######## design 1 ########
### Drive-strength map, design 1

Bar = 50 um.
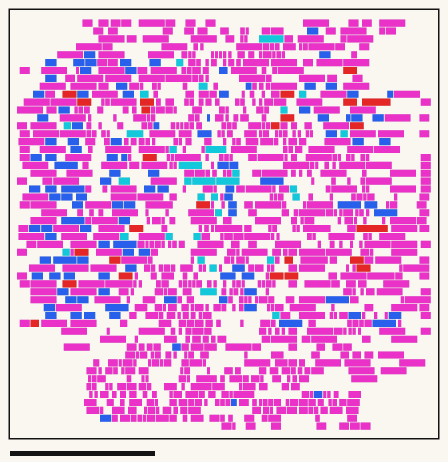
### Clock wires, drivers and flops, design 1

Bar = 50 um.
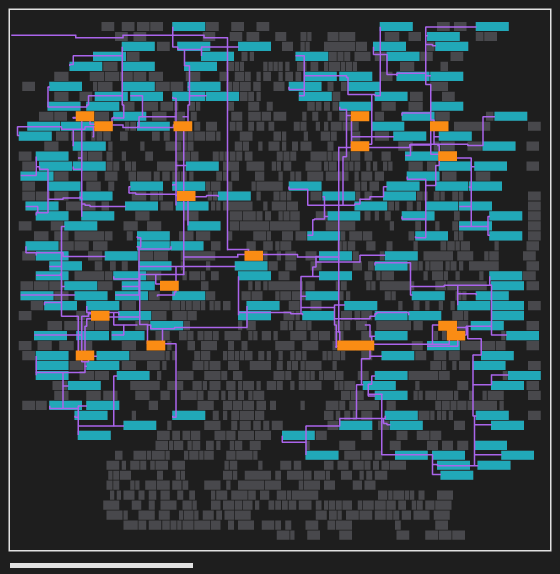
### Where the registers sit, design 1

Other sequential cells in the stronger grey, the rest of the logic in the fainter grey.
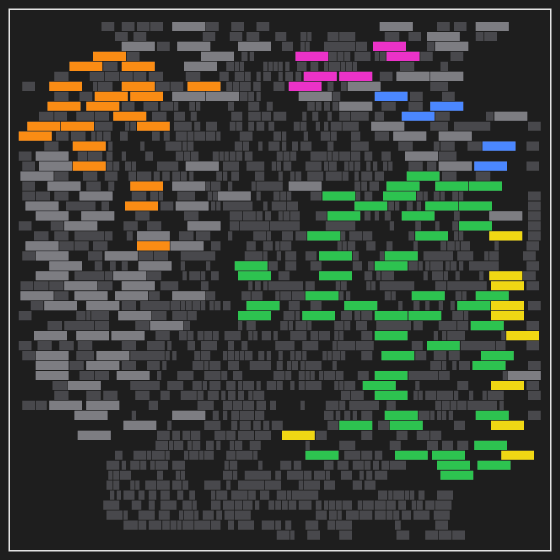
`src/rtl/turbo_iter_ctrl.sv`:
```
// Turbo decoder iteration controller: buffers one block, drives a shared SISO in natural and interleaved passes.
// Optional early stop on stable hard decisions is enabled by defining TURBO_EARLY_STOP_EN.
module turbo_iter_ctrl #(
   parameter int K        = 5,
   parameter int IN_W     = 4,
   parameter int EXT_W    = 10,
   parameter int P        = 2,
   parameter int MAX_ITER = 8
) (
   input  logic             clock,
   input  logic             reset,
   input  logic             start_i,
   input  logic             in_valid_i,
   input  logic [IN_W-1:0]  sys_i,
   input  logic [IN_W-1:0]  par1_i,
   input  logic [IN_W-1:0]  par2_i,
   output logic             siso_valid_o,
   output logic             siso_first_o,
   output logic             siso_sel_o,
   output logic [EXT_W-1:0] siso_sys_o,
   output logic [EXT_W-1:0] siso_par_o,
   output logic [EXT_W-1:0] siso_apr_o,
   input  logic             siso_valid_i,
   input  logic [EXT_W-1:0] siso_llr_i,
   output logic             busy_o,
   output logic             done_o,
   output logic [K-1:0]     data_o,
   output logic [5:0]       iter_o
);

   localparam int AW = (K > 1) ? $clog2(K) : 1;
   localparam int IW = AW + 1;
   localparam logic [IW-1:0] K_LAST = IW'(K - 1);
   localparam logic [IW-1:0] K_VAL  = IW'(K);
   localparam logic [IW-1:0] P_STEP = IW'(P % K);

   typedef enum logic [2:0] {IDLE, LOAD, FEED1, WAIT1, FEED2, WAIT2, CHECK, FIN} state_t;

   state_t state_q, state_d;
   logic [IW-1:0] cnt_q, cnt_d, perm_q, perm_d, perm_step;
   logic [5:0] iter_q, iter_d;
   logic [K-1:0][IN_W-1:0] sys_q, sys_d, par1_q, par1_d, par2_q, par2_d;
   logic [K-1:0][EXT_W-1:0] ext_q, ext_d;
   logic [K-1:0] hd_q, hd_d;
`ifdef TURBO_EARLY_STOP_EN
   logic [K-1:0] hd_prev_q, hd_prev_d;
`endif
   logic [AW-1:0] m_idx, feed_idx;
   logic [EXT_W-1:0] s_ext, ext_new;
   logic stop;

   logic siso_valid_q, siso_valid_d, siso_first_q, siso_first_d, siso_sel_q, siso_sel_d;
   logic [EXT_W-1:0] siso_sys_q, siso_sys_d, siso_par_q, siso_par_d, siso_apr_q, siso_apr_d;
   logic busy_q, busy_d, done_q, done_d;
   logic [K-1:0] data_q, data_d;
   logic [5:0] iter_out_q, iter_out_d;

   function automatic logic [EXT_W-1:0] sext(input logic [IN_W-1:0] v);
      sext = {{(EXT_W-IN_W){v[IN_W-1]}}, v};
   endfunction

   // One extra bit catches the overflow; a disagreement of the top two bits means clamp.
   function automatic logic [EXT_W-1:0] sat_sub(input logic [EXT_W-1:0] a, input logic [EXT_W-1:0] b);
      logic [EXT_W:0] d;
      d = {a[EXT_W-1], a} - {b[EXT_W-1], b};
      if (d[EXT_W] != d[EXT_W-1])
         sat_sub = d[EXT_W] ? {1'b1, {(EXT_W-1){1'b0}}} : {1'b0, {(EXT_W-1){1'b1}}};
      else
         sat_sub = d[EXT_W-1:0];
   endfunction

   always_ff @(posedge clock or posedge reset) begin
      if (reset) state_q <= IDLE;
      else       state_q <= state_d;
   end

   always_comb begin
      state_d = state_q;
      cnt_d   = cnt_q;
      perm_d  = perm_q;
      iter_d  = iter_q;
      sys_d   = sys_q;
      par1_d  = par1_q;
      par2_d  = par2_q;
      ext_d   = ext_q;
      hd_d    = hd_q;
`ifdef TURBO_EARLY_STOP_EN
      hd_prev_d = hd_prev_q;
`endif
      stop = 1'b0;
      perm_step = perm_q + P_STEP;
      if (perm_step >= K_VAL) perm_step = perm_step - K_VAL;
      // In the interleaved pass the n-th posterior belongs to natural index pi(n).
      m_idx   = (state_q == WAIT2) ? perm_q[AW-1:0] : cnt_q[AW-1:0];
      s_ext   = sext(sys_q[m_idx]);
      ext_new = sat_sub(sat_sub(sat_sub(siso_llr_i, ext_q[m_idx]), s_ext), s_ext);
      case (state_q)
         IDLE: if (start_i) begin
            ext_d   = '0;
            cnt_d   = '0;
            iter_d  = '0;
            state_d = LOAD;
         end
         LOAD: if (in_valid_i) begin
            sys_d[cnt_q[AW-1:0]]  = sys_i;
            par1_d[cnt_q[AW-1:0]] = par1_i;
            par2_d[cnt_q[AW-1:0]] = par2_i;
            cnt_d = cnt_q + IW'(1);
            if (cnt_q == K_LAST) begin
               cnt_d   = '0;
               perm_d  = '0;
               state_d = FEED1;
            end
         end
         FEED1, FEED2: begin
            cnt_d  = cnt_q + IW'(1);
            perm_d = perm_step;
            if (cnt_q == K_LAST) begin
               cnt_d   = '0;
               perm_d  = '0;
               state_d = (state_q == FEED1) ? WAIT1 : WAIT2;
            end
         end
         WAIT1, WAIT2: if (siso_valid_i) begin
            ext_d[m_idx] = ext_new;
            if (state_q == WAIT2) hd_d[m_idx] = siso_llr_i[EXT_W-1];
            cnt_d  = cnt_q + IW'(1);
            perm_d = perm_step;
            if (cnt_q == K_LAST) begin
               cnt_d   = '0;
               perm_d  = '0;
               state_d = (state_q == WAIT1) ? FEED2 : CHECK;
            end
         end
         CHECK: begin
            iter_d = iter_q + 6'd1;
            stop   = (iter_d == 6'(MAX_ITER));
`ifdef TURBO_EARLY_STOP_EN
            if (iter_d >= 6'd2 && hd_q == hd_prev_q) stop = 1'b1;
            hd_prev_d = hd_q;
`endif
            cnt_d   = '0;
            perm_d  = '0;
            state_d = stop ? FIN : FEED1;
         end
         FIN:     state_d = IDLE;
         default: state_d = IDLE;
      endcase
   end

   // Everything visible is registered; done/data/iter are loaded on entry to FIN so they appear during FIN.
   always_comb begin
      siso_valid_d = (state_q == FEED1) || (state_q == FEED2);
      siso_first_d = siso_valid_d && (cnt_q == '0);
      siso_sel_d   = (state_q == FEED2);
      feed_idx     = (state_q == FEED2) ? perm_q[AW-1:0] : cnt_q[AW-1:0];
      siso_sys_d   = siso_valid_d ? sext(sys_q[feed_idx]) : '0;
      siso_apr_d   = siso_valid_d ? ext_q[feed_idx] : '0;
      siso_par_d   = '0;
      if (state_q == FEED1) siso_par_d = sext(par1_q[cnt_q[AW-1:0]]);
      if (state_q == FEED2) siso_par_d = sext(par2_q[cnt_q[AW-1:0]]);
      busy_d     = (state_d != IDLE);
      done_d     = (state_d == FIN);
      data_d     = done_d ? hd_q : data_q;
      iter_out_d = done_d ? iter_d : iter_out_q;
   end

   always_ff @(posedge clock or posedge reset) begin
      if (reset) begin
         cnt_q <= '0;  perm_q <= '0;  iter_q <= '0;
         sys_q <= '0;  par1_q <= '0;  par2_q <= '0;
         ext_q <= '0;  hd_q <= '0;
         siso_valid_q <= 1'b0;  siso_first_q <= 1'b0;  siso_sel_q <= 1'b0;
         siso_sys_q <= '0;  siso_par_q <= '0;  siso_apr_q <= '0;
         busy_q <= 1'b0;  done_q <= 1'b0;  data_q <= '0;  iter_out_q <= '0;
      end else begin
         cnt_q <= cnt_d;  perm_q <= perm_d;  iter_q <= iter_d;
         sys_q <= sys_d;  par1_q <= par1_d;  par2_q <= par2_d;
         ext_q <= ext_d;  hd_q <= hd_d;
         siso_valid_q <= siso_valid_d;  siso_first_q <= siso_first_d;  siso_sel_q <= siso_sel_d;
         siso_sys_q <= siso_sys_d;  siso_par_q <= siso_par_d;  siso_apr_q <= siso_apr_d;
         busy_q <= busy_d;  done_q <= done_d;  data_q <= data_d;  iter_out_q <= iter_out_d;
      end
   end

`ifdef TURBO_EARLY_STOP_EN
   always_ff @(posedge clock or posedge reset) begin
      if (reset) hd_prev_q <= '0;
      else       hd_prev_q <= hd_prev_d;
   end
`endif

   assign siso_valid_o = siso_valid_q;
   assign siso_first_o = siso_first_q;
   assign siso_sel_o   = siso_sel_q;
   assign siso_sys_o   = siso_sys_q;
   assign siso_par_o   = siso_par_q;
   assign siso_apr_o   = siso_apr_q;
   assign busy_o       = busy_q;
   assign done_o       = done_q;
   assign data_o       = data_q;
   assign iter_o       = iter_out_q;

endmodule

```
`config.mk`:
```
export PLATFORM = sky130hd
export DESIGN_NAME = turbo_iter_ctrl
export DESIGN_NICKNAME = d
export VERILOG_FILES = /design/src/rtl/turbo_iter_ctrl.sv
export SDC_FILE = /design/constraint.sdc
export NUM_CORES = 1
export LEC_CHECK = 0
export ABC_AREA = 0
export CAP_MARGIN = 20
export CORE_MARGIN = 2
export CORE_UTILIZATION = 50
export CTS_BUF_LIST = sky130_fd_sc_hd__clkbuf_8
export DETAILED_ROUTE_END_ITERATION = 12
export HOLD_SLACK_MARGIN = 0.06
export PLACE_DENSITY = 0.67
export SLEW_MARGIN = 20
export SYNTH_ARGS = -nofsm -noshare
export SYNTH_HDL_FRONTEND = slang
export SYNTH_SLANG_ARGS = --single-unit
```
`constraint.sdc`:
```
create_clock -name clock -period 9.3 [get_ports clock]
set_input_delay 1.395 -clock clock [delete_from_list [all_inputs] [get_ports clock]]
set_output_delay 1.395 -clock clock [all_outputs]
set_load 0.005 [all_outputs]
```
==> changes_impl.md <==
## Implementation

- Status: finished, final reports clean
- Diode count: 0
- Rows: 52
- Synth top cells by count: 166 x dfrtp_1, 122 x nand2_1, 78 x nor2_1
- Xor/xnor share: 1.877%
- Ranking of synthesized cells by area: dfrtp_1 40%, mux2_2 8.0%, ha_1 4.8%, nand2_1 4.5%, o21ai_0 3.5%
- Min Clock Period, post-route: 8617 ps
- Root buf cell: clkbuf_8
- Worst EP required: 9610 ps
- Clock transition at path regs: 90 ps
- Syn Area/Cell: 10.12 um2
- CP max FO: 18
- IO buf count: 72
- Post-synth ARST share: 100.0%
- Worst slack at placement: 777.0 ps
- Worst r2r src: state_q[0]$_DFF_PP0_
About 'Drive-strength map' of design 1:
Key: x6 and larger = red [cells 25, share 2.3%, most used clkbuf_8]; x3 and x4 = cyan [cells 31, share 2.9%, most used buf_4]; x1 and smaller = magenta [cells 914, share 84%, most used dfrtp_1]; x2 = blue [cells 113, share 10%, most used mux2_2]

About 'Clock wires, drivers and flops' of design 1:
Key: clock wires = purple [length 2030 um]; clock-net drivers = orange [count 17]; flip-flops = cyan [count 166]
There are 18 routed clock nets.

About 'Where the registers sit' of design 1:
Key: siso_apr_o = yellow [placed flops 10]; ext_q = green [placed flops 50]; iter_q = magenta [placed flops 6, where top middle]; data_o = blue [placed flops 5, where top right]; par2_q = orange [placed flops 20, where top left]

[cells by family (layout without fill, tap and decap cells)]
family          Yosys count  in the layout
buf+inv                  79            147
compound gates          287            287
fa+ha+maj                47             47
simple gates            297            297
xor+xnor                 22             22
flops                   166            166
mux                     117            117
[sequential cells by signal (all words and copies together), names as in the netlist]
signal	count
done_o	1
iter_q	6
busy_o	1
ext_q	50
sys_q	20
par2_q	20
siso_par_o	4
hd_q	5
iter_o	6
siso_sel_o	1
par1_q	20
siso_sys_o	4
perm_q	4
state_q	3
siso_first_o	1
data_o	5
siso_apr_o	10
siso_valid_o	1
cnt_q	4
[layer usage]
metal / vias to the layer above / part of all wire [%] / global-route usage (%)
met1: 4016 / 47 / 36.80
li1: 3866 / - / -
met3: 45 / 6.1 / 4.255
met5: - / 0 / 0
met4: 0 / 2.7 / 9.327
met2: 305 / 45 / 37.10
[layout make-up]
class	instances	share of cell area (%)
Clock inverter	14	1.103
Clock buffer	18	2.141
Tap cell	270	2.920
Multi-Input combinational cell	770	49.53
Sequential cell	166	35.91
Timing Repair Buffer	89	7.506
Inverter	26	0.8869

######## design 2 ########
### Clock nets, design 2

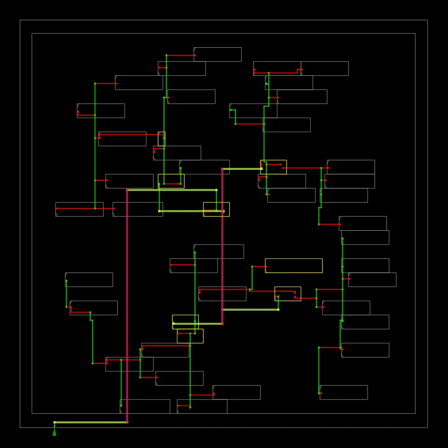
### Where the registers sit, design 2

Other sequential cells in the stronger grey, the rest of the logic in the fainter grey.
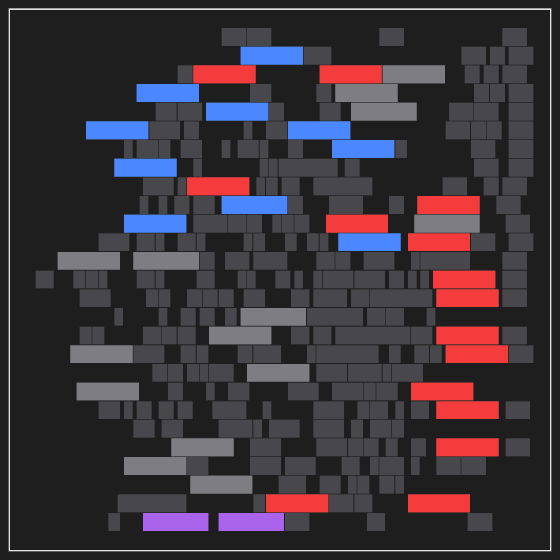
File: config.mk
export PLATFORM = sky130hd
export DESIGN_NAME = vga_frame_reader
export DESIGN_NICKNAME = d
export VERILOG_FILES = /design/src/rtl/vga_frame_reader.sv
export SDC_FILE = /design/constraint.sdc
export NUM_CORES = 1
export LEC_CHECK = 0
export CAP_MARGIN = 10
export CORE_MARGIN = 2
export CORE_UTILIZATION = 40
export DETAILED_ROUTE_END_ITERATION = 16
export GPL_ROUTABILITY_DRIVEN = 0
export GPL_TIMING_DRIVEN = 0
export PLACE_DENSITY = 0.65
export SLEW_MARGIN = 20
export SYNTH_ARGS = -nofsm -noshare
export SYNTH_HDL_FRONTEND = slang
export SYNTH_SLANG_ARGS = --single-unit
File: constraint.sdc
create_clock -name pl -period 2.4 [get_ports pl]
set_input_delay 0.36 -clock pl [delete_from_list [all_inputs] [get_ports pl]]
set_output_delay 0.36 -clock pl [all_outputs]
set_load 0.03 [all_outputs]
File: src/rtl/vga_frame_reader.sv
// rtl/vga_frame_reader.sv - 640x480@60 VGA scan-out of a 160x120 RGB332 frame buffer with 4x4 upscale
//
// Purpose: generates VGA timing from the pixel clock, issues read addresses to the
// frame-buffer read port and drives sync plus RGB332 to the DAC pins.
//
// Ports:
//   pl          - pixel clock, all logic on the rising edge
//   async_reset - asynchronous active-low reset
//   en          - display enable; low blanks colour, timing keeps running
//   DATARAMOUT  - RGB332 pixel from the buffer, valid RAM_LAT clocks after its address
//   ADDRRAMOUT  - registered buffer read address (0 outside the image)
//   HSYNC       - horizontal sync, active-low
//   VSYNC_OUT   - vertical sync, active-low
//   R, G, B     - colour to the DAC (3/3/2 bits)
//   frame_start - one-clock pulse while h_cnt=0, v_cnt=0 (not pipeline-delayed)
`timescale 1ns/1ps

module vga_frame_reader #(
    parameter int H_ACTIVE    = 640,
    parameter int H_FP        = 16,
    parameter int H_SYNC      = 96,
    parameter int H_BP        = 48,
    parameter int V_ACTIVE    = 480,
    parameter int V_FP        = 10,
    parameter int V_SYNC      = 2,
    parameter int V_BP        = 33,
    parameter int IMG_W       = 160,
    parameter int IMG_H       = 120,
    parameter int SCALE_SHIFT = 2,
    parameter int ADDR_W      = 15,
    parameter int RAM_LAT     = 1
) (
    input  logic              pl,
    input  logic              async_reset,
    input  logic              en,
    input  logic [7:0]        DATARAMOUT,
    output logic [ADDR_W-1:0] ADDRRAMOUT,
    output logic              HSYNC,
    output logic              VSYNC_OUT,
    output logic [2:0]        R,
    output logic [2:0]        G,
    output logic [1:0]        B,
    output logic              frame_start
);

    localparam int H_TOTAL = H_ACTIVE + H_FP + H_SYNC + H_BP;
    localparam int V_TOTAL = V_ACTIVE + V_FP + V_SYNC + V_BP;
    localparam int HW      = $clog2(H_TOTAL);
    localparam int VW      = $clog2(V_TOTAL);
    // One stage for the address register plus RAM_LAT stages for the buffer read.
    localparam int DEPTH   = 1 + RAM_LAT;

    localparam logic [HW-1:0] H_LAST  = HW'(H_TOTAL - 1);
    localparam logic [HW-1:0] H_ACT   = HW'(H_ACTIVE);
    localparam logic [HW-1:0] HS_BEG  = HW'(H_ACTIVE + H_FP);
    localparam logic [HW-1:0] HS_END  = HW'(H_ACTIVE + H_FP + H_SYNC);
    localparam logic [HW-1:0] IMG_W_H = HW'(IMG_W);
    localparam logic [VW-1:0] V_LAST  = VW'(V_TOTAL - 1);
    localparam logic [VW-1:0] V_ACT   = VW'(V_ACTIVE);
    localparam logic [VW-1:0] VS_BEG  = VW'(V_ACTIVE + V_FP);
    localparam logic [VW-1:0] VS_END  = VW'(V_ACTIVE + V_FP + V_SYNC);
    localparam logic [VW-1:0] IMG_H_V = VW'(IMG_H);

    logic [HW-1:0]     h_cnt;
    logic [VW-1:0]     v_cnt;
    logic [HW-1:0]     x;
    logic [VW-1:0]     y;
    logic [ADDR_W-1:0] x_a;
    logic [ADDR_W-1:0] y_a;
    logic [ADDR_W-1:0] addr_calc;
    logic              active;
    logic              in_img;
    logic              hs_n;
    logic              vs_n;
    logic [DEPTH-1:0]  hs_pipe;
    logic [DEPTH-1:0]  vs_pipe;
    logic [DEPTH-1:0]  img_pipe;

    // Raster counters; h and v may wrap on the same clock at end of frame.
    always_ff @(posedge pl or negedge async_reset) begin
        if (!async_reset) begin
            h_cnt <= '0;
            v_cnt <= '0;
        end else if (h_cnt == H_LAST) begin
            h_cnt <= '0;
            if (v_cnt == V_LAST) begin
                v_cnt <= '0;
            end else begin
                v_cnt <= v_cnt + 1'b1;
            end
        end else begin
            h_cnt <= h_cnt + 1'b1;
        end
    end

    // Stage 0 decode straight from the counters.
    assign x   = h_cnt >> SCALE_SHIFT;
    assign y   = v_cnt >> SCALE_SHIFT;
    assign x_a = ADDR_W'(x);
    assign y_a = ADDR_W'(y);

    always_comb begin
        hs_n   = 1'b1;
        vs_n   = 1'b1;
        active = 1'b0;
        in_img = 1'b0;
        if ((h_cnt >= HS_BEG) && (h_cnt < HS_END)) begin
            hs_n = 1'b0;
        end
        if ((v_cnt >= VS_BEG) && (v_cnt < VS_END)) begin
            vs_n = 1'b0;
        end
        active = (h_cnt < H_ACT) && (v_cnt < V_ACT);
        in_img = active && (x < IMG_W_H) && (y < IMG_H_V);
    end

    // Row offset y*IMG_W; the 160-wide case is two shifts and an add.
    generate
        if (IMG_W == 160) begin : g_addr_shift
            assign addr_calc = (y_a << 7) + (y_a << 5) + x_a;
        end else begin : g_addr_mul
            assign addr_calc = y_a * ADDR_W'(IMG_W) + x_a;
        end
    endgenerate

    // Address register and the sync/in_img delay line that lines them up with
    // DATARAMOUT. Reset leaves every stage blank with syncs inactive.
    always_ff @(posedge pl or negedge async_reset) begin
        if (!async_reset) begin
            ADDRRAMOUT <= '0;
            hs_pipe    <= '1;
            vs_pipe    <= '1;
            img_pipe   <= '0;
        end else begin
            ADDRRAMOUT <= in_img ? addr_calc : '0;
            hs_pipe    <= {hs_pipe[DEPTH-2:0], hs_n};
            vs_pipe    <= {vs_pipe[DEPTH-2:0], vs_n};
            img_pipe   <= {img_pipe[DEPTH-2:0], in_img};
        end
    end

    assign HSYNC     = hs_pipe[DEPTH-1];
    assign VSYNC_OUT = vs_pipe[DEPTH-1];

    // Colour is gated from the last aligned stage rather than re-registered, so
    // syncs and colour share the same 1+RAM_LAT latency and reset blanks at once.
    always_comb begin
        R = '0;
        G = '0;
        B = '0;
        if (img_pipe[DEPTH-1] && en) begin
            R = DATARAMOUT[7:5];
            G = DATARAMOUT[4:2];
            B = DATARAMOUT[1:0];
        end
    end

    // Qualified by reset so it stays low while reset is held at h=0,v=0.
    assign frame_start = async_reset && (h_cnt == '0) && (v_cnt == '0);

endmodule

==> changes_impl.md <==
## Implementation

- CP Class: reg2reg
- Pwr Density: 451.9 nW/um2
- Overall Power: 1328 uW
- CP max stage delay: 550 ps
- Via-to-Cell Ratio: 5.235
- Ports: 37
- Remaining antenna violation count: 0
- Clock transition at path regs: 80 ps
- Worst Setup SP: v_cnt[2]$_DFFE_PN0N_
- Met2 usage: 27.01%
- Sw frac: 20.03%
- Clock Latency Late Sink: 290 ps
- Clock power frac: 42.9%
- Setup crit end: ADDRRAMOUT[14]$_DFF_PN0_
- Tap cell count: 72
- H-tree Lvls: 2
- Seq pwr share: 52.0%
- Status: finished, final reports clean
- Post-Syn Nets: 244
- Total gr overflow: 0
- Tally of OpenROAD warnings: 29
- Slew headroom: 63.38%
- Top reg by flops: ADDRRAMOUT
- Flop share of the area: 35.21%
- Part of the power in combinational logic: 5.1%
- Core ar.: 5439 um2
- Initial antenna violation count: 0
- Slew @ Worst Pin: 547.0 ps
- Die area: 6201 um2
- Setup slack after layout: 77.46 ps
About 'Clock nets' of design 2:
clock buf count: 7
cts bufs inserted: 5
CTS sink cnt: 41

About 'Where the registers sit' of design 2:
Key: ADDRRAMOUT = red [placed flops 15]; vs_pipe = purple [placed flops 2]; h_cnt = blue [placed flops 10]
Another 14 sequential cells are not coloured.

## Yosys cell counts, drive strengths merged, types with 4 or more instances
| cell type | n |
|---|---|
| dfstp | 4 |
| nand3 | 7 |
| xnor2 | 6 |
| and2 | 7 |
| xor2 | 4 |
| nand4 | 10 |
| nor2 | 16 |
| nor3 | 5 |
| o21ai | 10 |
| inv | 14 |
| buf | 4 |
| a21oi | 4 |
| ha | 20 |
| dfrtp | 37 |
| a211oi | 4 |
| nand2 | 8 |
| and3 | 13 |
## power groups by stage
stage | sequential [uW] | combinational (uW) | clock (uW)
4_1_cts | 690 | 69.7 | 583
5_1_grt | 690 | 73.8 | 617
3_3_place_gp | 704 | 64.6 | 0
6_report | 691 | 67.9 | 570
2_1_floorplan | 704 | 19.8 | 0
3_5_place_dp | 704 | 69.4 | 0
## logic make-up after synthesis
group	count (synthesis)	synth area share [%]
compound gates	32	9.407
xor+xnor	10	3.919
fa+ha+maj	22	12.99
buf+inv	20	3.976
flops	41	46.14
mux	4	1.848
simple gates	82	21.73
## what timing repair did
item	in CTS	in global routing
resized	13	9
pin swaps	4	4
buffers inserted	3	5
cloned	0	0
setup endpoints to repair	6	5

######## design 3 ########
===== src/rtl/cart_arbiter.sv =====
`timescale 1ns/1ps
// cart_arbiter: shares one cartridge memory port between the CPU and PPU.
// One transaction at a time: IDLE -> ISSUE -> (WAIT) -> DONE -> IDLE.
// PPU has priority. The CPU is guaranteed a slot after MAX_BURST back-to-back
// PPU grants made while it was waiting.
//
// state | meaning
// IDLE  | no transaction; arbitrate when cart_ready
// ISSUE | address/selects valid, one-cycle rden/wren strobe
// WAIT  | read latency countdown, address/selects held
// DONE  | one-cycle ack to the owner, read data already captured
module cart_arbiter #(
  parameter int unsigned READ_LAT  = 2,
  parameter int unsigned MAX_BURST = 4
) (
  input  logic        clock,
  input  logic        reset_n,
  input  logic        cart_ready,
  input  logic        cpu_req,
  input  logic        cpu_wr,
  input  logic        cpu_ram_sel,
  input  logic [20:0] cpu_addr,
  input  logic [7:0]  cpu_wdata,
  output logic        cpu_ack,
  output logic [7:0]  cpu_rdata,
  input  logic        ppu_req,
  input  logic        ppu_wr,
  input  logic [20:0] ppu_addr,
  input  logic [7:0]  ppu_wdata,
  output logic        ppu_ack,
  output logic [7:0]  ppu_rdata,
  output logic [20:0] mem_address,
  output logic        mem_prg_sel,
  output logic        mem_chr_sel,
  output logic        mem_ram_sel,
  output logic        mem_rden,
  output logic        mem_wren,
  output logic [7:0]  mem_write_data,
  input  logic [7:0]  mem_read_data
);

  localparam logic [3:0] BURST_MAX = 4'(MAX_BURST);
  // WAIT lasts READ_LAT-1 cycles; the counter is loaded with the remaining
  // count after the first WAIT cycle and finishes on terminal count zero.
  localparam logic [2:0] WAIT_LOAD = (READ_LAT > 1) ? 3'(READ_LAT - 2) : 3'd0;
  localparam bit         NO_WAIT   = (READ_LAT <= 1);

  typedef enum logic [1:0] {IDLE, ISSUE, WAIT, DONE} state_t;

  state_t      state_q;
  logic [3:0]  burst_cnt_q;
  logic [3:0]  burst_cnt_d;
  logic [2:0]  wait_cnt_q;
  logic        owner_cpu_q;
  logic        wr_q;
  logic [20:0] mem_address_q;
  logic        mem_prg_sel_q;
  logic        mem_chr_sel_q;
  logic        mem_ram_sel_q;
  logic        mem_rden_q;
  logic        mem_wren_q;
  logic [7:0]  mem_write_data_q;
  logic        cpu_ack_q;
  logic        ppu_ack_q;
  logic [7:0]  cpu_rdata_q;
  logic [7:0]  ppu_rdata_q;

  logic        grant_d;
  logic        pick_cpu_d;
  logic        finish_d;

  // Arbitration decision, next burst count and end-of-access detection.
  always_comb begin
    grant_d    = cart_ready && (cpu_req || ppu_req);
    pick_cpu_d = cpu_req && (!ppu_req || (burst_cnt_q == BURST_MAX));
    if (pick_cpu_d || !cpu_req) begin
      burst_cnt_d = 4'd0;
    end else if (burst_cnt_q < BURST_MAX) begin
      burst_cnt_d = burst_cnt_q + 4'd1;
    end else begin
      burst_cnt_d = burst_cnt_q;
    end
    finish_d = ((state_q == ISSUE) && (wr_q || NO_WAIT)) ||
               ((state_q == WAIT) && (wait_cnt_q == 3'd0));
  end

  // Transaction FSM with all outputs registered.
  always_ff @(posedge clock or negedge reset_n) begin
    if (!reset_n) begin
      state_q          <= IDLE;
      burst_cnt_q      <= 4'd0;
      wait_cnt_q       <= 3'd0;
      owner_cpu_q      <= 1'b0;
      wr_q             <= 1'b0;
      mem_address_q    <= 21'd0;
      mem_prg_sel_q    <= 1'b0;
      mem_chr_sel_q    <= 1'b0;
      mem_ram_sel_q    <= 1'b0;
      mem_rden_q       <= 1'b0;
      mem_wren_q       <= 1'b0;
      mem_write_data_q <= 8'd0;
      cpu_ack_q        <= 1'b0;
      ppu_ack_q        <= 1'b0;
      cpu_rdata_q      <= 8'd0;
      ppu_rdata_q      <= 8'd0;
    end else begin
      cpu_ack_q  <= 1'b0;
      ppu_ack_q  <= 1'b0;
      mem_rden_q <= 1'b0;
      mem_wren_q <= 1'b0;
      case (state_q)
        IDLE: begin
          if (grant_d) begin
            state_q     <= ISSUE;
            owner_cpu_q <= pick_cpu_d;
            burst_cnt_q <= burst_cnt_d;
            if (pick_cpu_d) begin
              wr_q             <= cpu_wr;
              mem_rden_q       <= !cpu_wr;
              mem_wren_q       <= cpu_wr;
              mem_address_q    <= cpu_addr;
              mem_write_data_q <= cpu_wdata;
              mem_prg_sel_q    <= !cpu_ram_sel;
              mem_ram_sel_q    <= cpu_ram_sel;
              mem_chr_sel_q    <= 1'b0;
            end else begin
              wr_q             <= ppu_wr;
              mem_rden_q       <= !ppu_wr;
              mem_wren_q       <= ppu_wr;
              mem_address_q    <= ppu_addr;
              mem_write_data_q <= ppu_wdata;
              mem_prg_sel_q    <= 1'b0;
              mem_ram_sel_q    <= 1'b0;
              mem_chr_sel_q    <= 1'b1;
            end
          end
        end
        ISSUE, WAIT: begin
          if (finish_d) begin
            state_q          <= DONE;
            cpu_ack_q        <= owner_cpu_q;
            ppu_ack_q        <= !owner_cpu_q;
            mem_address_q    <= 21'd0;
            mem_prg_sel_q    <= 1'b0;
            mem_chr_sel_q    <= 1'b0;
            mem_ram_sel_q    <= 1'b0;
            mem_write_data_q <= 8'd0;
            if (!wr_q) begin
              if (owner_cpu_q) begin
                cpu_rdata_q <= mem_read_data;
              end else begin
                ppu_rdata_q <= mem_read_data;
              end
            end
          end else if (state_q == ISSUE) begin
            state_q    <= WAIT;
            wait_cnt_q <= WAIT_LOAD;
          end else begin
            wait_cnt_q <= wait_cnt_q - 3'd1;
          end
        end
        DONE: begin
          state_q <= IDLE;
        end
        default: begin
          state_q <= IDLE;
        end
      endcase
    end
  end

  assign mem_address    = mem_address_q;
  assign mem_prg_sel    = mem_prg_sel_q;
  assign mem_chr_sel    = mem_chr_sel_q;
  assign mem_ram_sel    = mem_ram_sel_q;
  assign mem_rden       = mem_rden_q;
  assign mem_wren       = mem_wren_q;
  assign mem_write_data = mem_write_data_q;
  assign cpu_ack        = cpu_ack_q;
  assign ppu_ack        = ppu_ack_q;
  assign cpu_rdata      = cpu_rdata_q;
  assign ppu_rdata      = ppu_rdata_q;

endmodule


===== config.mk =====
export PLATFORM = sky130hd
export DESIGN_NAME = cart_arbiter
export DESIGN_NICKNAME = d
export VERILOG_FILES = /design/src/rtl/cart_arbiter.sv
export SDC_FILE = /design/constraint.sdc
export NUM_CORES = 1
export LEC_CHECK = 0
export ABC_CLOCK_PERIOD_IN_PS = 3400
export CORE_ASPECT_RATIO = 1.2
export CORE_UTILIZATION = 30
export DETAILED_ROUTE_END_ITERATION = 10
export PLACE_DENSITY = 0.69
export SYNTH_ARGS = -nofsm -noshare
export SYNTH_HDL_FRONTEND = slang
export SYNTH_SLANG_ARGS = --single-unit

===== constraint.sdc =====
create_clock -name clock -period 3.4 [get_ports clock]
set_input_delay 0.68 -clock clock [delete_from_list [all_inputs] [get_ports clock]]
set_output_delay 0.68 -clock clock [all_outputs]
set_load 0.1 [all_outputs]

### Clock wires, drivers and flops, design 3

Bar = 20 um.
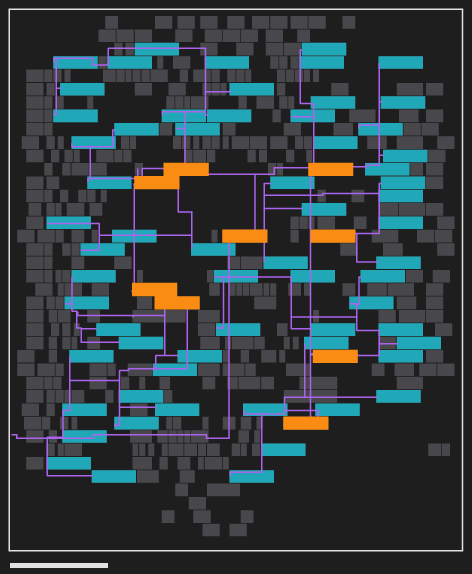
Key: clock wires = purple [length 880 um]; clock-net drivers = orange [count 9]; flip-flops = cyan [count 63]
Position of the flops: spread over the die.

### Drive-strength map, design 3

Bar = 20 um.
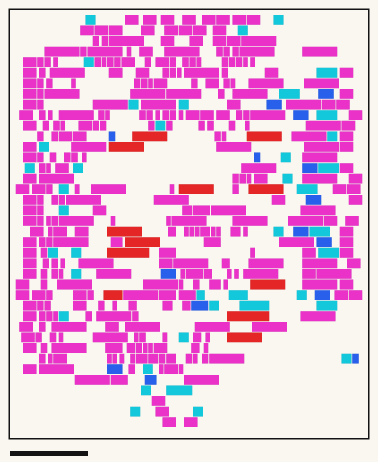
Key: x3 and x4 = cyan [cells 40, share 9.7%, most used buf_4]; x6 and larger = red [cells 12, share 2.9%, most used clkbuf_16]; x1 and smaller = magenta [cells 345, share 84%, most used clkdlybuf4s50_1]; x2 = blue [cells 15, share 3.6%, most used mux2_2]

synth_stat cells (all sizes together), types with 3 or more instances:
| library cell | count |
|---|---|
| mux2 | 17 |
| dfrtp | 63 |
| o21ai | 4 |
| inv | 11 |
| nor2 | 3 |
| o31ai | 3 |
| clkbuf | 11 |
| nand3 | 87 |
| nand2 | 43 |
| a21oi | 4 |
| buf | 7 |
| ha | 8 |
final cells by class:
cell class	count	share of cell area (%)
flip-flops and latches	63	34.80
repair buffers	130	27.06
multi-input cells	193	26.87
clock buffers	11	5.358
well taps	123	3.397
clock inverters	4	1.547
inverters	11	0.9666
state kept, by name, summed over array words and instances, names as in the netlist:
| name | cells |
|---|---|
| mem_wren | 1 |
| state_q | 2 |
| mem_chr_sel | 1 |
| wait_cnt_q | 3 |
| ppu_rdata | 8 |
| mem_address | 21 |
| mem_write_data | 8 |
| wr_q | 1 |
| mem_ram_sel | 1 |
| mem_prg_sel | 1 |
| cpu_ack | 1 |
| ppu_ack | 1 |
| mem_rden | 1 |
| burst_cnt_q | 4 |
| cpu_rdata | 8 |
| owner_cpu_q | 1 |
==> changes_impl.md <==
## Implementation

- Slew @ Worst Pin: 985.0 ps
- Cts hold-fix bufs: 0
- Reg2reg end: ppu_rdata[4]$_DFFE_PN0P_
- Area growth from synthesis to layout: 55.47%
- Share of layout cells above drive strength 1: 16.26%
- Global-route wire length before repair: 12100 um
- Sequential cell area: 1577 um2
- Register share after synthesis: 54.10%
- Min Clock Period, post-route: 2494 ps
- Synth unique cells: 38
- Slew headroom: 34.13%
- Met1 wire length: 3100 um
- Buf/Inv on CP: 1
- Flip-flops with a built-in enable: 0
- Status: finished, final reports clean
- Final TNS setup: 0 ps
- Metal3 WL: 539 um
- Max-area cell share: 54.10%
- Cell Area, Placed: 4218 um2
- YS chip area: 2914 um2
- Clock skew: 5.782 ps
- Ao+oa area frac: 5.453%

######## design 4 ########
### config.mk
export PLATFORM = sky130hd
export DESIGN_NAME = cache_refill_arbiter
export DESIGN_NICKNAME = d
export VERILOG_FILES = /design/src/rtl/cache_pkg.sv /design/src/rtl/rr_pick2.sv /design/src/rtl/cache_refill_arbiter.sv
export SDC_FILE = /design/constraint.sdc
export NUM_CORES = 1
export LEC_CHECK = 0
export ABC_AREA = 0
export CAP_MARGIN = 15
export CORE_AREA = 2 2 191 193
export DETAILED_ROUTE_END_ITERATION = 10
export DIE_AREA = 0 0 193 195
export PLACE_DENSITY_LB_ADDON = 0.3
export SYNTH_ARGS = -nofsm -noshare
export SYNTH_HDL_FRONTEND = slang
export SYNTH_SLANG_ARGS = --single-unit
### constraint.sdc
create_clock -name clk -period 2.5 [get_ports clk]
set_clock_uncertainty 0.05 [all_clocks]
set_input_delay 0.75 -clock clk [delete_from_list [all_inputs] [get_ports clk]]
set_output_delay 0.75 -clock clk [all_outputs]
set_load 0.02 [all_outputs]
### src/rtl/cache_pkg.sv
// Shared constants and types for the cache refill arbiter.
package cache_pkg;

  // Cache line geometry: 128-bit line, 16 bytes, 4 offset bits.
  localparam int LINE_W = 128;
  localparam int OFF_W  = $clog2(LINE_W / 8);

  // Requester port indices.
  localparam int PORT_I = 0;
  localparam int PORT_D = 1;

  // Arbiter FSM states.
  typedef enum logic [1:0] {
    ARB_IDLE = 2'd0,
    ARB_BUSY = 2'd1,
    ARB_RESP = 2'd2
  } arb_state_e;

endpackage

### src/rtl/rr_pick2.sv
// Combinational 2-way round-robin selector: a lone request wins outright,
// and on a tie the port that was not served last wins.
module rr_pick2 (
  input  logic [1:0] req,
  input  logic       last,
  output logic [1:0] gnt
);

  // One-hot grant from the request pair and the round-robin pointer.
  always_comb begin
    gnt = 2'b00;
    case (req)
      2'b01:   gnt = 2'b01;
      2'b10:   gnt = 2'b10;
      2'b11:   gnt = last ? 2'b01 : 2'b10;
      default: gnt = 2'b00;
    endcase
  end

endmodule

### src/rtl/cache_refill_arbiter.sv
// Shares one line-fill memory port between the instruction cache (port 0)
// and the data cache (port 1). One miss is in flight at a time; the line
// comes back through a shared register and is pulsed to the winner only.
//
// Handshake contract: rd_reqN is held high (address stable) until that
// port sees its one-cycle ret_validN. mem_rd_req is held high until the
// one-cycle mem_ret_valid; mem_ret_valid outside BUSY is ignored.
module cache_refill_arbiter #(
  parameter int ADDR_W  = 32,
  parameter int LINE_W  = cache_pkg::LINE_W,
  parameter int TIMEOUT = 255
) (
  input  logic                    clk,
  input  logic                    rst,
  input  logic                    rd_req0,
  input  logic [ADDR_W-1:0]       rd_addr0,
  input  logic                    rd_req1,
  input  logic [ADDR_W-1:0]       rd_addr1,
  output logic                    ret_valid0,
  output logic [LINE_W-1:0]       ret_data0,
  output logic                    ret_valid1,
  output logic [LINE_W-1:0]       ret_data1,
  output logic                    mem_rd_req,
  output logic [ADDR_W-1:0]       mem_rd_addr,
  input  logic                    mem_ret_valid,
  input  logic [LINE_W-1:0]       mem_ret_data,
  output logic [1:0]              gnt,
  output logic                    timeout_err,
  output cache_pkg::arb_state_e   state_dbg
);

  import cache_pkg::*;

  localparam int OFS_W = $clog2(LINE_W / 8);
  localparam logic [ADDR_W-1:0] ALIGN_MASK = {{(ADDR_W-OFS_W){1'b1}}, {OFS_W{1'b0}}};
  localparam int CNT_W = (TIMEOUT > 0) ? $clog2(TIMEOUT + 1) : 1;
  localparam logic [CNT_W-1:0] CNT_SAT  = CNT_W'(TIMEOUT);
  localparam logic [CNT_W-1:0] CNT_TRIP = CNT_W'(TIMEOUT - 1);

  arb_state_e        state, state_nxt;
  logic [ADDR_W-1:0] addr_q;
  logic [LINE_W-1:0] line_q;
  logic [1:0]        gnt_q;
  logic [1:0]        mask_q;
  logic              last_q;
  logic [CNT_W-1:0]  wait_cnt;
  logic [1:0]        pick;
  logic [ADDR_W-1:0] addr_sel;

  // The just-served port is hidden for one IDLE cycle so a cache that drops
  // its request a cycle after ret_valid is not served twice.
  rr_pick2 u_pick (
    .req  ({rd_req1, rd_req0} & ~mask_q),
    .last (last_q),
    .gnt  (pick)
  );

  assign addr_sel    = pick[PORT_D] ? rd_addr1 : rd_addr0;
  assign mem_rd_addr = addr_q;
  assign ret_data0   = line_q;
  assign ret_data1   = line_q;
  assign gnt         = gnt_q;
  assign state_dbg   = state;

  // FSM state register.
  always_ff @(posedge clk) begin
    if (rst) state <= ARB_IDLE;
    else     state <= state_nxt;
  end

  // Next-state logic and state-decoded handshake outputs.
  always_comb begin
    state_nxt  = state;
    mem_rd_req = 1'b0;
    ret_valid0 = 1'b0;
    ret_valid1 = 1'b0;
    case (state)
      ARB_IDLE: if (|pick) state_nxt = ARB_BUSY;
      ARB_BUSY: begin
        mem_rd_req = 1'b1;
        if (mem_ret_valid) state_nxt = ARB_RESP;
      end
      ARB_RESP: begin
        ret_valid0 = gnt_q[PORT_I];
        ret_valid1 = gnt_q[PORT_D];
        state_nxt  = ARB_IDLE;
      end
      default: state_nxt = ARB_IDLE;
    endcase
  end

  // Grant latch, line register, wait counter and sticky timeout flag.
  always_ff @(posedge clk) begin
    if (rst) begin
      addr_q      <= '0;
      line_q      <= '0;
      gnt_q       <= 2'b00;
      mask_q      <= 2'b00;
      last_q      <= 1'b1;
      wait_cnt    <= '0;
      timeout_err <= 1'b0;
    end else begin
      mask_q <= 2'b00;
      case (state)
        ARB_IDLE: begin
          if (|pick) begin
            addr_q <= addr_sel & ALIGN_MASK;
            gnt_q  <= pick;
            last_q <= pick[PORT_D];
          end
        end
        ARB_BUSY: begin
          if (mem_ret_valid) begin
            line_q <= mem_ret_data;
          end else begin
            if (wait_cnt != CNT_SAT) wait_cnt <= wait_cnt + CNT_W'(1);
            if (TIMEOUT != 0 && wait_cnt == CNT_TRIP) timeout_err <= 1'b1;
          end
        end
        ARB_RESP: begin
          gnt_q    <= 2'b00;
          wait_cnt <= '0;
          mask_q   <= gnt_q;
        end
        default: ;
      endcase
    end
  end

endmodule

### Clock wires, drivers and flops, design 4

Bar = 50 um.
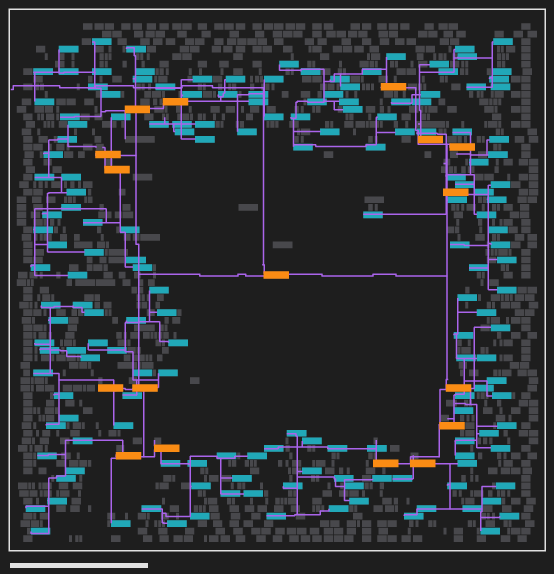
Key: clock wires = purple [length 2640 um]; clock-net drivers = orange [count 17]; flip-flops = cyan [count 172]
Position of the flops: spread over the die.

### Drive-strength map, design 4

Bar = 50 um.
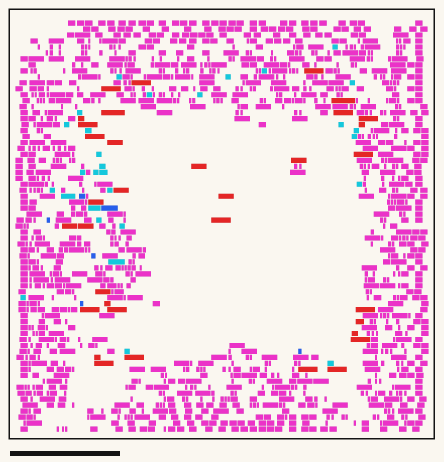
Key: x6 and larger = red [cells 34, share 2.6%, most used clkbuf_16]; x3 and x4 = cyan [cells 29, share 2.3%, most used buf_4]; x1 and smaller = magenta [cells 1216, share 95%, most used clkdlybuf4s50_1]; x2 = blue [cells 6, share 0.47%, most used clkinv_2]

==> changes_impl.md <==
## Implementation

- CTS sink cnt: 172
- Comb/total area: 21.34%
- Final non-clock buffer share: 41.32%
- Synth Instances: 933
- CTS tree: built
- Final TNS setup: 0 ps
- Max-area cell share: 46.76%
- Ports: 493
- Leak: 0.004399 uW
- Sequential cell area: 3445 um2
- Synth unique cells: 40
- Core ar.: 35400 um2
- Clock power frac: 36.8%
- Clock buffer depth: 2
- Synthesized flop and latch total: 172
- Worst slack at placement: 87.66 ps
- Reg2Reg Setup Slack: 730 ps
- Commonest flop: dfxtp_1
- IO buf count: 480
- Leading area contributor after synthesis: dfxtp_1
- Diode count: 1
- Seq pwr share: 40.9%
- Cell Area, Placed: 11800 um2
- Largest net degree at the start of global routing: 70
- Crit path cell chain: buf_4, clkdlybuf4s50_1
- Number of max-cap violations: 0
- Hold path start: ret_data0[15]$_SDFFE_PP0N_
- Die y size: 195 um
- Syn. warnings: 0
- Register share after synthesis: 46.76%
- Status: finished, final reports clean
- YS chip area: 7363 um2
- Nonclk inv count: 4
- Initial DRC count: 229
- Post-CTS setup buffers: 0
- Max IR drop VDD: 0.0004650 V
- Root buf cell: clkbuf_16
- Sw frac: 29.10%
- Setup slack after layout: 110.2 ps
- Period utilization: 95.59%
- Synth Cell Area: 7363 um2
[metal layers]
layer  global-route usage, %  routed length (um)
met2                   24.35               13420
met1                   15.16               10540
met3                   4.978                2338
met5                       0                   0
met4                   4.658                 314
[cells in the final DEF (no fill, tap or decap), types with 3 or more instances in the layout]
cell type,instances
nand2_1,317
nand3_1,3
buf_12,9
a21oi_1,131
nor2b_1,5
a31oi_1,3
inv_6,5
clkdlybuf4s50_1,476
nor3_1,4
a311oi_1,28
nor2_1,40
inv_1,4
buf_4,20
conb_1,4
clkbuf_16,17
dfxtp_1,171
[cell families after synthesis]
logic type | Yosys count | share of synthesized area [%]
AOI/OAI and AO/OA | 174 | 13.87
adders and majority gates | 2 | 0.3398
muxes | 1 | 0.1359
buffers and inverters | 195 | 17.77
other | 1 | 0.05093
DFF | 172 | 46.76
and+or+nand+nor | 387 | 20.95
xor gates and xnor gates | 1 | 0.1190
[cell usage after synthesis (all sizes together) (2+ instances only)]
cell,count
a311oi,28
nand2,318
and2,3
dfxtp,172
nand4,2
nand2b,2
inv,4
ha,2
a211oi,2
nor2b,5
a31oi,3
a21oi,132
nor4,2
clkbuf,23
o21ai,3
buf,168
and4,2
nor3,4
nand3,3
nor2,40

######## design 5 ########
### Clock nets, design 5

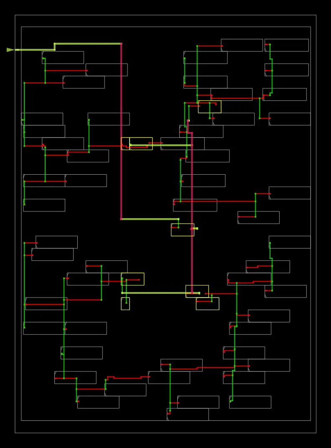
### M4 wires, design 5

Supply wires on this layer in grey.
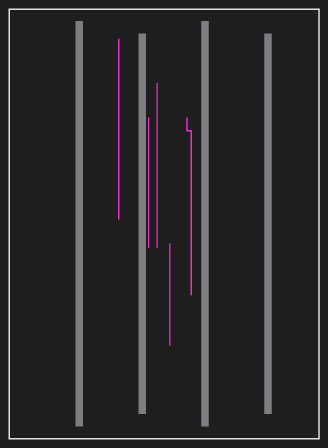
### Where the registers sit, design 5

Other sequential cells in the stronger grey, the rest of the logic in the fainter grey.
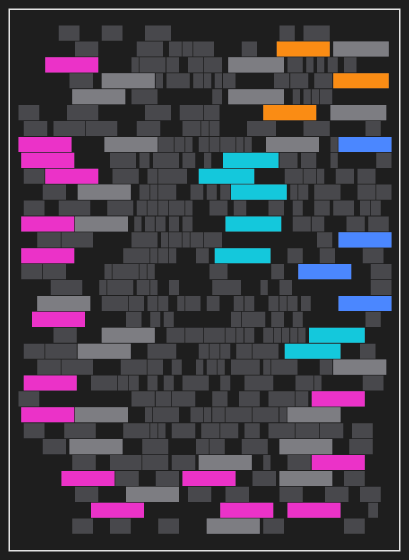
<file path="src/rtl/seg_scan_driver.sv">
// Multiplexed 4-digit 7-segment driver: one-hot select in, active-low anodes/cathodes out,
// with anode dead-time and frame-synchronous display updates. Option: LEADING_ZERO_BLANK_EN.
module seg_scan_driver #(
    parameter int BLANK_CYCLES = 4
) (
    input  logic        clk_i,
    input  logic        rst_ni,
    input  logic [3:0]  sel_i,
    input  logic        load_i,
    input  logic [15:0] value_i,
    output logic [3:0]  an_o,
    output logic [6:0]  seg_o,
    output logic        err_o
);

    localparam int NUM_DIG = 4;
    localparam int CW      = (BLANK_CYCLES > 0) ? $clog2(BLANK_CYCLES + 1) : 1;
    localparam logic [CW-1:0] CNT_INIT = CW'(BLANK_CYCLES);

    typedef enum logic {
        ST_BLANK,
        ST_DRIVE
    } state_e;

    state_e              state_q;
    logic [CW-1:0]       cnt_q;
    logic [3:0]          sel_q;
    logic [3:0]          an_q;
    logic [6:0]          seg_q;
    logic                err_q;
    logic [15:0]         shadow_q;
    logic [15:0]         disp_q;

    logic [NUM_DIG-1:0][3:0] nib;
    logic [NUM_DIG-1:0]      blank;
    logic [NUM_DIG-1:0][6:0] dig_seg;
    logic [6:0]              seg_d;
    logic [3:0]              an_d;
    logic                    sel_i_ok;
    logic                    sel_q_ok;

    function automatic logic [6:0] hex7(input logic [3:0] n);
        logic [6:0] s;
        case (n)
            4'h0: s = 7'b1000000;
            4'h1: s = 7'b1111001;
            4'h2: s = 7'b0100100;
            4'h3: s = 7'b0110000;
            4'h4: s = 7'b0011001;
            4'h5: s = 7'b0010010;
            4'h6: s = 7'b0000010;
            4'h7: s = 7'b1111000;
            4'h8: s = 7'b0000000;
            4'h9: s = 7'b0010000;
            4'hA: s = 7'b0001000;
            4'hB: s = 7'b0000011;
            4'hC: s = 7'b1000110;
            4'hD: s = 7'b0100001;
            4'hE: s = 7'b0000110;
            default: s = 7'b0001110;
        endcase
        return s;
    endfunction

    assign nib = disp_q;

`ifdef LEADING_ZERO_BLANK_EN
    // lz[k]: nibbles k..3 all zero; digit 0 is never blanked so it has no lz bit
    logic [NUM_DIG-1:1] lz;
    assign lz[NUM_DIG-1] = (nib[NUM_DIG-1] == 4'h0);
    for (genvar k = 1; k < NUM_DIG - 1; k++) begin : g_lz
        assign lz[k] = lz[k+1] & (nib[k] == 4'h0);
    end
    assign blank = {lz, 1'b0};
`else
    assign blank = '0;
`endif

    for (genvar k = 0; k < NUM_DIG; k++) begin : g_dig
        assign dig_seg[k] = blank[k] ? 7'b1111111 : hex7(nib[k]);
    end

    // Active-low patterns: AND-ing the selected digits picks the one lit digit
    always_comb begin
        seg_d = 7'b1111111;
        for (int k = 0; k < NUM_DIG; k++) begin
            if (sel_q[k]) seg_d = seg_d & dig_seg[k];
        end
    end

    assign an_d     = ~sel_q;
    assign sel_i_ok = (sel_i != 4'b0000) && ((sel_i & (sel_i - 4'd1)) == 4'b0000);
    assign sel_q_ok = (sel_q != 4'b0000) && ((sel_q & (sel_q - 4'd1)) == 4'b0000);

    always_ff @(posedge clk_i or negedge rst_ni) begin
        if (!rst_ni) begin
            state_q  <= ST_BLANK;
            cnt_q    <= CNT_INIT;
            sel_q    <= 4'b0000;
            an_q     <= 4'b1111;
            seg_q    <= 7'b1111111;
            err_q    <= 1'b0;
            shadow_q <= 16'h0000;
            disp_q   <= 16'h0000;
        end else begin
            if (load_i) shadow_q <= value_i;

            if (sel_i != sel_q) begin
                sel_q   <= sel_i;
                state_q <= ST_BLANK;
                cnt_q   <= CNT_INIT;
                an_q    <= 4'b1111;
                seg_q   <= 7'b1111111;
                if (!sel_i_ok) err_q <= 1'b1;
                // Frame boundary: a same-cycle load takes effect without waiting a frame
                if (sel_i == 4'b1000) disp_q <= load_i ? value_i : shadow_q;
            end else begin
                case (state_q)
                    ST_BLANK: begin
                        an_q  <= 4'b1111;
                        seg_q <= 7'b1111111;
                        if (cnt_q != '0) begin
                            cnt_q <= cnt_q - CW'(1);
                        end else if (sel_q_ok) begin
                            state_q <= ST_DRIVE;
                            an_q    <= an_d;
                            seg_q   <= seg_d;
                        end
                    end
                    default: begin
                        an_q  <= an_d;
                        seg_q <= seg_d;
                    end
                endcase
            end
        end
    end

    assign an_o  = an_q;
    assign seg_o = seg_q;
    assign err_o = err_q;

endmodule
</file>
<file path="config.mk">
export PLATFORM = sky130hd
export DESIGN_NAME = seg_scan_driver
export DESIGN_NICKNAME = d
export VERILOG_FILES = /design/src/rtl/seg_scan_driver.sv
export SDC_FILE = /design/constraint.sdc
export NUM_CORES = 1
export LEC_CHECK = 0
export CORE_ASPECT_RATIO = 1.4
export CORE_UTILIZATION = 55
export DETAILED_ROUTE_END_ITERATION = 10
export PLACE_DENSITY_LB_ADDON = 0.12
export SLEW_MARGIN = 5
export SYNTH_ARGS = -nofsm -noshare
export SYNTH_HDL_FRONTEND = slang
export SYNTH_SLANG_ARGS = --single-unit
export TNS_END_PERCENT = 100
</file>
<file path="constraint.sdc">
create_clock -name clk_i -period 4.12 [get_ports clk_i]
set_clock_uncertainty 0.15 [all_clocks]
set_input_delay 1.236 -clock clk_i [delete_from_list [all_inputs] [get_ports clk_i]]
set_output_delay 1.236 -clock clk_i [all_outputs]
set_load 0.1 [all_outputs]
</file>
==> changes_impl.md <==
## Implementation

- Sw frac: 36.05%
- Syn Area/Cell: 10.51 um2
- Final TNS setup: 0 ps
- Met1 usage: 27.21%
- Via-to-Cell Ratio: 5.665
- Max IR drop VDD: 0.0002448 V
- Dpl hpwl: 4394 um
- IO buf count: 34
- Post-synth ARST share: 100.0%
- Min Clock Period, post-route: 3176 ps
- Worst EP required: 2730 ps
- H-tree Lvls: 2
- Post-route insts no fill: 394
- Status: finished, final reports clean
- Top cells excl fill/tap: 40 x dfrtp_1, 30 x ha_1, 29 x mux2_2
## Picture notes: 'Clock nets' of design 5
Clock Latency Late Sink: 310 ps
clock group power: 298 uW

## Picture notes: 'M4 wires' of design 5
5 nets have wire on it. The layer holds 2.7% of the routed length.

## Picture notes: 'Where the registers sit' of design 5
Key: sel_q = blue [placed flops 4, where right middle]; seg_o = cyan [placed flops 7]; cnt_q = orange [placed flops 3]; shadow_q = magenta [placed flops 16, where spread over the die]

[how the worst max path moves through the flow]
| stage | to | depth (start not counted) | start |
|---|---|---|---|
| after detailed placement | disp_q[4]$_DFFE_PN0P_ | 5 | sel_i[0] |
| after global placement | disp_q[4]$_DFFE_PN0P_ | 5 | sel_i[0] |
| after CTS | err_o | 1 | err_o$_DFFE_PN0P_ |
| after floorplan | disp_q[10]$_DFFE_PN0P_ | 5 | sel_i[2] |
| final | err_o | 1 | err_o$_DFFE_PN0P_ |
| after global routing | err_o | 1 | err_o$_DFFE_PN0P_ |
[per-layer routing]
metal  vias to the layer above  routed length (um)
li1                       1100                   -
met1                      1066                2608
met2                        54                3007
met3                        12                 237
met4                         0                 162
met5                         -                   0
[cells by family (layout without fill, tap and decap cells)]
logic type	count (synthesis)	in the layout	synth area share [%]
AND-OR/OR-AND	72	72	14.09
flip-flops	52	52	41.05
XOR/XNOR	8	8	2.185
multiplexers	42	42	15.84
AND/OR/NAND/NOR	60	60	9.325
buffers and inverters	41	62	5.813
adder cells (fa/ha/maj)	30	30	11.71
[registers in the layout, summed over array words and instances, names as in the netlist]
register,count
sel_q,4
cnt_q,3
an_o,4
state_q,1
seg_o,7
shadow_q,16
disp_q,16
err_o,1

######## design 6 ########
<file path="config.mk">
export PLATFORM = sky130hd
export DESIGN_NAME = edf_arbiter
export DESIGN_NICKNAME = d
export VERILOG_FILES = /design/src/rtl/edf_arbiter.sv
export SDC_FILE = /design/constraint.sdc
export NUM_CORES = 1
export LEC_CHECK = 0
export CORE_UTILIZATION = 39
export CTS_CLUSTER_SIZE = 20
export DETAILED_ROUTE_END_ITERATION = 10
export PLACE_DENSITY = 0.79
export SYNTH_ARGS = -nofsm -noshare
export SYNTH_HDL_FRONTEND = slang
export SYNTH_SLANG_ARGS = --single-unit
</file>
<file path="constraint.sdc">
create_clock -name clk_i -period 3.45 [get_ports clk_i]
set_input_delay 0.345 -clock clk_i [delete_from_list [all_inputs] [get_ports clk_i]]
set_output_delay 0.345 -clock clk_i [all_outputs]
set_load 0.03 [all_outputs]
</file>
<file path="src/rtl/edf_arbiter.sv">
// Earliest-deadline-first interrupt arbiter: scans the gateway cells one per cycle,
// offers the earliest pending deadline to the core and pulses a claim back on acceptance.
module edf_arbiter #(
  parameter int NrIrqs  = 4,
  parameter int TsWidth = 64,
  localparam int IdWidth = $clog2(NrIrqs)
) (
  input  logic                      clk_i,
  input  logic                      rst_ni,
  input  logic [NrIrqs-1:0]         ip_i,
  input  logic [NrIrqs*TsWidth-1:0] dl_i,
  output logic [IdWidth-1:0]        irq_id_o,
  output logic                      irq_valid_o,
  input  logic                      irq_ready_i,
  output logic [NrIrqs-1:0]         claim_o,
  output logic                      busy_o,
  output logic [1:0]                dbg_state_o
);

  // Handshake: an offer is transferred on a cycle where irq_valid_o and irq_ready_i
  // are both high; once raised, irq_valid_o and irq_id_o hold until that cycle, and
  // irq_ready_i has no effect while irq_valid_o is low.

  typedef enum logic [1:0] {
    IDLE  = 2'd0,
    SCAN  = 2'd1,
    OFFER = 2'd2,
    CLAIM = 2'd3
  } state_t;

  state_t               state_q, state_d;
  logic [IdWidth-1:0]   idx_q;
  logic                 best_valid_q;
  logic [IdWidth-1:0]   best_id_q;
  logic [TsWidth-1:0]   best_dl_q;

  logic [TsWidth-1:0]   cur_dl;
  logic                 take;
  logic                 last;

  // Only the currently scanned cell is sampled; strict compare keeps the lower index on ties.
  assign cur_dl = dl_i[int'(idx_q)*TsWidth +: TsWidth];
  assign take   = ip_i[idx_q] & (~best_valid_q | (cur_dl < best_dl_q));
  assign last   = (idx_q == IdWidth'(NrIrqs - 1));

  always_ff @(posedge clk_i or negedge rst_ni) begin
    if (!rst_ni) begin
      state_q <= IDLE;
    end else begin
      state_q <= state_d;
    end
  end

  always_comb begin
    state_d = state_q;
    case (state_q)
      IDLE:    if (|ip_i) state_d = SCAN;
      SCAN:    if (last) state_d = (best_valid_q | take) ? OFFER : IDLE;
      OFFER:   if (irq_ready_i) state_d = CLAIM;
      CLAIM:   state_d = IDLE;
      default: state_d = IDLE;
    endcase
  end

  always_ff @(posedge clk_i or negedge rst_ni) begin
    if (!rst_ni) begin
      idx_q        <= '0;
      best_valid_q <= 1'b0;
      best_id_q    <= '0;
      best_dl_q    <= '0;
    end else if (state_q == IDLE) begin
      idx_q        <= '0;
      best_valid_q <= 1'b0;
    end else if (state_q == SCAN) begin
      if (take) begin
        best_valid_q <= 1'b1;
        best_id_q    <= idx_q;
        best_dl_q    <= cur_dl;
      end
      if (!last) idx_q <= idx_q + 1'b1;
    end
  end

  assign irq_valid_o = (state_q == OFFER);
  assign irq_id_o    = (state_q == OFFER) ? best_id_q : '0;
  assign claim_o     = (state_q == CLAIM) ? ({{(NrIrqs-1){1'b0}}, 1'b1} << best_id_q) : '0;
  assign busy_o      = (state_q != IDLE);
  assign dbg_state_o = state_q;

endmodule
</file>
==> changes_impl.md <==
## Implementation

- Layout Utilization: 67.14%
- Pre-Place Util: 39.74%
- Logic area: 4188 um2
- Gr usage total: 25.02%
- Slew @ Worst Pin: 939.9 ps
- Via-to-Cell Ratio: 5.347
- Failing checks: setup timing
- Clock transition at path regs: 60 ps
- # setup viols final: 66
- Hold WC Path Type: in2async
- Final non-clock buffer share: 33.78%
- Setup slack after layout: -221.9 ps
- Ao+oa area frac: 6.258%
- CP max FO: 8
- Part of the power in combinational logic: 74.3%
- RSZ-0062 raised after global routing: true
- Worst Setup SP: idx_q[0]$_DFFE_PN0P_
- Seq pwr share: 16.5%
- Share of layout cells above drive strength 1: 28.59%
- Most frequent logic cell in the layout: clkdlybuf4s50_1
- Leading area contributor after synthesis: dfrtp_1
- Ports: 273
- Met2 usage: 46.96%
- IO buf count: 272
- Syn Area/Cell: 12.54 um2
- H-tree Lvls: 3
- Status: complete, but fails checks
- Core ar.: 15150 um2
- Pwr Density: 961.6 nW/um2
-- worst max-delay path: stages (launching register included) --
cell and delay (ps):
dfrtp_4 510, buf_6 140, buf_12 130, buf_6 110, mux4_2 460, ha_4 300
nand4_1 170, buf_4 180, or4_4 430, nor3_4 190, o21ai_2 90, o311ai_4 100
buf_6 210, clkbuf_16 190, mux2_4 310
-- flip-flops by register name, summed over array words and instances (netlist names), named ones only --
name	flops
best_dl_q	64
best_id_q	2
idx_q	2
best_valid_q	1
dbg_state_o	1
-- power groups by stage --
| stage | combinational (uW) | sequential [uW] | clock, uW |
|---|---|---|---|
| global placement | 5430 | 1580 | 0 |
| global route | 7850 | 1670 | 958 |
| detailed placement | 5680 | 1600 | 0 |
| finish | 7270 | 1610 | 903 |
| CTS | 7160 | 1600 | 914 |
| floorplan | 4230 | 1510 | 0 |
-- cell families (layout without fill, tap and decap cells) --
logic type / after synthesis / after routing
adder cells (fa/ha/maj): 64 / 64
AND/OR/NAND/NOR: 65 / 65
flip-flops: 71 / 71
AND-OR/OR-AND: 61 / 61
multiplexers: 131 / 131
buffers and inverters: 88 / 409
### Clock wires, drivers and flops, design 6

Bar = 50 um.
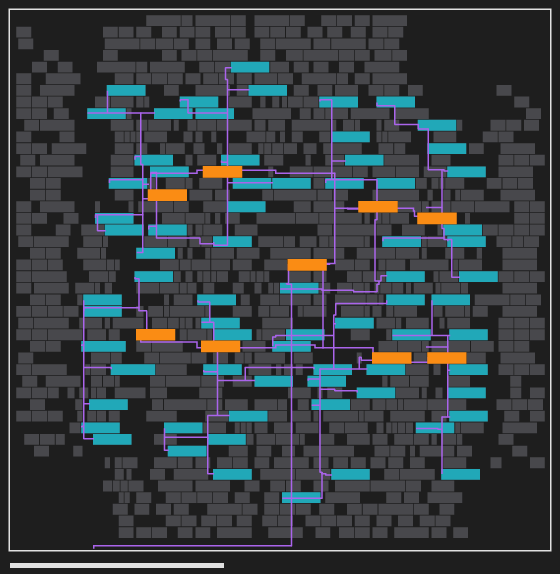
Key: clock-net drivers = orange [count 9]; clock wires = purple [length 1070 um]; flip-flops = cyan [count 71]
There are 10 routed clock nets.

### Clock nets, design 6

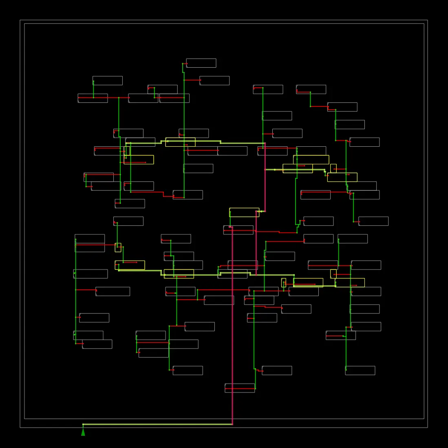
Clock Latency Late Sink: 330 ps
Flops: 71
clock buf count: 10
cts bufs inserted: 9
clock skew: 6.763 ps

### Drive-strength map, design 6

Bar = 50 um.
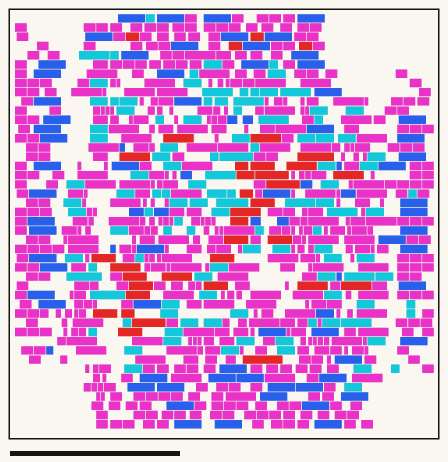
Key: x6 and larger = red [cells 36, share 4.5%, most used buf_12]; x3 and x4 = cyan [cells 113, share 14%, most used mux2_4]; x1 and smaller = magenta [cells 572, share 71%, most used clkdlybuf4s50_1]; x2 = blue [cells 80, share 10%, most used mux4_2]


######## design 7 ########
### Clock wires, drivers and flops, design 7

Bar = 20 um.
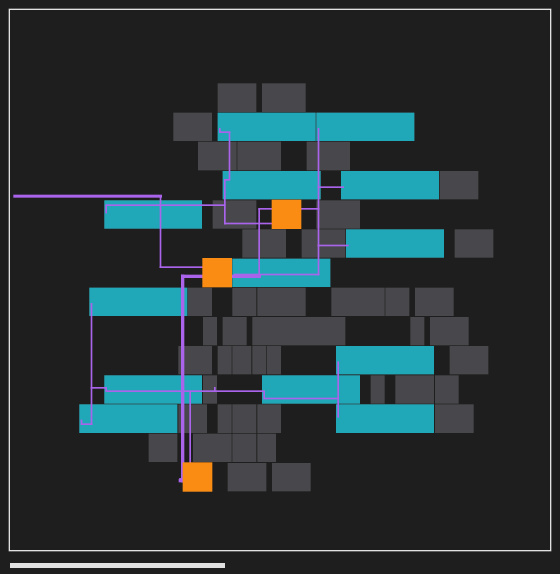
### Drive-strength map, design 7

Bar = 20 um.
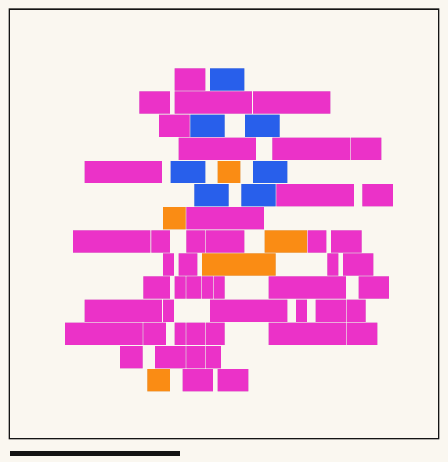
<file path="src/rtl/sipo_frame_ctrl_pkg.sv">
// Shared types and constants for the serial-in/parallel-out frame controller.
// Optional parity stage is enabled by defining SIPO_FRAME_PARITY_EN.
package sipo_ctrl_pkg;

  localparam int DEFAULT_WIDTH = 4;

  typedef enum logic [1:0] {
    IDLE   = 2'd0,
    SHIFT  = 2'd1,
    PARITY = 2'd2
  } state_e;

  // Counter must be able to hold the value WIDTH.
  function automatic int cnt_width(input int width);
    return $clog2(width + 1);
  endfunction

endpackage

</file>
<file path="src/rtl/sipo_frame_ctrl_if.sv">
// Serial input, parallel output and status signals of sipo_frame_ctrl.
// parity_err exists only when SIPO_FRAME_PARITY_EN is defined.
interface sipo_frame_ctrl_if
  import sipo_ctrl_pkg::*;
#(
  parameter int WIDTH = DEFAULT_WIDTH
);
  logic             start;
  logic             sin;
  logic             sin_en;
  logic [WIDTH-1:0] out_data;
  logic             out_valid;
  logic             out_ready;
  logic             busy;
  logic             overrun;
  logic             clr_ovr;
`ifdef SIPO_FRAME_PARITY_EN
  logic             parity_err;
`endif

  // Source/consumer side (drives the controller).
  modport master (
    output start, sin, sin_en, out_ready, clr_ovr,
`ifdef SIPO_FRAME_PARITY_EN
    input  parity_err,
`endif
    input  out_data, out_valid, busy, overrun
  );

  // Controller side.
  modport slave (
    input  start, sin, sin_en, out_ready, clr_ovr,
`ifdef SIPO_FRAME_PARITY_EN
    output parity_err,
`endif
    output out_data, out_valid, busy, overrun
  );

endinterface

</file>
<file path="src/rtl/sipo_frame_ctrl_shift.sv">
// WIDTH-bit shift register; each enabled cycle shifts sin in at the LSB,
// so the first bit received ends up in the MSB.
module sipo_shift #(
  parameter int WIDTH = 4
) (
  input  logic             clk,
  input  logic             reset_n,
  input  logic             shift_en,
  input  logic             sin,
  output logic [WIDTH-1:0] q
);

  logic [WIDTH-1:0] q_q;
  logic [WIDTH-1:0] q_d;

  always_comb begin
    q_d = q_q;
    if (shift_en) begin
      q_d = {q_q[WIDTH-2:0], sin};
    end
  end

  always_ff @(posedge clk or negedge reset_n) begin
    if (!reset_n) begin
      q_q <= '0;
    end else begin
      q_q <= q_d;
    end
  end

  assign q = q_q;

endmodule

</file>
<file path="src/rtl/sipo_frame_ctrl.sv">
// Frames a serial bit stream after a start pulse and hands the word to a
// valid/ready consumer. Define SIPO_FRAME_PARITY_EN for a trailing even-parity bit.
module sipo_frame_ctrl
  import sipo_ctrl_pkg::*;
#(
  parameter int WIDTH = DEFAULT_WIDTH
) (
  input logic              clk,
  input logic              reset_n,
  sipo_frame_ctrl_if.slave bus
);

  localparam int              CNT_W    = cnt_width(WIDTH);
  localparam logic [CNT_W-1:0] LAST_IDX = CNT_W'(WIDTH - 1);

  state_e           state_q, state_d;
  logic [CNT_W-1:0] cnt_q, cnt_d;
  logic [WIDTH-1:0] out_data_q, out_data_d;
  logic             out_valid_q, out_valid_d;
  logic             overrun_q, overrun_d;
  logic             shift_en;
  logic             complete;
  logic             drop;
  logic [WIDTH-1:0] word;
  logic [WIDTH-1:0] shift_q;
`ifdef SIPO_FRAME_PARITY_EN
  logic             par_err;
  logic             parity_err_q, parity_err_d;
`endif

  sipo_shift #(.WIDTH(WIDTH)) u_shift (
    .clk      (clk),
    .reset_n  (reset_n),
    .shift_en (shift_en),
    .sin      (bus.sin),
    .q        (shift_q)
  );

  always_comb begin
    state_d  = state_q;
    cnt_d    = cnt_q;
    shift_en = 1'b0;
    complete = 1'b0;
    // Without parity the word is captured on the same edge as the last shift,
    // so it is built from the register contents plus the incoming bit.
    word     = (shift_q << 1) | WIDTH'(bus.sin);
`ifdef SIPO_FRAME_PARITY_EN
    par_err  = 1'b0;
`endif
    case (state_q)
      IDLE: begin
        if (bus.start) begin
          state_d = SHIFT;
          cnt_d   = '0;
        end
      end
      SHIFT: begin
        if (bus.sin_en) begin
          shift_en = 1'b1;
          if (cnt_q == LAST_IDX) begin
            cnt_d = '0;
`ifdef SIPO_FRAME_PARITY_EN
            state_d = PARITY;
`else
            state_d  = IDLE;
            complete = 1'b1;
`endif
          end else begin
            cnt_d = cnt_q + CNT_W'(1);
          end
        end
      end
`ifdef SIPO_FRAME_PARITY_EN
      PARITY: begin
        if (bus.sin_en) begin
          state_d  = IDLE;
          complete = 1'b1;
          word     = shift_q;
          par_err  = ^{shift_q, bus.sin};
        end
      end
`endif
      default: state_d = IDLE;
    endcase
  end

  always_comb begin
    out_data_d  = out_data_q;
    out_valid_d = out_valid_q;
`ifdef SIPO_FRAME_PARITY_EN
    parity_err_d = parity_err_q;
`endif
    drop = complete && out_valid_q && !bus.out_ready;
    if (complete && !drop) begin
      out_data_d  = word;
      out_valid_d = 1'b1;
`ifdef SIPO_FRAME_PARITY_EN
      parity_err_d = par_err;
`endif
    end else if (out_valid_q && bus.out_ready) begin
      out_valid_d = 1'b0;
    end
    // A drop in the same cycle as a clear keeps the flag set.
    overrun_d = drop || (overrun_q && !bus.clr_ovr);
  end

  always_ff @(posedge clk or negedge reset_n) begin
    if (!reset_n) begin
      state_q     <= IDLE;
      cnt_q       <= '0;
      out_data_q  <= '0;
      out_valid_q <= 1'b0;
      overrun_q   <= 1'b0;
`ifdef SIPO_FRAME_PARITY_EN
      parity_err_q <= 1'b0;
`endif
    end else begin
      state_q     <= state_d;
      cnt_q       <= cnt_d;
      out_data_q  <= out_data_d;
      out_valid_q <= out_valid_d;
      overrun_q   <= overrun_d;
`ifdef SIPO_FRAME_PARITY_EN
      parity_err_q <= parity_err_d;
`endif
    end
  end

  assign bus.out_data  = out_data_q;
  assign bus.out_valid = out_valid_q;
  assign bus.busy      = (state_q != IDLE);
  assign bus.overrun   = overrun_q;
`ifdef SIPO_FRAME_PARITY_EN
  assign bus.parity_err = parity_err_q;
`endif

endmodule

</file>
<file path="src/flat_wrapper.sv">
// flat-port wrapper written by rule: the top's interface ports become plain ports
module sipo_frame_ctrl_flat import sipo_ctrl_pkg::*;
#(
  parameter int WIDTH = DEFAULT_WIDTH
)
  (clk, reset_n, bus_start, bus_sin, bus_sin_en, bus_out_ready, bus_clr_ovr, bus_out_data, bus_out_valid, bus_busy, bus_overrun);
  sipo_frame_ctrl_if #(.WIDTH(WIDTH)) bus_i ();
  input logic clk;
  input logic reset_n;
  input wire logic [$bits(bus_i.start)-1:0] bus_start;
  input wire logic [$bits(bus_i.sin)-1:0] bus_sin;
  input wire logic [$bits(bus_i.sin_en)-1:0] bus_sin_en;
  input wire logic [$bits(bus_i.out_ready)-1:0] bus_out_ready;
  input wire logic [$bits(bus_i.clr_ovr)-1:0] bus_clr_ovr;
  output wire logic [$bits(bus_i.out_data)-1:0] bus_out_data;
  output wire logic [$bits(bus_i.out_valid)-1:0] bus_out_valid;
  output wire logic [$bits(bus_i.busy)-1:0] bus_busy;
  output wire logic [$bits(bus_i.overrun)-1:0] bus_overrun;
  assign bus_i.start = bus_start;
  assign bus_i.sin = bus_sin;
  assign bus_i.sin_en = bus_sin_en;
  assign bus_i.out_ready = bus_out_ready;
  assign bus_i.clr_ovr = bus_clr_ovr;
  assign bus_out_data = bus_i.out_data;
  assign bus_out_valid = bus_i.out_valid;
  assign bus_busy = bus_i.busy;
  assign bus_overrun = bus_i.overrun;
  sipo_frame_ctrl #(.WIDTH(WIDTH)) u_core (.clk(clk), .reset_n(reset_n), .bus(bus_i));
endmodule
</file>
<file path="config.mk">
export PLATFORM = sky130hd
export DESIGN_NAME = sipo_frame_ctrl_flat
export DESIGN_NICKNAME = d
export VERILOG_FILES = /design/src/rtl/sipo_frame_ctrl_pkg.sv /design/src/rtl/sipo_frame_ctrl_if.sv /design/src/rtl/sipo_frame_ctrl_shift.sv /design/src/rtl/sipo_frame_ctrl.sv /design/src/flat_wrapper.sv
export SDC_FILE = /design/constraint.sdc
export NUM_CORES = 1
export LEC_CHECK = 0
export CORE_MARGIN = 5
export CORE_UTILIZATION = 35
export CTS_CLUSTER_SIZE = 20
export DETAILED_ROUTE_END_ITERATION = 16
export PLACE_DENSITY_LB_ADDON = 0.25
export SYNTH_ARGS = -nofsm -noshare
export SYNTH_HDL_FRONTEND = slang
export SYNTH_SLANG_ARGS = --single-unit
</file>
<file path="constraint.sdc">
create_clock -name clk -period 2.7 [get_ports clk]
set_input_delay 0.54 -clock clk [delete_from_list [all_inputs] [get_ports clk]]
set_output_delay 0.54 -clock clk [all_outputs]
set_load 0.02 [all_outputs]
</file>
==> changes_impl.md <==
## Implementation

- Status: finished, final reports clean
- Crit path cell chain: clkdlybuf4s50_1
- Tally of OpenROAD warnings: 26
- Mux cell area share after synthesis: 13.85%
- Core ar.: 1524 um2
- Initial antenna violation count: 0
- Busiest grt layer: met2
- Met1 usage: 10.11%
- CTS sink cnt: 13
- Die W: 50.33 um
- Leak: 0.0003504 uW
- RSZ-0062 raised after global routing: false
- Crit path max-delay cell type: clkdlybuf4s50_1
- Syn Area/Cell: 12.94 um2
- Final hold viol count: 0
- Root buf cell: clkbuf_4
- CP max stage delay: 670 ps
- Period utilization: 74.45%
- Initial DRC count: 11
- Dpl hpwl: 690 um
- Dominant comb cell: simple AND/OR/NAND/NOR gates
- Setup crit end: bus_busy
- Ys cells: 44
- Slew @ Worst Pin: 568.4 ps
- Post-Route WL: 930 um
- Final non-clock buffer share: 17.57%
- Gr usage total: 8.278%
- Net count, final: 69
- Met3 Track Usage GR: 2.959%
- Clock buffer depth: 2
- Overall Power: 733.8 uW
- Global-route wire length before repair: 1593 um
- Flip-flops with a built-in enable: 0
- Cts bufs inserted: 3
- Vias in the first global route: 363
Notes on 'Clock wires, drivers and flops' of design 7 above:
Key: flip-flops = cyan [count 13]; clock wires = purple [length 168 um]; clock-net drivers = orange [count 3]
There are 4 routed clock nets.

Notes on 'Drive-strength map' of design 7 above:
Key: x2 = blue [cells 7, share 12%, most used mux2_2]; x3 and x4 = orange [cells 5, share 8.3%, most used clkbuf_4]; x1 and smaller = magenta [cells 48, share 80%]

[stage by stage]
stage	hold slack (ps)	std cells	utilization [%]	setup slack [ps]	instance area, um2
floorplan	244.4	44	-	1318	569.3
global placement	488.8	72	46.88	721.9	714.4
detailed placement	487.4	72	46.88	698.0	714.4
CTS	506.0	76	48.60	676.2	740.7
global route	532.7	76	48.60	627.9	740.7
finish	504.4	76	48.60	689.8	740.7
[flip-flops by register name, summed over array words and instances, names as in the netlist]
name	flops
u_core.state_q	1
u_core.cnt_q	3
u_core.u_shift.q	3
u_core.bus.out_data	4
u_core.bus.out_valid	1
u_core.bus.overrun	1
[placed cells by master, fill, tap and decap left out]
cell / n
nor2_1: 1
clkdlybuf4s50_1: 13
nand2b_1: 3
nor2b_1: 2
nand4b_4: 1
o22ai_1: 2
a31oi_1: 1
a21o_1: 1
mux2_2: 7
o21ai_0: 1
nor2b_4: 1
clkbuf_1: 1
dfrtp_1: 13
a21oi_1: 1
inv_1: 2
nor3b_1: 1
nand2_1: 4
a22o_1: 1
ha_1: 1
clkbuf_4: 3

######## design 8 ########
### Where the registers sit, design 8

Other sequential cells in the stronger grey, the rest of the logic in the fainter grey.
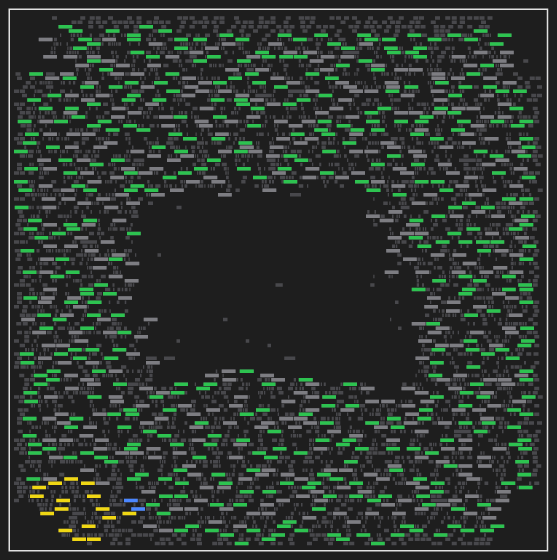
### Clock wires, drivers and flops, design 8

Bar = 100 um.
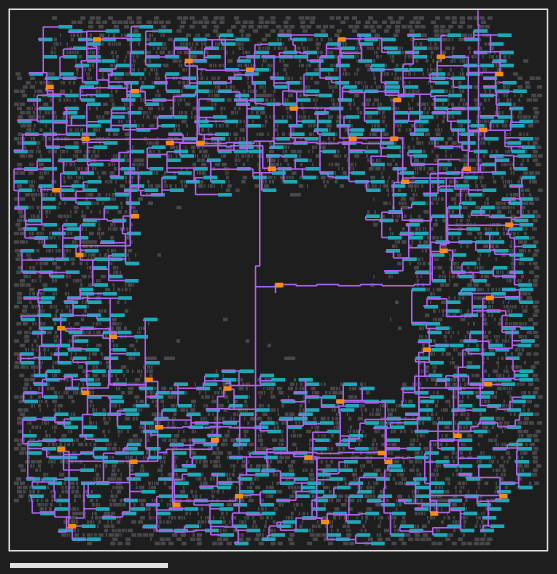
`src/rtl/lfsr_seq.sv`:
```
// lfsr_seq - sequential front end for the 411-bit, 12-bit-per-step scrambler.
//
// Loads a seed, consumes a counted stream of 12-bit chunks over a valid/ready
// handshake (one scrambler step per accepted chunk), and holds the final
// state as a result until the next job is started.
//
// Optional build macro:
//   LFSR_SEQ_BITREV_EN - when defined, each chunk is bit-reversed before the
//                        step so bit CHUNK_W-1 is applied first (MSB-first).
//                        When undefined, bit 0 is applied first.
//
// Ports:
//   clk          in   rising-edge clock
//   rst          in   asynchronous, active-high reset
//   start        in   one-cycle job request, honoured only in IDLE or DONE
//   seed         in   initial state, sampled when start is honoured
//   num_chunks   in   chunk count of the job, sampled with start
//   in_valid     in   in_data carries a chunk
//   in_data      in   12-bit chunk
//   in_ready     out  a chunk is accepted this cycle if in_valid is high
//   busy         out  job in progress
//   done         out  one-cycle pulse on entry to DONE
//   result       out  final state, valid while result_valid is high
//   result_valid out  high while in DONE

// lfsr_7 - combinational scrambler stage: applies CHUNK_W single-bit steps.
// Each bit step shifts the state up by one; the bit falling out of the top
// feeds back into bit 0 (mixed with the data bit) and into the tap positions.
module lfsr_7 #(
  parameter int STATE_W = 411,
  parameter int CHUNK_W = 12
) (
  input  logic [STATE_W-1:0] state_in,
  input  logic [CHUNK_W-1:0] chunk_in,
  output logic [STATE_W-1:0] state_out
);

  logic [STATE_W-1:0] s;
  logic               msb;

  // Bits are consumed from chunk_in[0] upward; callers reorder the chunk
  // beforehand if another serial order is wanted.
  always_comb begin
    s   = state_in;
    msb = 1'b0;
    for (int i = 0; i < CHUNK_W; i++) begin
      msb = s[STATE_W-1];
      s   = {s[STATE_W-2:0], msb ^ chunk_in[i]};
      s[31]  = s[31]  ^ msb;
      s[60]  = s[60]  ^ msb;
      s[190] = s[190] ^ msb;
      s[195] = s[195] ^ msb;
      s[245] = s[245] ^ msb;
    end
  end

  assign state_out = s;

endmodule

module lfsr_seq #(
  parameter int STATE_W = 411,
  parameter int CHUNK_W = 12,
  parameter int LEN_W   = 16
) (
  input  logic               clk,
  input  logic               rst,
  input  logic               start,
  input  logic [STATE_W-1:0] seed,
  input  logic [LEN_W-1:0]   num_chunks,
  input  logic               in_valid,
  input  logic [CHUNK_W-1:0] in_data,
  output logic               in_ready,
  output logic               busy,
  output logic               done,
  output logic [STATE_W-1:0] result,
  output logic               result_valid
);

  localparam logic [1:0] IDLE = 2'd0;
  localparam logic [1:0] RUN  = 2'd1;
  localparam logic [1:0] DONE = 2'd2;

  logic [1:0]         fsm;
  logic [STATE_W-1:0] state_q;
  logic [STATE_W-1:0] result_q;
  logic [LEN_W-1:0]   cnt;
  logic               done_q;
  logic [CHUNK_W-1:0] step_data;
  logic [STATE_W-1:0] next_state;
  logic               transfer;

  // Optional MSB-first ordering is just a wire swap ahead of the step.
`ifdef LFSR_SEQ_BITREV_EN
  always_comb begin
    step_data = '0;
    for (int i = 0; i < CHUNK_W; i++) begin
      step_data[i] = in_data[CHUNK_W-1-i];
    end
  end
`else
  assign step_data = in_data;
`endif

  lfsr_7 #(
    .STATE_W (STATE_W),
    .CHUNK_W (CHUNK_W)
  ) u_step (
    .state_in  (state_q),
    .chunk_in  (step_data),
    .state_out (next_state)
  );

  assign transfer = (fsm == RUN) && in_valid;

  // Job control. IDLE and DONE share the start path; a zero-length job goes
  // straight to DONE with the seed as its result. In RUN the last transfer
  // (cnt==1) captures the post-step state into the held result.
  always_ff @(posedge clk or posedge rst) begin
    if (rst) begin
      fsm      <= IDLE;
      state_q  <= '0;
      result_q <= '0;
      cnt      <= '0;
      done_q   <= 1'b0;
    end else begin
      done_q <= 1'b0;
      case (fsm)
        IDLE, DONE: begin
          if (start) begin
            state_q <= seed;
            cnt     <= num_chunks;
            if (num_chunks == '0) begin
              fsm      <= DONE;
              result_q <= seed;
              done_q   <= 1'b1;
            end else begin
              fsm <= RUN;
            end
          end
        end
        RUN: begin
          if (transfer) begin
            state_q <= next_state;
            if (cnt != '0) begin
              cnt <= cnt - 1'b1;
            end
            if (cnt == LEN_W'(1)) begin
              fsm      <= DONE;
              result_q <= next_state;
              done_q   <= 1'b1;
            end
          end
        end
        default: fsm <= IDLE;
      endcase
    end
  end

  assign in_ready     = (fsm == RUN);
  assign busy         = (fsm == RUN);
  assign result_valid = (fsm == DONE);
  assign done         = done_q;
  assign result       = result_q;

endmodule

```
`config.mk`:
```
export PLATFORM = sky130hd
export DESIGN_NAME = lfsr_seq
export DESIGN_NICKNAME = d
export VERILOG_FILES = /design/src/rtl/lfsr_seq.sv
export SDC_FILE = /design/constraint.sdc
export NUM_CORES = 2
export LEC_CHECK = 0
export CORE_AREA = 2 2 337 339
export CTS_BUF_LIST = sky130_fd_sc_hd__clkbuf_2 sky130_fd_sc_hd__clkbuf_4 sky130_fd_sc_hd__clkbuf_8
export CTS_CLUSTER_DIAMETER = 80
export CTS_CLUSTER_SIZE = 24
export DETAILED_ROUTE_END_ITERATION = 8
export DIE_AREA = 0 0 339 341
export PLACE_DENSITY = 0.55
export REMOVE_ABC_BUFFERS = 1
export SYNTH_ARGS = -nofsm -noshare
export SYNTH_HDL_FRONTEND = slang
export SYNTH_SLANG_ARGS = --single-unit
```
`constraint.sdc`:
```
create_clock -name clk -period 83.8 [get_ports clk]
set_clock_uncertainty 0.05 [all_clocks]
set_input_delay 25.14 -clock clk [delete_from_list [all_inputs] [get_ports clk]]
set_output_delay 25.14 -clock clk [all_outputs]
set_load 0.1 [all_outputs]
```
==> changes_impl.md <==
## Implementation

- Top cells excl fill/tap: 854 x clkdlybuf4s50_1, 841 x dfrtp_1, 778 x nor2_1
- Most frequent CP cell: buf_4
- Remaining antenna violation count: 0
- Pins over their slew limit: 0
- Syn. warnings: 0
- RSZ-0062 raised after global routing: false
- Most numerous cell in the Yosys netlist: dfrtp_1
- Root buf cell: clkbuf_8
- H-tree Lvls: 2
- CTS sink cnt: 841
- Cell Area, Placed: 46410 um2
- Critical path capture point type: register
- Xor/xnor share: 1.696%
- Pwr Density: 25.71 nW/um2
- Register share after synthesis: 56.59%
- Max-area cell share: 56.59%
- Leak: 0.02048 uW
- Hold path start: result[0]$_DFFE_PP0P_
- Clock buffer depth: 3
- Slew @ Worst Pin: 1249 ps
- Buf/Inv on CP: 4
- Die y size: 341 um
- Global-route wire length before repair: 217800 um
- Die W: 339 um
- Vias in the first global route: 32827
- Post-Route WL: 146800 um
- Synth Instances: 4223
- Adder Share, Synth: 0.06729%
- Crit path max-delay cell type: buf_4
- Rows: 123
- Final hold viol count: 0
- Initial antenna violation count: 43
- Synth Cell Area: 37190 um2
- Total gr overflow: 0
- Post-CTS setup buffers: 0
- Initial DRT Pass Iterations: 6
- Vias: 33954
- CP max FO: 70
- Resized cells post-CTS: 0
- WL/cell: 23.04 um
- Clock transition at path regs: 140 ps
- Status: finished, final reports clean
- Area growth from synthesis to layout: 28.03%
- Pre-Place Util: 33.24%
- Synth unique cells: 40
Notes on 'Where the registers sit' of design 8 above:
Key: cnt = yellow [placed flops 16, where bottom left]; fsm = blue [placed flops 2]; result = green [placed flops 411, where spread over the die]

Notes on 'Clock wires, drivers and flops' of design 8 above:
Key: clock wires = purple [length 11300 um]; clock-net drivers = orange [count 48]; flip-flops = cyan [count 841]
Position of the flops: spread over the die.

-- final cells by class --
cell class | count | area (um2) | share of cell area [%]
Tap cell | 1500 | 1877 | 3.942
Timing Repair Buffer | 910 | 9031 | 18.97
Clock buffer | 52 | 703.2 | 1.477
Antenna cell | 34 | 85.08 | 0.1787
Inverter | 7 | 41.29 | 0.08672
Sequential cell | 841 | 21050 | 44.20
Clock inverter | 27 | 417.9 | 0.8777
Multi-Input combinational cell | 2999 | 14410 | 30.27
-- report_power, final --
group,switching [uW],internal (uW)
logic,235,142
clock network,149,82.5
registers,106,509
-- metrics by stage --
step	total power, uW	setup slack, ps	instances	hold WS, ps	utilization, %
finish	1224	54590	6370	467.2	42.55
global route	1302	54280	6365	493.5	42.54
CTS	1234	54720	6336	471.0	42.48
detailed placement	1003	53860	6257	439.1	41.48
global placement	997.4	53870	6257	432.4	41.48
floorplan	890.6	34980	3847	420.4	-
-- metal layers --
metal / vias up / GRT usage [%] / share of wire, %
met5: - / 0 / 0.10
met4: 20 / 9.491 / 3.6
met3: 214 / 4.729 / 6.1
met2: 1065 / 40.04 / 48
met1: 16861 / 32.04 / 42
li1: 15794 / - / -

######## design 9 ########
<file path="config.mk">
export PLATFORM = sky130hd
export DESIGN_NAME = fp_normalize_round_flat
export DESIGN_NICKNAME = d
export VERILOG_FILES = /design/src/rtl/fp_normalize_round_if.sv /design/src/rtl/fp_normalize_round.sv /design/src/flat_wrapper.sv
export SDC_FILE = /design/constraint.sdc
export NUM_CORES = 1
export LEC_CHECK = 0
export ABC_AREA = 1
export ABC_CLOCK_PERIOD_IN_PS = 5250
export CAP_MARGIN = 20
export CORE_MARGIN = 2
export CORE_UTILIZATION = 40
export CTS_BUF_LIST = sky130_fd_sc_hd__clkbuf_16
export CTS_CLUSTER_SIZE = 28
export DETAILED_ROUTE_END_ITERATION = 8
export PLACE_DENSITY_LB_ADDON = 0.15
export SLEW_MARGIN = 0
export SYNTH_ARGS = -nofsm -noshare
export SYNTH_HDL_FRONTEND = slang
export SYNTH_SLANG_ARGS = --single-unit
</file>
<file path="constraint.sdc">
create_clock -name clk -period 5.25 [get_ports clk]
set_input_delay 1.05 -clock clk [delete_from_list [all_inputs] [get_ports clk]]
set_output_delay 1.05 -clock clk [all_outputs]
set_load 0.005 [all_outputs]
</file>
<file path="src/rtl/fp_normalize_round_if.sv">
// rtl/fp_normalize_round_if.sv - handshake bundle for the binary32 normalise/round stage
//
// Purpose: groups the raw-sum input stream and the packed-result output stream
// of fp_normalize_round into one interface.
//   master : the environment side (drives the raw sum and out_rdy)
//   slave  : the fp_normalize_round side (drives in_rdy and the result)
// Signals:
//   sum_sign, sum_exp[EXP_W], sum_mant[MANT_W], in_state[2], in_vld -> in_rdy
//   result[32], state[2], res_vld -> out_rdy
interface fp_normalize_round_if #(
  parameter int MANT_W = 28,
  parameter int EXP_W  = 8
);
  logic              sum_sign;
  logic [EXP_W-1:0]  sum_exp;
  logic [MANT_W-1:0] sum_mant;
  logic [1:0]        in_state;
  logic              in_vld;
  logic              in_rdy;
  logic [31:0]       result;
  logic [1:0]        state;
  logic              res_vld;
  logic              out_rdy;

  modport master (
    output sum_sign, sum_exp, sum_mant, in_state, in_vld, out_rdy,
    input  in_rdy, result, state, res_vld
  );

  modport slave (
    input  sum_sign, sum_exp, sum_mant, in_state, in_vld, out_rdy,
    output in_rdy, result, state, res_vld
  );
endinterface

</file>
<file path="src/rtl/fp_normalize_round.sv">
// rtl/fp_normalize_round.sv - normalise, round-to-nearest-even and pack binary32 sums
//
// Purpose: last stage of the single-precision adder. Stage 1 normalises the
// raw aligned mantissa, stage 2 rounds (RNE) and packs the IEEE-754 word plus
// a 2-bit status tag (00 OK, 01 NAN, 10 INF, 11 NUL).
// Ports:
//   clk  : clock
//   rst  : synchronous active-low reset
//   bus  : fp_normalize_round_if.slave
//          in : sum_sign, sum_exp, sum_mant ([27] carry, [26] hidden,
//               [25:3] fraction, [2] guard, [1] round, [0] sticky),
//               in_state, in_vld / in_rdy
//          out: result, state, res_vld / out_rdy
// Build option: define FPU_NORM_DENORM_EN to produce subnormals on underflow;
// otherwise underflow flushes to signed zero with state NUL.
module fp_normalize_round #(
  parameter int MANT_W = 28,
  parameter int EXP_W  = 8
) (
  input logic                 clk,
  input logic                 rst,
  fp_normalize_round_if.slave bus
);

  localparam int IEW = EXP_W + 2;           // signed internal exponent
  localparam int NW  = MANT_W - 1;          // normalised mantissa: hidden..sticky
  localparam int LZW = $clog2(MANT_W);

  localparam logic [1:0] ST_OK  = 2'b00;
  localparam logic [1:0] ST_NAN = 2'b01;
  localparam logic [1:0] ST_INF = 2'b10;
  localparam logic [1:0] ST_NUL = 2'b11;

  localparam logic signed [IEW-1:0] EXP_INF  = IEW'((1 << EXP_W) - 1);
  localparam logic signed [IEW-1:0] EXP_ZERO = '0;

  // Pipeline control
  logic s1_vld;
  logic adv1, adv2;

  assign adv2       = !bus.res_vld || bus.out_rdy;
  assign adv1       = !s1_vld || adv2;
  assign bus.in_rdy = adv1;

  // Stage 1: normalise
  logic [LZW-1:0]        lzc;
  logic [NW-1:0]         n_mant;
  logic signed [IEW-1:0] n_exp;
  logic                  n_zero;

  always_comb begin
    lzc    = '0;
    n_zero = 1'b0;
    n_mant = bus.sum_mant[NW-1:0];
    n_exp  = {2'b00, bus.sum_exp};
    // Highest set bit wins because the scan runs upward.
    for (int i = 0; i < NW; i++) begin
      if (bus.sum_mant[i]) lzc = LZW'(NW - 1 - i);
    end
    if (bus.sum_mant[MANT_W-1]) begin
      // Carry out of the add: drop one bit into sticky.
      n_mant = {bus.sum_mant[MANT_W-1:2], |bus.sum_mant[1:0]};
      n_exp  = n_exp + IEW'(1);
    end else if (bus.sum_mant == '0) begin
      n_zero = 1'b1;
    end else begin
      n_mant = bus.sum_mant[NW-1:0] << lzc;
      n_exp  = n_exp - IEW'(lzc);
    end
  end

  logic                  s1_sign;
  logic signed [IEW-1:0] s1_exp;
  logic [NW-1:0]         s1_mant;
  logic                  s1_zero;
  logic [1:0]            s1_tag;

  always_ff @(posedge clk) begin
    if (adv1) begin
      s1_sign <= bus.sum_sign;
      s1_exp  <= n_exp;
      s1_mant <= n_mant;
      s1_zero <= n_zero;
      s1_tag  <= bus.in_state;
    end
  end

  // Stage 2: round to nearest even
  logic                  round_up;
  logic [24:0]           r_sum;
  logic [22:0]           r_frac;
  logic signed [IEW-1:0] r_exp;

  always_comb begin
    round_up = s1_mant[2] & (s1_mant[1] | s1_mant[0] | s1_mant[3]);
    r_sum    = {1'b0, s1_mant[NW-1:3]} + {24'b0, round_up};
    if (r_sum[24]) begin
      r_frac = r_sum[23:1];
      r_exp  = s1_exp + IEW'(1);
    end else begin
      r_frac = r_sum[22:0];
      r_exp  = s1_exp;
    end
  end

`ifdef FPU_NORM_DENORM_EN
  // Subnormal path: denormalise the pre-rounding mantissa so that only one
  // rounding step is applied to the final value.
  logic [IEW-1:0] d_sh_raw;
  logic [LZW-1:0] d_sh;
  logic [NW-1:0]  d_full;
  logic [NW-1:0]  d_mant;
  logic           d_lost;
  logic           d_up;
  logic [23:0]    d_sum;

  always_comb begin
    d_sh_raw = IEW'(1) - s1_exp;
    d_sh     = (d_sh_raw > IEW'(NW)) ? LZW'(NW) : d_sh_raw[LZW-1:0];
    d_full   = s1_mant >> d_sh;
    d_lost   = |(s1_mant & ~({NW{1'b1}} << d_sh));
    d_mant   = {d_full[NW-1:1], d_full[0] | d_lost};
    d_up     = d_mant[2] & (d_mant[1] | d_mant[0] | d_mant[3]);
    d_sum    = d_mant[NW-1:3] + {23'b0, d_up};
  end
`endif

  // Packing
  logic [31:0] p_res;
  logic [1:0]  p_state;

  always_comb begin
    p_res   = '0;
    p_state = ST_OK;
    case (s1_tag)
      ST_NAN: begin
        p_res   = 32'h7FC00000;
        p_state = ST_NAN;
      end
      ST_INF: begin
        p_res   = {s1_sign, 8'hFF, 23'h0};
        p_state = ST_INF;
      end
      ST_NUL: begin
        p_res   = {s1_sign, 31'h0};
        p_state = ST_NUL;
      end
      default: begin
        if (s1_zero) begin
          p_res   = 32'h0;
          p_state = ST_NUL;
        end else if (r_exp >= EXP_INF) begin
          p_res   = {s1_sign, 8'hFF, 23'h0};
          p_state = ST_INF;
        end else if (r_exp <= EXP_ZERO) begin
`ifdef FPU_NORM_DENORM_EN
          if (d_sum == '0) begin
            p_res   = {s1_sign, 31'h0};
            p_state = ST_NUL;
          end else begin
            // A carry into bit 23 lands in the exponent LSB: 2^-126.
            p_res   = {s1_sign, 7'b0, d_sum};
            p_state = ST_OK;
          end
`else
          p_res   = {s1_sign, 31'h0};
          p_state = ST_NUL;
`endif
        end else begin
          p_res   = {s1_sign, r_exp[EXP_W-1:0], r_frac};
          p_state = ST_OK;
        end
      end
    endcase
  end

  always_ff @(posedge clk) begin
    if (!rst) begin
      s1_vld      <= 1'b0;
      bus.res_vld <= 1'b0;
      bus.result  <= 32'h0;
      bus.state   <= ST_OK;
    end else begin
      if (adv1) s1_vld <= bus.in_vld;
      if (adv2) begin
        bus.res_vld <= s1_vld;
        if (s1_vld) begin
          bus.result <= p_res;
          bus.state  <= p_state;
        end
      end
    end
  end

endmodule

</file>
<file path="src/flat_wrapper.sv">
// flat-port wrapper written by rule: the top's interface ports become plain ports
module fp_normalize_round_flat 
#(
  parameter int MANT_W = 28,
  parameter int EXP_W  = 8
)
  (clk, rst, bus_sum_sign, bus_sum_exp, bus_sum_mant, bus_in_state, bus_in_vld, bus_out_rdy, bus_in_rdy, bus_result, bus_state, bus_res_vld);
  fp_normalize_round_if #(.MANT_W(MANT_W), .EXP_W(EXP_W)) bus_i ();
  input logic clk;
  input logic rst;
  input wire logic [$bits(bus_i.sum_sign)-1:0] bus_sum_sign;
  input wire logic [$bits(bus_i.sum_exp)-1:0] bus_sum_exp;
  input wire logic [$bits(bus_i.sum_mant)-1:0] bus_sum_mant;
  input wire logic [$bits(bus_i.in_state)-1:0] bus_in_state;
  input wire logic [$bits(bus_i.in_vld)-1:0] bus_in_vld;
  input wire logic [$bits(bus_i.out_rdy)-1:0] bus_out_rdy;
  output wire logic [$bits(bus_i.in_rdy)-1:0] bus_in_rdy;
  output wire logic [$bits(bus_i.result)-1:0] bus_result;
  output wire logic [$bits(bus_i.state)-1:0] bus_state;
  output wire logic [$bits(bus_i.res_vld)-1:0] bus_res_vld;
  assign bus_i.sum_sign = bus_sum_sign;
  assign bus_i.sum_exp = bus_sum_exp;
  assign bus_i.sum_mant = bus_sum_mant;
  assign bus_i.in_state = bus_in_state;
  assign bus_i.in_vld = bus_in_vld;
  assign bus_i.out_rdy = bus_out_rdy;
  assign bus_in_rdy = bus_i.in_rdy;
  assign bus_result = bus_i.result;
  assign bus_state = bus_i.state;
  assign bus_res_vld = bus_i.res_vld;
  fp_normalize_round #(.MANT_W(MANT_W), .EXP_W(EXP_W)) u_core (.clk(clk), .rst(rst), .bus(bus_i));
endmodule
</file>
### Drive-strength map, design 9

Bar = 20 um.
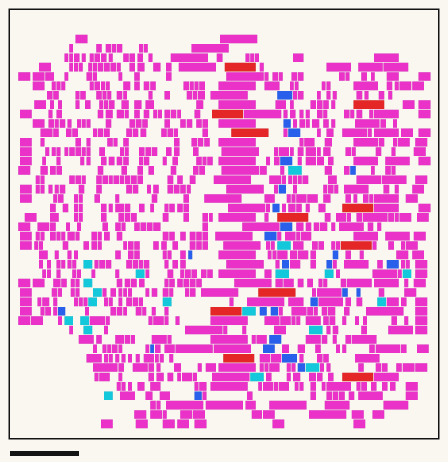
Key: x2 = blue [cells 26, share 2.9%]; x6 and larger = red [cells 11, share 1.2%, most used clkbuf_16]; x1 and smaller = magenta [cells 854, share 94%, most used nand2_1]; x3 and x4 = cyan [cells 20, share 2.2%, most used buf_4]

==> changes_impl.md <==
## Implementation

- Reg2reg end: u_core.bus.result[8]$_SDFFE_PN0P_
- Met3 Track Usage GR: 2.564%
- Tally of OpenROAD warnings: 29
- Worst setup SP type: input pin
- Worst slack at placement: 762.3 ps
- Area growth from synthesis to layout: 22.06%
- Vias in the first global route: 5442
- Final TNS setup: 0 ps
- Root buf cell: clkbuf_16
- Status: finished, final reports clean
- Clock Latency Late Sink: 340 ps
- Seq pwr share: 42.1%
- Most frequent logic cell in the layout: nand2_1
- Logic area: 3371 um2
- Synth Cell Area: 5758 um2
- Clock power frac: 36.6%
- Hold WC Path Type: reg2reg
- Top cells excl fill/tap: 184 x nand2_1, 179 x nand3_1, 78 x clkdlybuf4s50_1
- # setup viols final: 0
- CP max stage delay: 520 ps
- Die y size: 124.0 um
- Met1 usage: 31.51%
- Clock buffer depth: 2
- Synth unique cells: 49
- Syn Area/Cell: 6.871 um2
- Flops: 77
- Flip-flops with a built-in enable: 41
- Cell Area, Placed: 6716 um2
## flip-flops by register name, summed over array words and instances (netlist names)
register and count:
u_core.s1_exp 10, u_core.s1_zero 1, u_core.bus.result 32, u_core.s1_vld 1, u_core.bus.res_vld 1, u_core.s1_mant 27
u_core.s1_sign 1, u_core.s1_tag 2, u_core.bus.state 2
## power groups by stage
| stage | clock network (uW) | logic (uW) | registers [uW] |
|---|---|---|---|
| floorplan | 0 | 232 | 724 |
| global placement | 0 | 360 | 730 |
| detailed placement | 0 | 359 | 732 |
| CTS | 641 | 361 | 719 |
| global route | 663 | 412 | 726 |
| finish | 626 | 364 | 719 |
## kinds of logic (layout without fill, tap and decap cells)
| logic type | Yosys count | after routing | synth area share (%) |
|---|---|---|---|
| AND-OR/OR-AND | 123 | 123 | 11.69 |
| AND/OR/NAND/NOR | 486 | 486 | 39.68 |
| flip-flops | 77 | 77 | 33.90 |
| buffers and inverters | 112 | 185 | 7.649 |
| adder cells (fa/ha/maj) | 13 | 13 | 2.955 |
| multiplexers | 1 | 1 | 0.1738 |
| XOR/XNOR | 26 | 26 | 3.955 |

######## design 10 ########
### Selected gate families, design 10

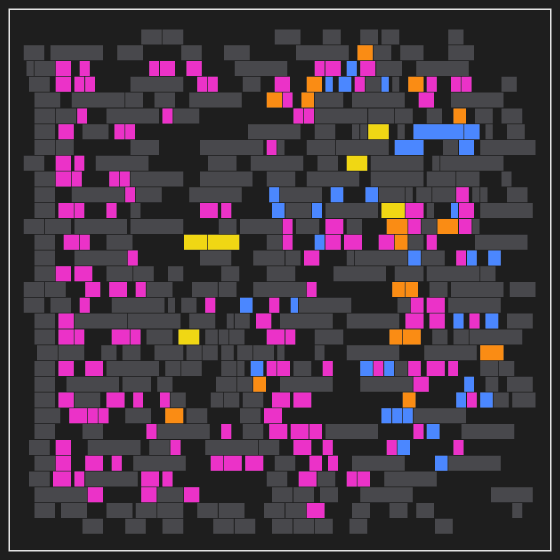
### Where the registers sit, design 10

Other sequential cells in the stronger grey, the rest of the logic in the fainter grey.
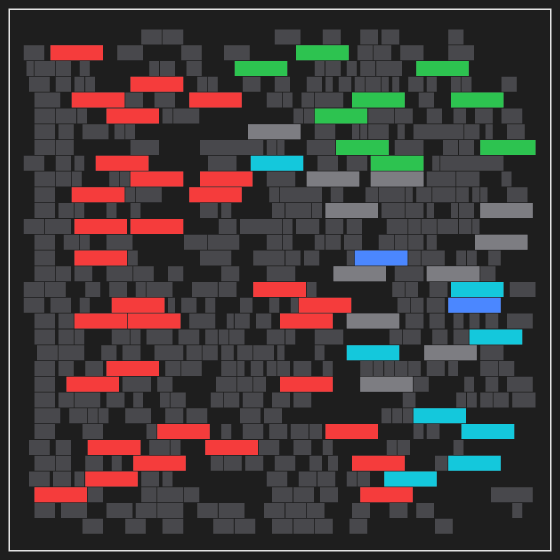
### Drive-strength map, design 10

Bar = 20 um.
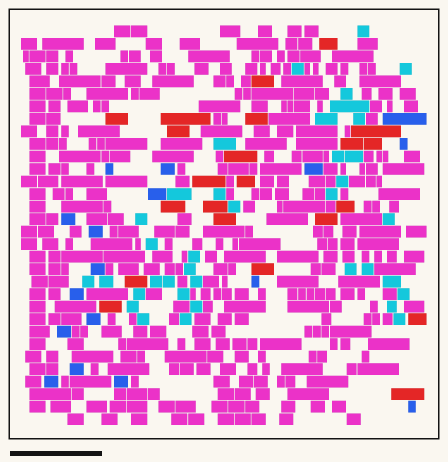
==> config.mk <==
export PLATFORM = sky130hd
export DESIGN_NAME = instr_encoder
export DESIGN_NICKNAME = d
export VERILOG_FILES = /design/src/rtl/instr_encoder.sv
export SDC_FILE = /design/constraint.sdc
export NUM_CORES = 1
export LEC_CHECK = 0
export CORE_MARGIN = 2
export CORE_UTILIZATION = 40
export DETAILED_ROUTE_END_ITERATION = 16
export PLACE_DENSITY_LB_ADDON = 0.1
export SLEW_MARGIN = 5
export SYNTH_ARGS = -nofsm -noshare
export SYNTH_HDL_FRONTEND = slang
export SYNTH_SLANG_ARGS = --single-unit
==> constraint.sdc <==
create_clock -name clk -period 1.8 [get_ports clk]
set_input_delay 0.54 -clock clk [delete_from_list [all_inputs] [get_ports clk]]
set_output_delay 0.54 -clock clk [all_outputs]
set_load 0.01 [all_outputs]
==> src/rtl/instr_encoder.sv <==
// instr_encoder
//   Encodes symbolic instruction commands (addi, add, lw, sw, bgtz, j) into
//   32-bit MIPS words. It writes each word to the next consecutive
//   instruction-memory address.
//
// Ports
//   clk, rst_n        rising-edge clock, asynchronous active-low reset
//   start             synchronous restart: clears address, length and status
//   cmd_valid/ready   command handshake; accepted when both are high
//   cmd_kind          0 addi, 1 add, 2 lw, 3 sw, 4 bgtz, 5 j, 6-7 illegal
//   cmd_rs/rt/rd      register fields
//   cmd_imm           immediate / branch offset
//   cmd_target        jump target
//   cmd_last          final instruction of the program
//   imem_we           one-cycle instruction-memory write strobe
//   imem_addr         write word address (holds its value between writes)
//   imem_wdata        encoded instruction (holds its value between writes)
//   prog_len          number of words written
//   done              program complete (last word written, or memory full)
//   full              memory capacity reached
//   err_illegal       sticky flag: an illegal cmd_kind was accepted
module instr_encoder #(
  parameter int ADDR_W = 8
) (
  input  logic              clk,
  input  logic              rst_n,
  input  logic              start,
  input  logic              cmd_valid,
  output logic              cmd_ready,
  input  logic [2:0]        cmd_kind,
  input  logic [4:0]        cmd_rs,
  input  logic [4:0]        cmd_rt,
  input  logic [4:0]        cmd_rd,
  input  logic [15:0]       cmd_imm,
  input  logic [25:0]       cmd_target,
  input  logic              cmd_last,
  output logic              imem_we,
  output logic [ADDR_W-1:0] imem_addr,
  output logic [31:0]       imem_wdata,
  output logic [ADDR_W:0]   prog_len,
  output logic              done,
  output logic              full,
  output logic              err_illegal
);

  typedef enum logic [1:0] {IDLE, WRITE, DONE} state_t;

  state_t            r_state;
  state_t            w_next;
  logic [ADDR_W-1:0] r_ptr;    // next address to be written
  logic [ADDR_W-1:0] r_waddr;  // address presented on imem_addr
  logic [31:0]       r_wdata;
  logic [ADDR_W:0]   r_len;
  logic              r_full;
  logic              r_err;
  logic              r_last;
  logic              w_accept;
  logic              w_legal;
  logic              w_at_top;

  function automatic logic [31:0] encode(
    input logic [2:0]  kind,
    input logic [4:0]  rs,
    input logic [4:0]  rt,
    input logic [4:0]  rd,
    input logic [15:0] imm,
    input logic [25:0] target
  );
    logic [31:0] word;
    case (kind)
      3'd0:    word = {6'b001000, rs, rt, imm};
      3'd1:    word = {6'b000000, rs, rt, rd, 5'b00000, 6'b100000};
      3'd2:    word = {6'b100011, rs, rt, imm};
      3'd3:    word = {6'b101011, rs, rt, imm};
      3'd4:    word = {6'b000111, rs, 5'b00000, imm};
      3'd5:    word = {6'b000010, target};
      default: word = 32'h0000_0000;
    endcase
    return word;
  endfunction

  assign cmd_ready = (r_state == IDLE) && !start;
  assign w_accept  = cmd_valid && cmd_ready;
  assign w_legal   = (cmd_kind <= 3'd5);
  // The address never wraps: writing the top word ends the program.
  assign w_at_top  = (r_ptr == {ADDR_W{1'b1}});

  // A restart in the WRITE cycle suppresses the pending write.
  assign imem_we     = (r_state == WRITE) && !start;
  assign imem_addr   = r_waddr;
  assign imem_wdata  = r_wdata;
  assign prog_len    = r_len;
  assign done        = (r_state == DONE);
  assign full        = r_full;
  assign err_illegal = r_err;

  always_comb begin
    w_next = r_state;
    if (start) begin
      w_next = IDLE;
    end else begin
      case (r_state)
        IDLE: begin
          if (w_accept) begin
            if (w_legal)       w_next = WRITE;
            else if (cmd_last) w_next = DONE;
          end
        end
        WRITE:   w_next = (r_last || w_at_top) ? DONE : IDLE;
        DONE:    w_next = DONE;
        default: w_next = IDLE;
      endcase
    end
  end

  always_ff @(posedge clk or negedge rst_n) begin
    if (!rst_n) r_state <= IDLE;
    else        r_state <= w_next;
  end

  always_ff @(posedge clk or negedge rst_n) begin
    if (!rst_n) begin
      r_ptr   <= '0;
      r_waddr <= '0;
      r_wdata <= '0;
      r_len   <= '0;
      r_full  <= 1'b0;
      r_err   <= 1'b0;
      r_last  <= 1'b0;
    end else if (start) begin
      r_ptr   <= '0;
      r_waddr <= '0;
      r_len   <= '0;
      r_full  <= 1'b0;
      r_err   <= 1'b0;
      r_last  <= 1'b0;
    end else begin
      if (w_accept) begin
        if (w_legal) begin
          r_wdata <= encode(cmd_kind, cmd_rs, cmd_rt, cmd_rd, cmd_imm, cmd_target);
          r_waddr <= r_ptr;
          r_last  <= cmd_last;
        end else begin
          r_err   <= 1'b1;
        end
      end
      if (r_state == WRITE) begin
        r_len <= r_len + 1'b1;
        if (w_at_top) r_full <= 1'b1;
        else          r_ptr  <= r_ptr + 1'b1;
      end
    end
  end

endmodule

==> changes_impl.md <==
## Implementation

- # setup viols final: 1
- Pre-Place Util: 41.26%
- Sw frac: 27.67%
- Top cells excl fill/tap: 64 x clkdlybuf4s50_1, 60 x dfrtp_1, 48 x a21oi_1
- Syn. warnings: 0
- WL/cell: 16.06 um
- Worst setup SP type: register
- Multi-input gates: 214
- Most frequent logic cell in the layout: clkdlybuf4s50_1
- Commonest flop: dfrtp_1
- Tally of OpenROAD warnings: 30
- Status: complete, but fails checks
- Failing checks: setup timing
- Seq pwr share: 40.8%
- Min Clock Period, post-route: 1885 ps
- Mux cell area share after synthesis: 2.012%
- Final hold viol count: 0
- YS chip area: 3172 um2
- Synth top cells by count: 61 x dfrtp_1, 48 x a21oi_1, 20 x a22oi_1
- IO buf count: 117
- Crit path max-delay cell type: dfrtp_1
- Clock skew: 7.177 ps
- Cts hold-fix bufs: 0
- Clock-cell share: 4.584%
- Arr. time, crit path: 1350 ps
- Pwr Density: 814.1 nW/um2
- Setup slack after layout: -85.06 ps
- Clock Latency Late Sink: 330 ps
- Final non-clock buffer share: 31.06%
- Vias: 3008
- Cts bufs inserted: 9
Notes on 'Selected gate families' of design 10 above:
Key: aoi and oai cells = magenta [cells 131, most used a21oi_1, where spread over the die]; mux cells = yellow [cells 6, most used mux2i_1, where middle]; and/or cells = orange [cells 17, most used or4_1]; nand cells = blue [cells 34, most used nand3_1]

Notes on 'Where the registers sit' of design 10 above:
Key: imem_addr = cyan [placed flops 8]; prog_len = green [placed flops 9]; r_state = blue [placed flops 2]; imem_wdata = red [placed flops 31]

Notes on 'Drive-strength map' of design 10 above:
Key: x2 = blue [cells 17, share 3.8%, most used a21oi_2]; x1 and smaller = magenta [cells 376, share 83%, most used clkdlybuf4s50_1]; x3 and x4 = cyan [cells 37, share 8.2%, most used buf_4]; x6 and larger = red [cells 22, share 4.9%, most used clkbuf_8]

==> per-layer routing <==
metal	GRT usage [%]	share of wire, %	vias to the layer above
met5	0	0	-
met4	4.902	0.92	0
met3	8.139	7.3	6
met2	37.20	50	101
met1	25.99	41	1460
li1	-	-	1441
==> power by group through the flow <==
stage               logic [uW]  clock network [uW]  registers, uW
CTS                       1020                1400           1630
global route              1080                1470           1640
global placement          1040                   0           1650
detailed placement        1050                   0           1650
floorplan                  359                   0           1720
finish                     990                1360           1620
==> worst paths after layout <==
| check | start | end | slack [ps] | cells past startpoint |
|---|---|---|---|---|
| hold / removal | rst_n | imem_addr[5]$_DFFE_PN0P_ | 210 | 2 |
| min in group clk | imem_wdata[17]$_DFFE_PN0P_ | imem_wdata[17]$_DFFE_PN0P_ | 510 | 2 |
| setup / recovery | r_state[1]$_DFFE_PN0P_ | cmd_ready | -90 | 4 |
| setup reg to reg | r_state[1]$_DFFE_PN0P_ | imem_wdata[31]$_DFFE_PN0P_ | 40 | 6 |
| hold reg to reg | imem_wdata[17]$_DFFE_PN0P_ | imem_wdata[17]$_DFFE_PN0P_ | 510 | 2 |
| max in group asynchronous | rst_n | prog_len[2]$_DFFE_PN0P_ | 1310 | 2 |

######## design 11 ########
### M4 wires, design 11

Supply wires on this layer in grey.
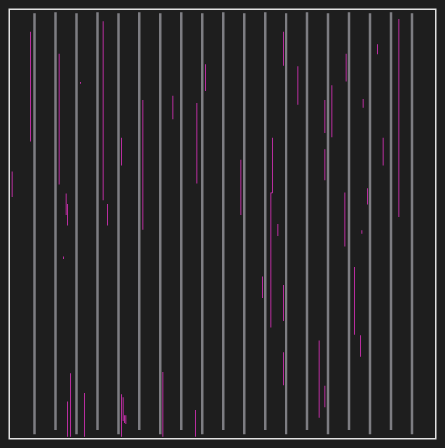
### Drive-strength map, design 11

Bar = 100 um.
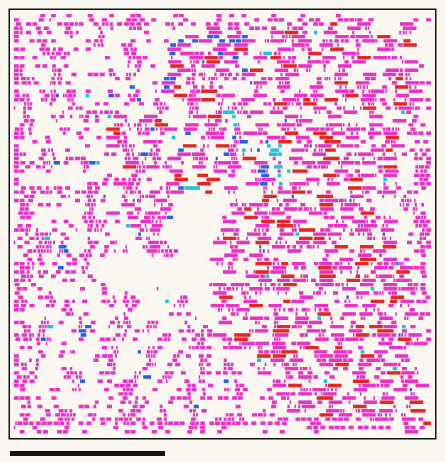
[src/rtl/eu_q2_pack_encoder.sv]
// Requant/pack stage: optional >>1 calibration, nearest MNISC-Q 2-bit code per lane,
// and packing of BPW beats into one BUS_W-bit output word behind a holding register.
module eu_q2_pack_encoder #(
  parameter  int LANES = 16,
  parameter  int ACC_W = 32,
  parameter  int BUS_W = 128,
  localparam int BPW   = BUS_W / (2 * LANES)
) (
  input  logic                   clk,
  input  logic                   rst_n,
  input  logic                   start,
  input  logic [7:0]             cfg_flags,
  input  logic [15:0]            cfg_words,
  input  logic                   in_valid,
  output logic                   in_ready,
  input  logic [LANES*ACC_W-1:0] in_data,
  input  logic                   in_last,
  output logic                   out_valid,
  input  logic                   out_ready,
  output logic [BUS_W-1:0]       out_data,
  output logic                   out_last,
  output logic                   busy,
  output logic                   done,
  output logic [7:0]             err_code,
  output logic [15:0]            clamp_cnt
);

  localparam int BIW = (BPW > 1) ? $clog2(BPW) : 1;
  localparam int CPW = $clog2(LANES + 1);
  localparam logic [7:0] ERR_INVALID_PARAM  = 8'h02;
  localparam logic [7:0] ERR_COUNT_MISMATCH = 8'h05;

  typedef enum logic [1:0] {S_IDLE, S_RUN, S_FLUSH, S_DONE} state_e;

  state_e             state_q, state_d;
  logic [2:0]         flags_q, flags_d;
  logic [15:0]        words_q, words_d;
  logic [15:0]        word_cnt_q, word_cnt_d;
  logic [BIW-1:0]     beat_idx_q, beat_idx_d;
  logic [BUS_W-1:0]   acc_q, acc_d;
  logic [BUS_W-1:0]   out_data_q, out_data_d;
  logic               out_valid_q, out_valid_d;
  logic               out_last_q, out_last_d;
  logic               done_q, done_d;
  logic [7:0]         err_q, err_d;
  logic [15:0]        clamp_q, clamp_d;

  logic [2*LANES-1:0] beat_codes;
  logic [LANES-1:0]   clamped;
  logic [CPW-1:0]     clamp_pop;
  logic [BUS_W-1:0]   word_fill;
  logic [16:0]        clamp_sum;
  logic               word_end, beat_fire, out_pop;

  genvar gi;
  generate
    for (gi = 0; gi < LANES; gi++) begin : g_lane
      logic signed [ACC_W-1:0] lane_v;
      logic signed [ACC_W-1:0] lane_s;
      assign lane_v = in_data[ACC_W*gi +: ACC_W];
      assign lane_s = flags_q[1] ? (lane_v >>> 1) : lane_v;
      // Decision thresholds sit midway between the code levels -3, -1, +1, +3.
      assign beat_codes[2*gi +: 2] = (lane_s <= -2) ? 2'b00 :
                                     (lane_s == -1) ? 2'b01 :
                                     (lane_s <=  1) ? 2'b10 : 2'b11;
      assign clamped[gi] = (lane_s > 3) || (lane_s < -3);
    end
    for (gi = 0; gi < BPW; gi++) begin : g_field
      assign word_fill[2*LANES*gi +: 2*LANES] =
        (beat_idx_q == BIW'(gi)) ? beat_codes : acc_q[2*LANES*gi +: 2*LANES];
    end
  endgenerate

  always_comb begin
    clamp_pop = '0;
    for (int i = 0; i < LANES; i++) begin
      clamp_pop = clamp_pop + CPW'(clamped[i]);
    end
  end

  assign word_end  = (beat_idx_q == BIW'(BPW - 1)) || in_last;
  assign in_ready  = (state_q == S_RUN) && !(out_valid_q && !out_ready && word_end);
  assign beat_fire = in_valid && in_ready;
  assign out_pop   = out_valid_q && out_ready;
  assign clamp_sum = {1'b0, clamp_q} + 17'(clamp_pop);

  always_comb begin
    state_d     = state_q;
    flags_d     = flags_q;
    words_d     = words_q;
    word_cnt_d  = word_cnt_q;
    beat_idx_d  = beat_idx_q;
    acc_d       = acc_q;
    out_data_d  = out_data_q;
    out_valid_d = out_valid_q;
    out_last_d  = out_last_q;
    done_d      = 1'b0;
    err_d       = err_q;
    clamp_d     = clamp_q;

    // Retire the held word first so a new word can reload in the same cycle.
    if (out_pop) begin
      out_valid_d = 1'b0;
      out_last_d  = 1'b0;
    end

    case (state_q)
      S_IDLE: begin
        if (start) begin
          state_d    = S_RUN;
          flags_d    = cfg_flags[2:0];
          words_d    = cfg_words;
          err_d      = 8'h00;
          clamp_d    = 16'h0000;
          word_cnt_d = 16'h0000;
          beat_idx_d = '0;
          acc_d      = '0;
        end
      end
      S_RUN: begin
        if (beat_fire) begin
          clamp_d = clamp_sum[16] ? 16'hFFFF : clamp_sum[15:0];
          if (!flags_q[2] && (|clamped) && (err_q == 8'h00)) begin
            err_d = ERR_INVALID_PARAM;
          end
          if (word_end) begin
            out_valid_d = 1'b1;
            out_data_d  = word_fill;
            out_last_d  = in_last;
            word_cnt_d  = word_cnt_q + 16'd1;
            acc_d       = '0;
            beat_idx_d  = '0;
          end else begin
            acc_d      = word_fill;
            beat_idx_d = beat_idx_q + 1'b1;
          end
          if (in_last) begin
            state_d = S_FLUSH;
          end
        end
      end
      S_FLUSH: begin
        if (out_pop && out_last_q) begin
          state_d = S_DONE;
          done_d  = 1'b1;
          if (flags_q[0] && (word_cnt_q != words_q) && (err_q == 8'h00)) begin
            err_d = ERR_COUNT_MISMATCH;
          end
        end
      end
      default: begin
        state_d = S_IDLE;
      end
    endcase
  end

  always_ff @(posedge clk or negedge rst_n) begin
    if (!rst_n) begin
      state_q     <= S_IDLE;
      flags_q     <= '0;
      words_q     <= '0;
      word_cnt_q  <= '0;
      beat_idx_q  <= '0;
      acc_q       <= '0;
      out_data_q  <= '0;
      out_valid_q <= 1'b0;
      out_last_q  <= 1'b0;
      done_q      <= 1'b0;
      err_q       <= '0;
      clamp_q     <= '0;
    end else begin
      state_q     <= state_d;
      flags_q     <= flags_d;
      words_q     <= words_d;
      word_cnt_q  <= word_cnt_d;
      beat_idx_q  <= beat_idx_d;
      acc_q       <= acc_d;
      out_data_q  <= out_data_d;
      out_valid_q <= out_valid_d;
      out_last_q  <= out_last_d;
      done_q      <= done_d;
      err_q       <= err_d;
      clamp_q     <= clamp_d;
    end
  end

  assign out_valid = out_valid_q;
  assign out_data  = out_data_q;
  assign out_last  = out_last_q;
  assign busy      = (state_q != S_IDLE);
  assign done      = done_q;
  assign err_code  = err_q;
  assign clamp_cnt = clamp_q;

endmodule

[config.mk]
export PLATFORM = sky130hd
export DESIGN_NAME = eu_q2_pack_encoder
export DESIGN_NICKNAME = d
export VERILOG_FILES = /design/src/rtl/eu_q2_pack_encoder.sv
export SDC_FILE = /design/constraint.sdc
export NUM_CORES = 1
export LEC_CHECK = 0
export ABC_AREA = 0
export CAP_MARGIN = 20
export CORE_AREA = 2 2 273 275
export CTS_CLUSTER_DIAMETER = 30
export DETAILED_ROUTE_END_ITERATION = 8
export DIE_AREA = 0 0 275 277
export PLACE_DENSITY_LB_ADDON = 0.05
export SLEW_MARGIN = 20
export SYNTH_ARGS = -nofsm -noshare
export SYNTH_HDL_FRONTEND = slang
export SYNTH_SLANG_ARGS = --single-unit
[constraint.sdc]
create_clock -name clk -period 18.5 [get_ports clk]
set_clock_uncertainty 0.05 [all_clocks]
set_input_delay 2.775 -clock clk [delete_from_list [all_inputs] [get_ports clk]]
set_output_delay 2.775 -clock clk [all_outputs]
set_load 0.1 [all_outputs]
==> changes_impl.md <==
## Implementation

- CP max FO: 12
- Xor/xnor share: 1.512%
- Total gr overflow: 0
- Vias: 17886
- Tally of OpenROAD warnings: 44
- Arr. time, crit path: 9900 ps
- Final TNS setup: 0 ps
- Area growth from synthesis to layout: 63.27%
- Layout Utilization: 38.55%
- CTS tree: built
- Number of non-clock buffers: 709
- Via-to-Cell Ratio: 4.986
- Flop share of the area: 27.89%
- Synth Instances: 1840
- Setup slack after layout: 9031 ps
- Slew @ Worst Pin: 1174 ps
- Placer congestion estimate: 0.9593
- Worst hold slack: 419.6 ps
- Design Area, Final: 28360 um2
- Root buf cell: clkbuf_16
- Ranking of synthesized cells by area: dfrtp_1 46%, mux2i_1 7.5%, o21ai_0 6.0%, nand2_1 5.4%, nand4_1 4.4%
- Worst setup SP type: input pin
- Status: finished, final reports clean
- YS chip area: 17370 um2
- Number of max-cap violations: 0
- Initial antenna violation count: 14
- Worst slack at placement: 8421 ps
- Met2 usage: 43.06%
- Dominant comb cell: simple AND/OR/NAND/NOR gates
- Synth Cell Area: 17370 um2
- Fmax achieved: 0.1056 GHz
- Flip-flops with a built-in enable: 0
- Most frequent logic cell in the layout: clkdlybuf4s50_1
- Final hold viol count: 0
- Hold WC Path Type: reg2reg
- Slew headroom: 21.50%
- H-tree Lvls: 3
- Top cells excl fill/tap: 683 x clkdlybuf4s50_1, 315 x dfrtp_1, 248 x nand2_1
- Largest cell class: logic gates
- Flops: 316
- Die y size: 277 um
- Clock buffer depth: 3
About 'M4 wires' of design 11:
The layer holds 1.5% of the routed length. The layer carries 1400 um of wire. The wires run mostly vertical.

About 'Drive-strength map' of design 11:
Key: x6 and larger = red [cells 123, share 4.7%, most used clkbuf_16]; x2 = blue [cells 68, share 2.6%, most used mux2_2]; x1 and smaller = magenta [cells 2385, share 91%, most used clkdlybuf4s50_1]; x3 and x4 = cyan [cells 35, share 1.3%, most used buf_4]

## worst paths after layout
check	start	to	slack [ps]
worst min register to register	out_data[104]$_DFFE_PN0P_	out_data[104]$_DFFE_PN0P_	420
worst max-delay path	in_data[31]	clamp_cnt[9]$_DFFE_PN0P_	9030
worst max register to register	flags_q[1]$_DFFE_PN0P_	clamp_cnt[9]$_DFFE_PN0P_	10350
min in group asynchronous	rst_n	out_data[120]$_DFFE_PN0P_	2040
worst min-delay path	out_data[104]$_DFFE_PN0P_	out_data[104]$_DFFE_PN0P_	420
max in group asynchronous	rst_n	out_data[2]$_DFFE_PN0P_	14630
## logic make-up after synthesis
group / after synthesis
other cells: 1
flops: 316
buf+inv: 161
fa+ha+maj: 29
mux: 154
compound gates: 414
xor+xnor: 30
simple gates: 735
## report_power, final
group | total, uW | switching, uW | internal [uW]
registers | 943 | 118 | 825
logic | 1550 | 1100 | 443
clock network | 1510 | 457 | 1060
total | 4000 | 1680 | 2320
## sequential cells by signal (all words and copies together) (netlist names)
register and count:
clamp_cnt 16, out_valid 1, flags_q 3, done 1
words_q 16, err_code 2, state_q 2, beat_idx_q 2
out_last 1, out_data 128, word_cnt_q 16, acc_q 128


==> screenshots <==
Clock wires, drivers and flops.
Plate I
Bar = 20 um.
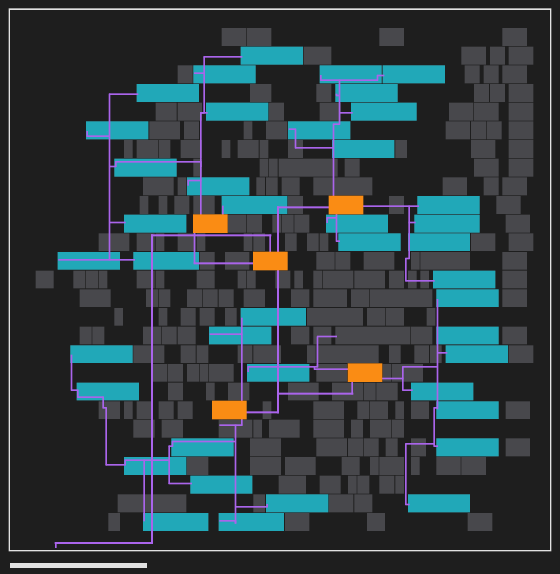
Plate II
Bar = 20 um.
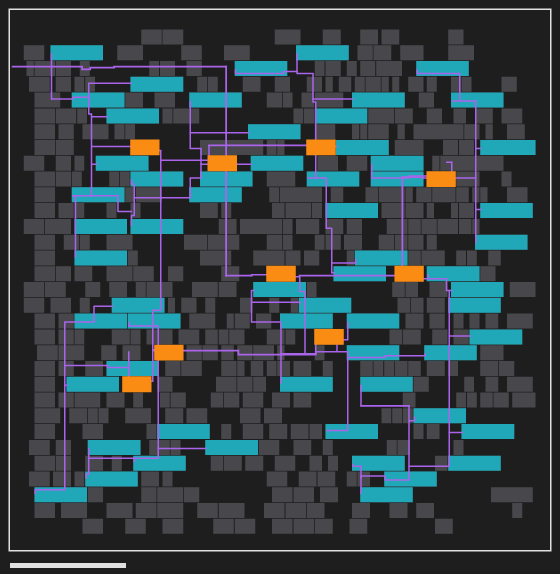
Plate III
Bar = 100 um.
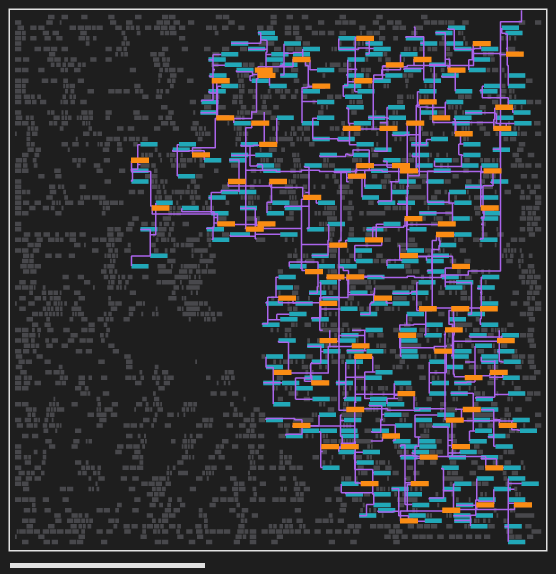
Plate IV
Bar = 20 um.
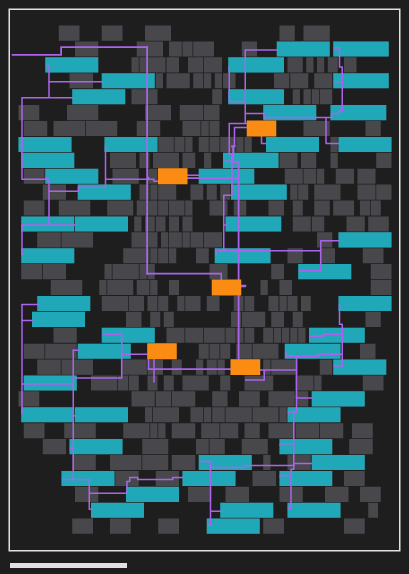
Plate V
Bar = 20 um.
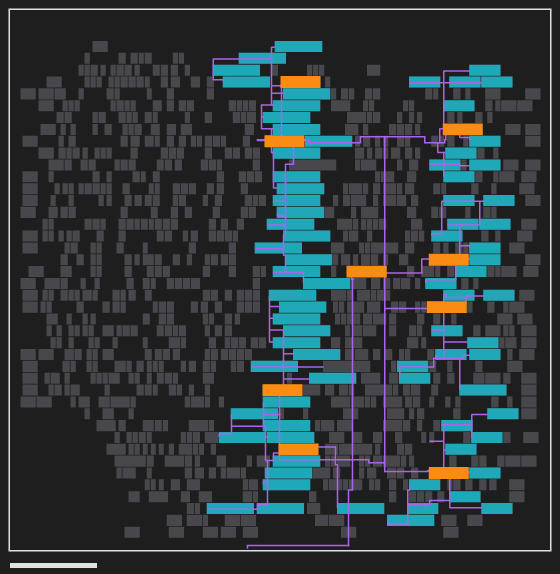
| from | picture |
|---|---|
| design 11 | Plate III |
| design 9 | Plate V |
| design 2 | Plate I |
| design 10 | Plate II |
| design 5 | Plate IV |
- largest die: Plate III


==> gallery <==
Selected gate families.
panel A
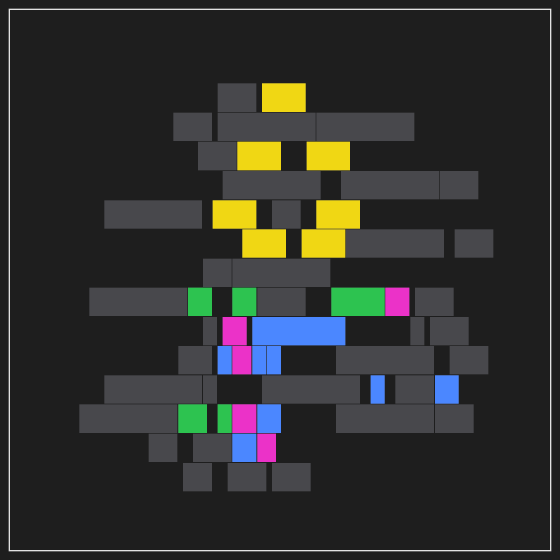
panel B
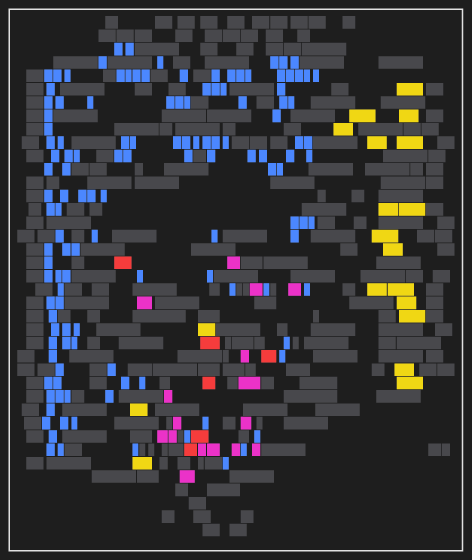
panel C
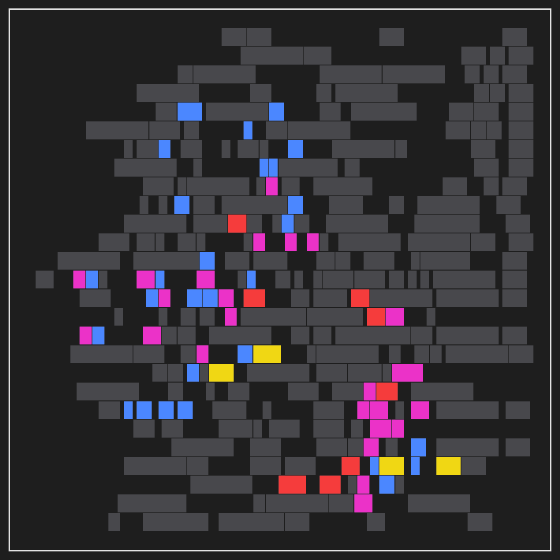
design 7 -> panel A
design 3 -> panel B
design 2 -> panel C
- most cells: panel B
- fewest cells: panel A

No activity file was given, so power comes from the tool's default toggle rates.
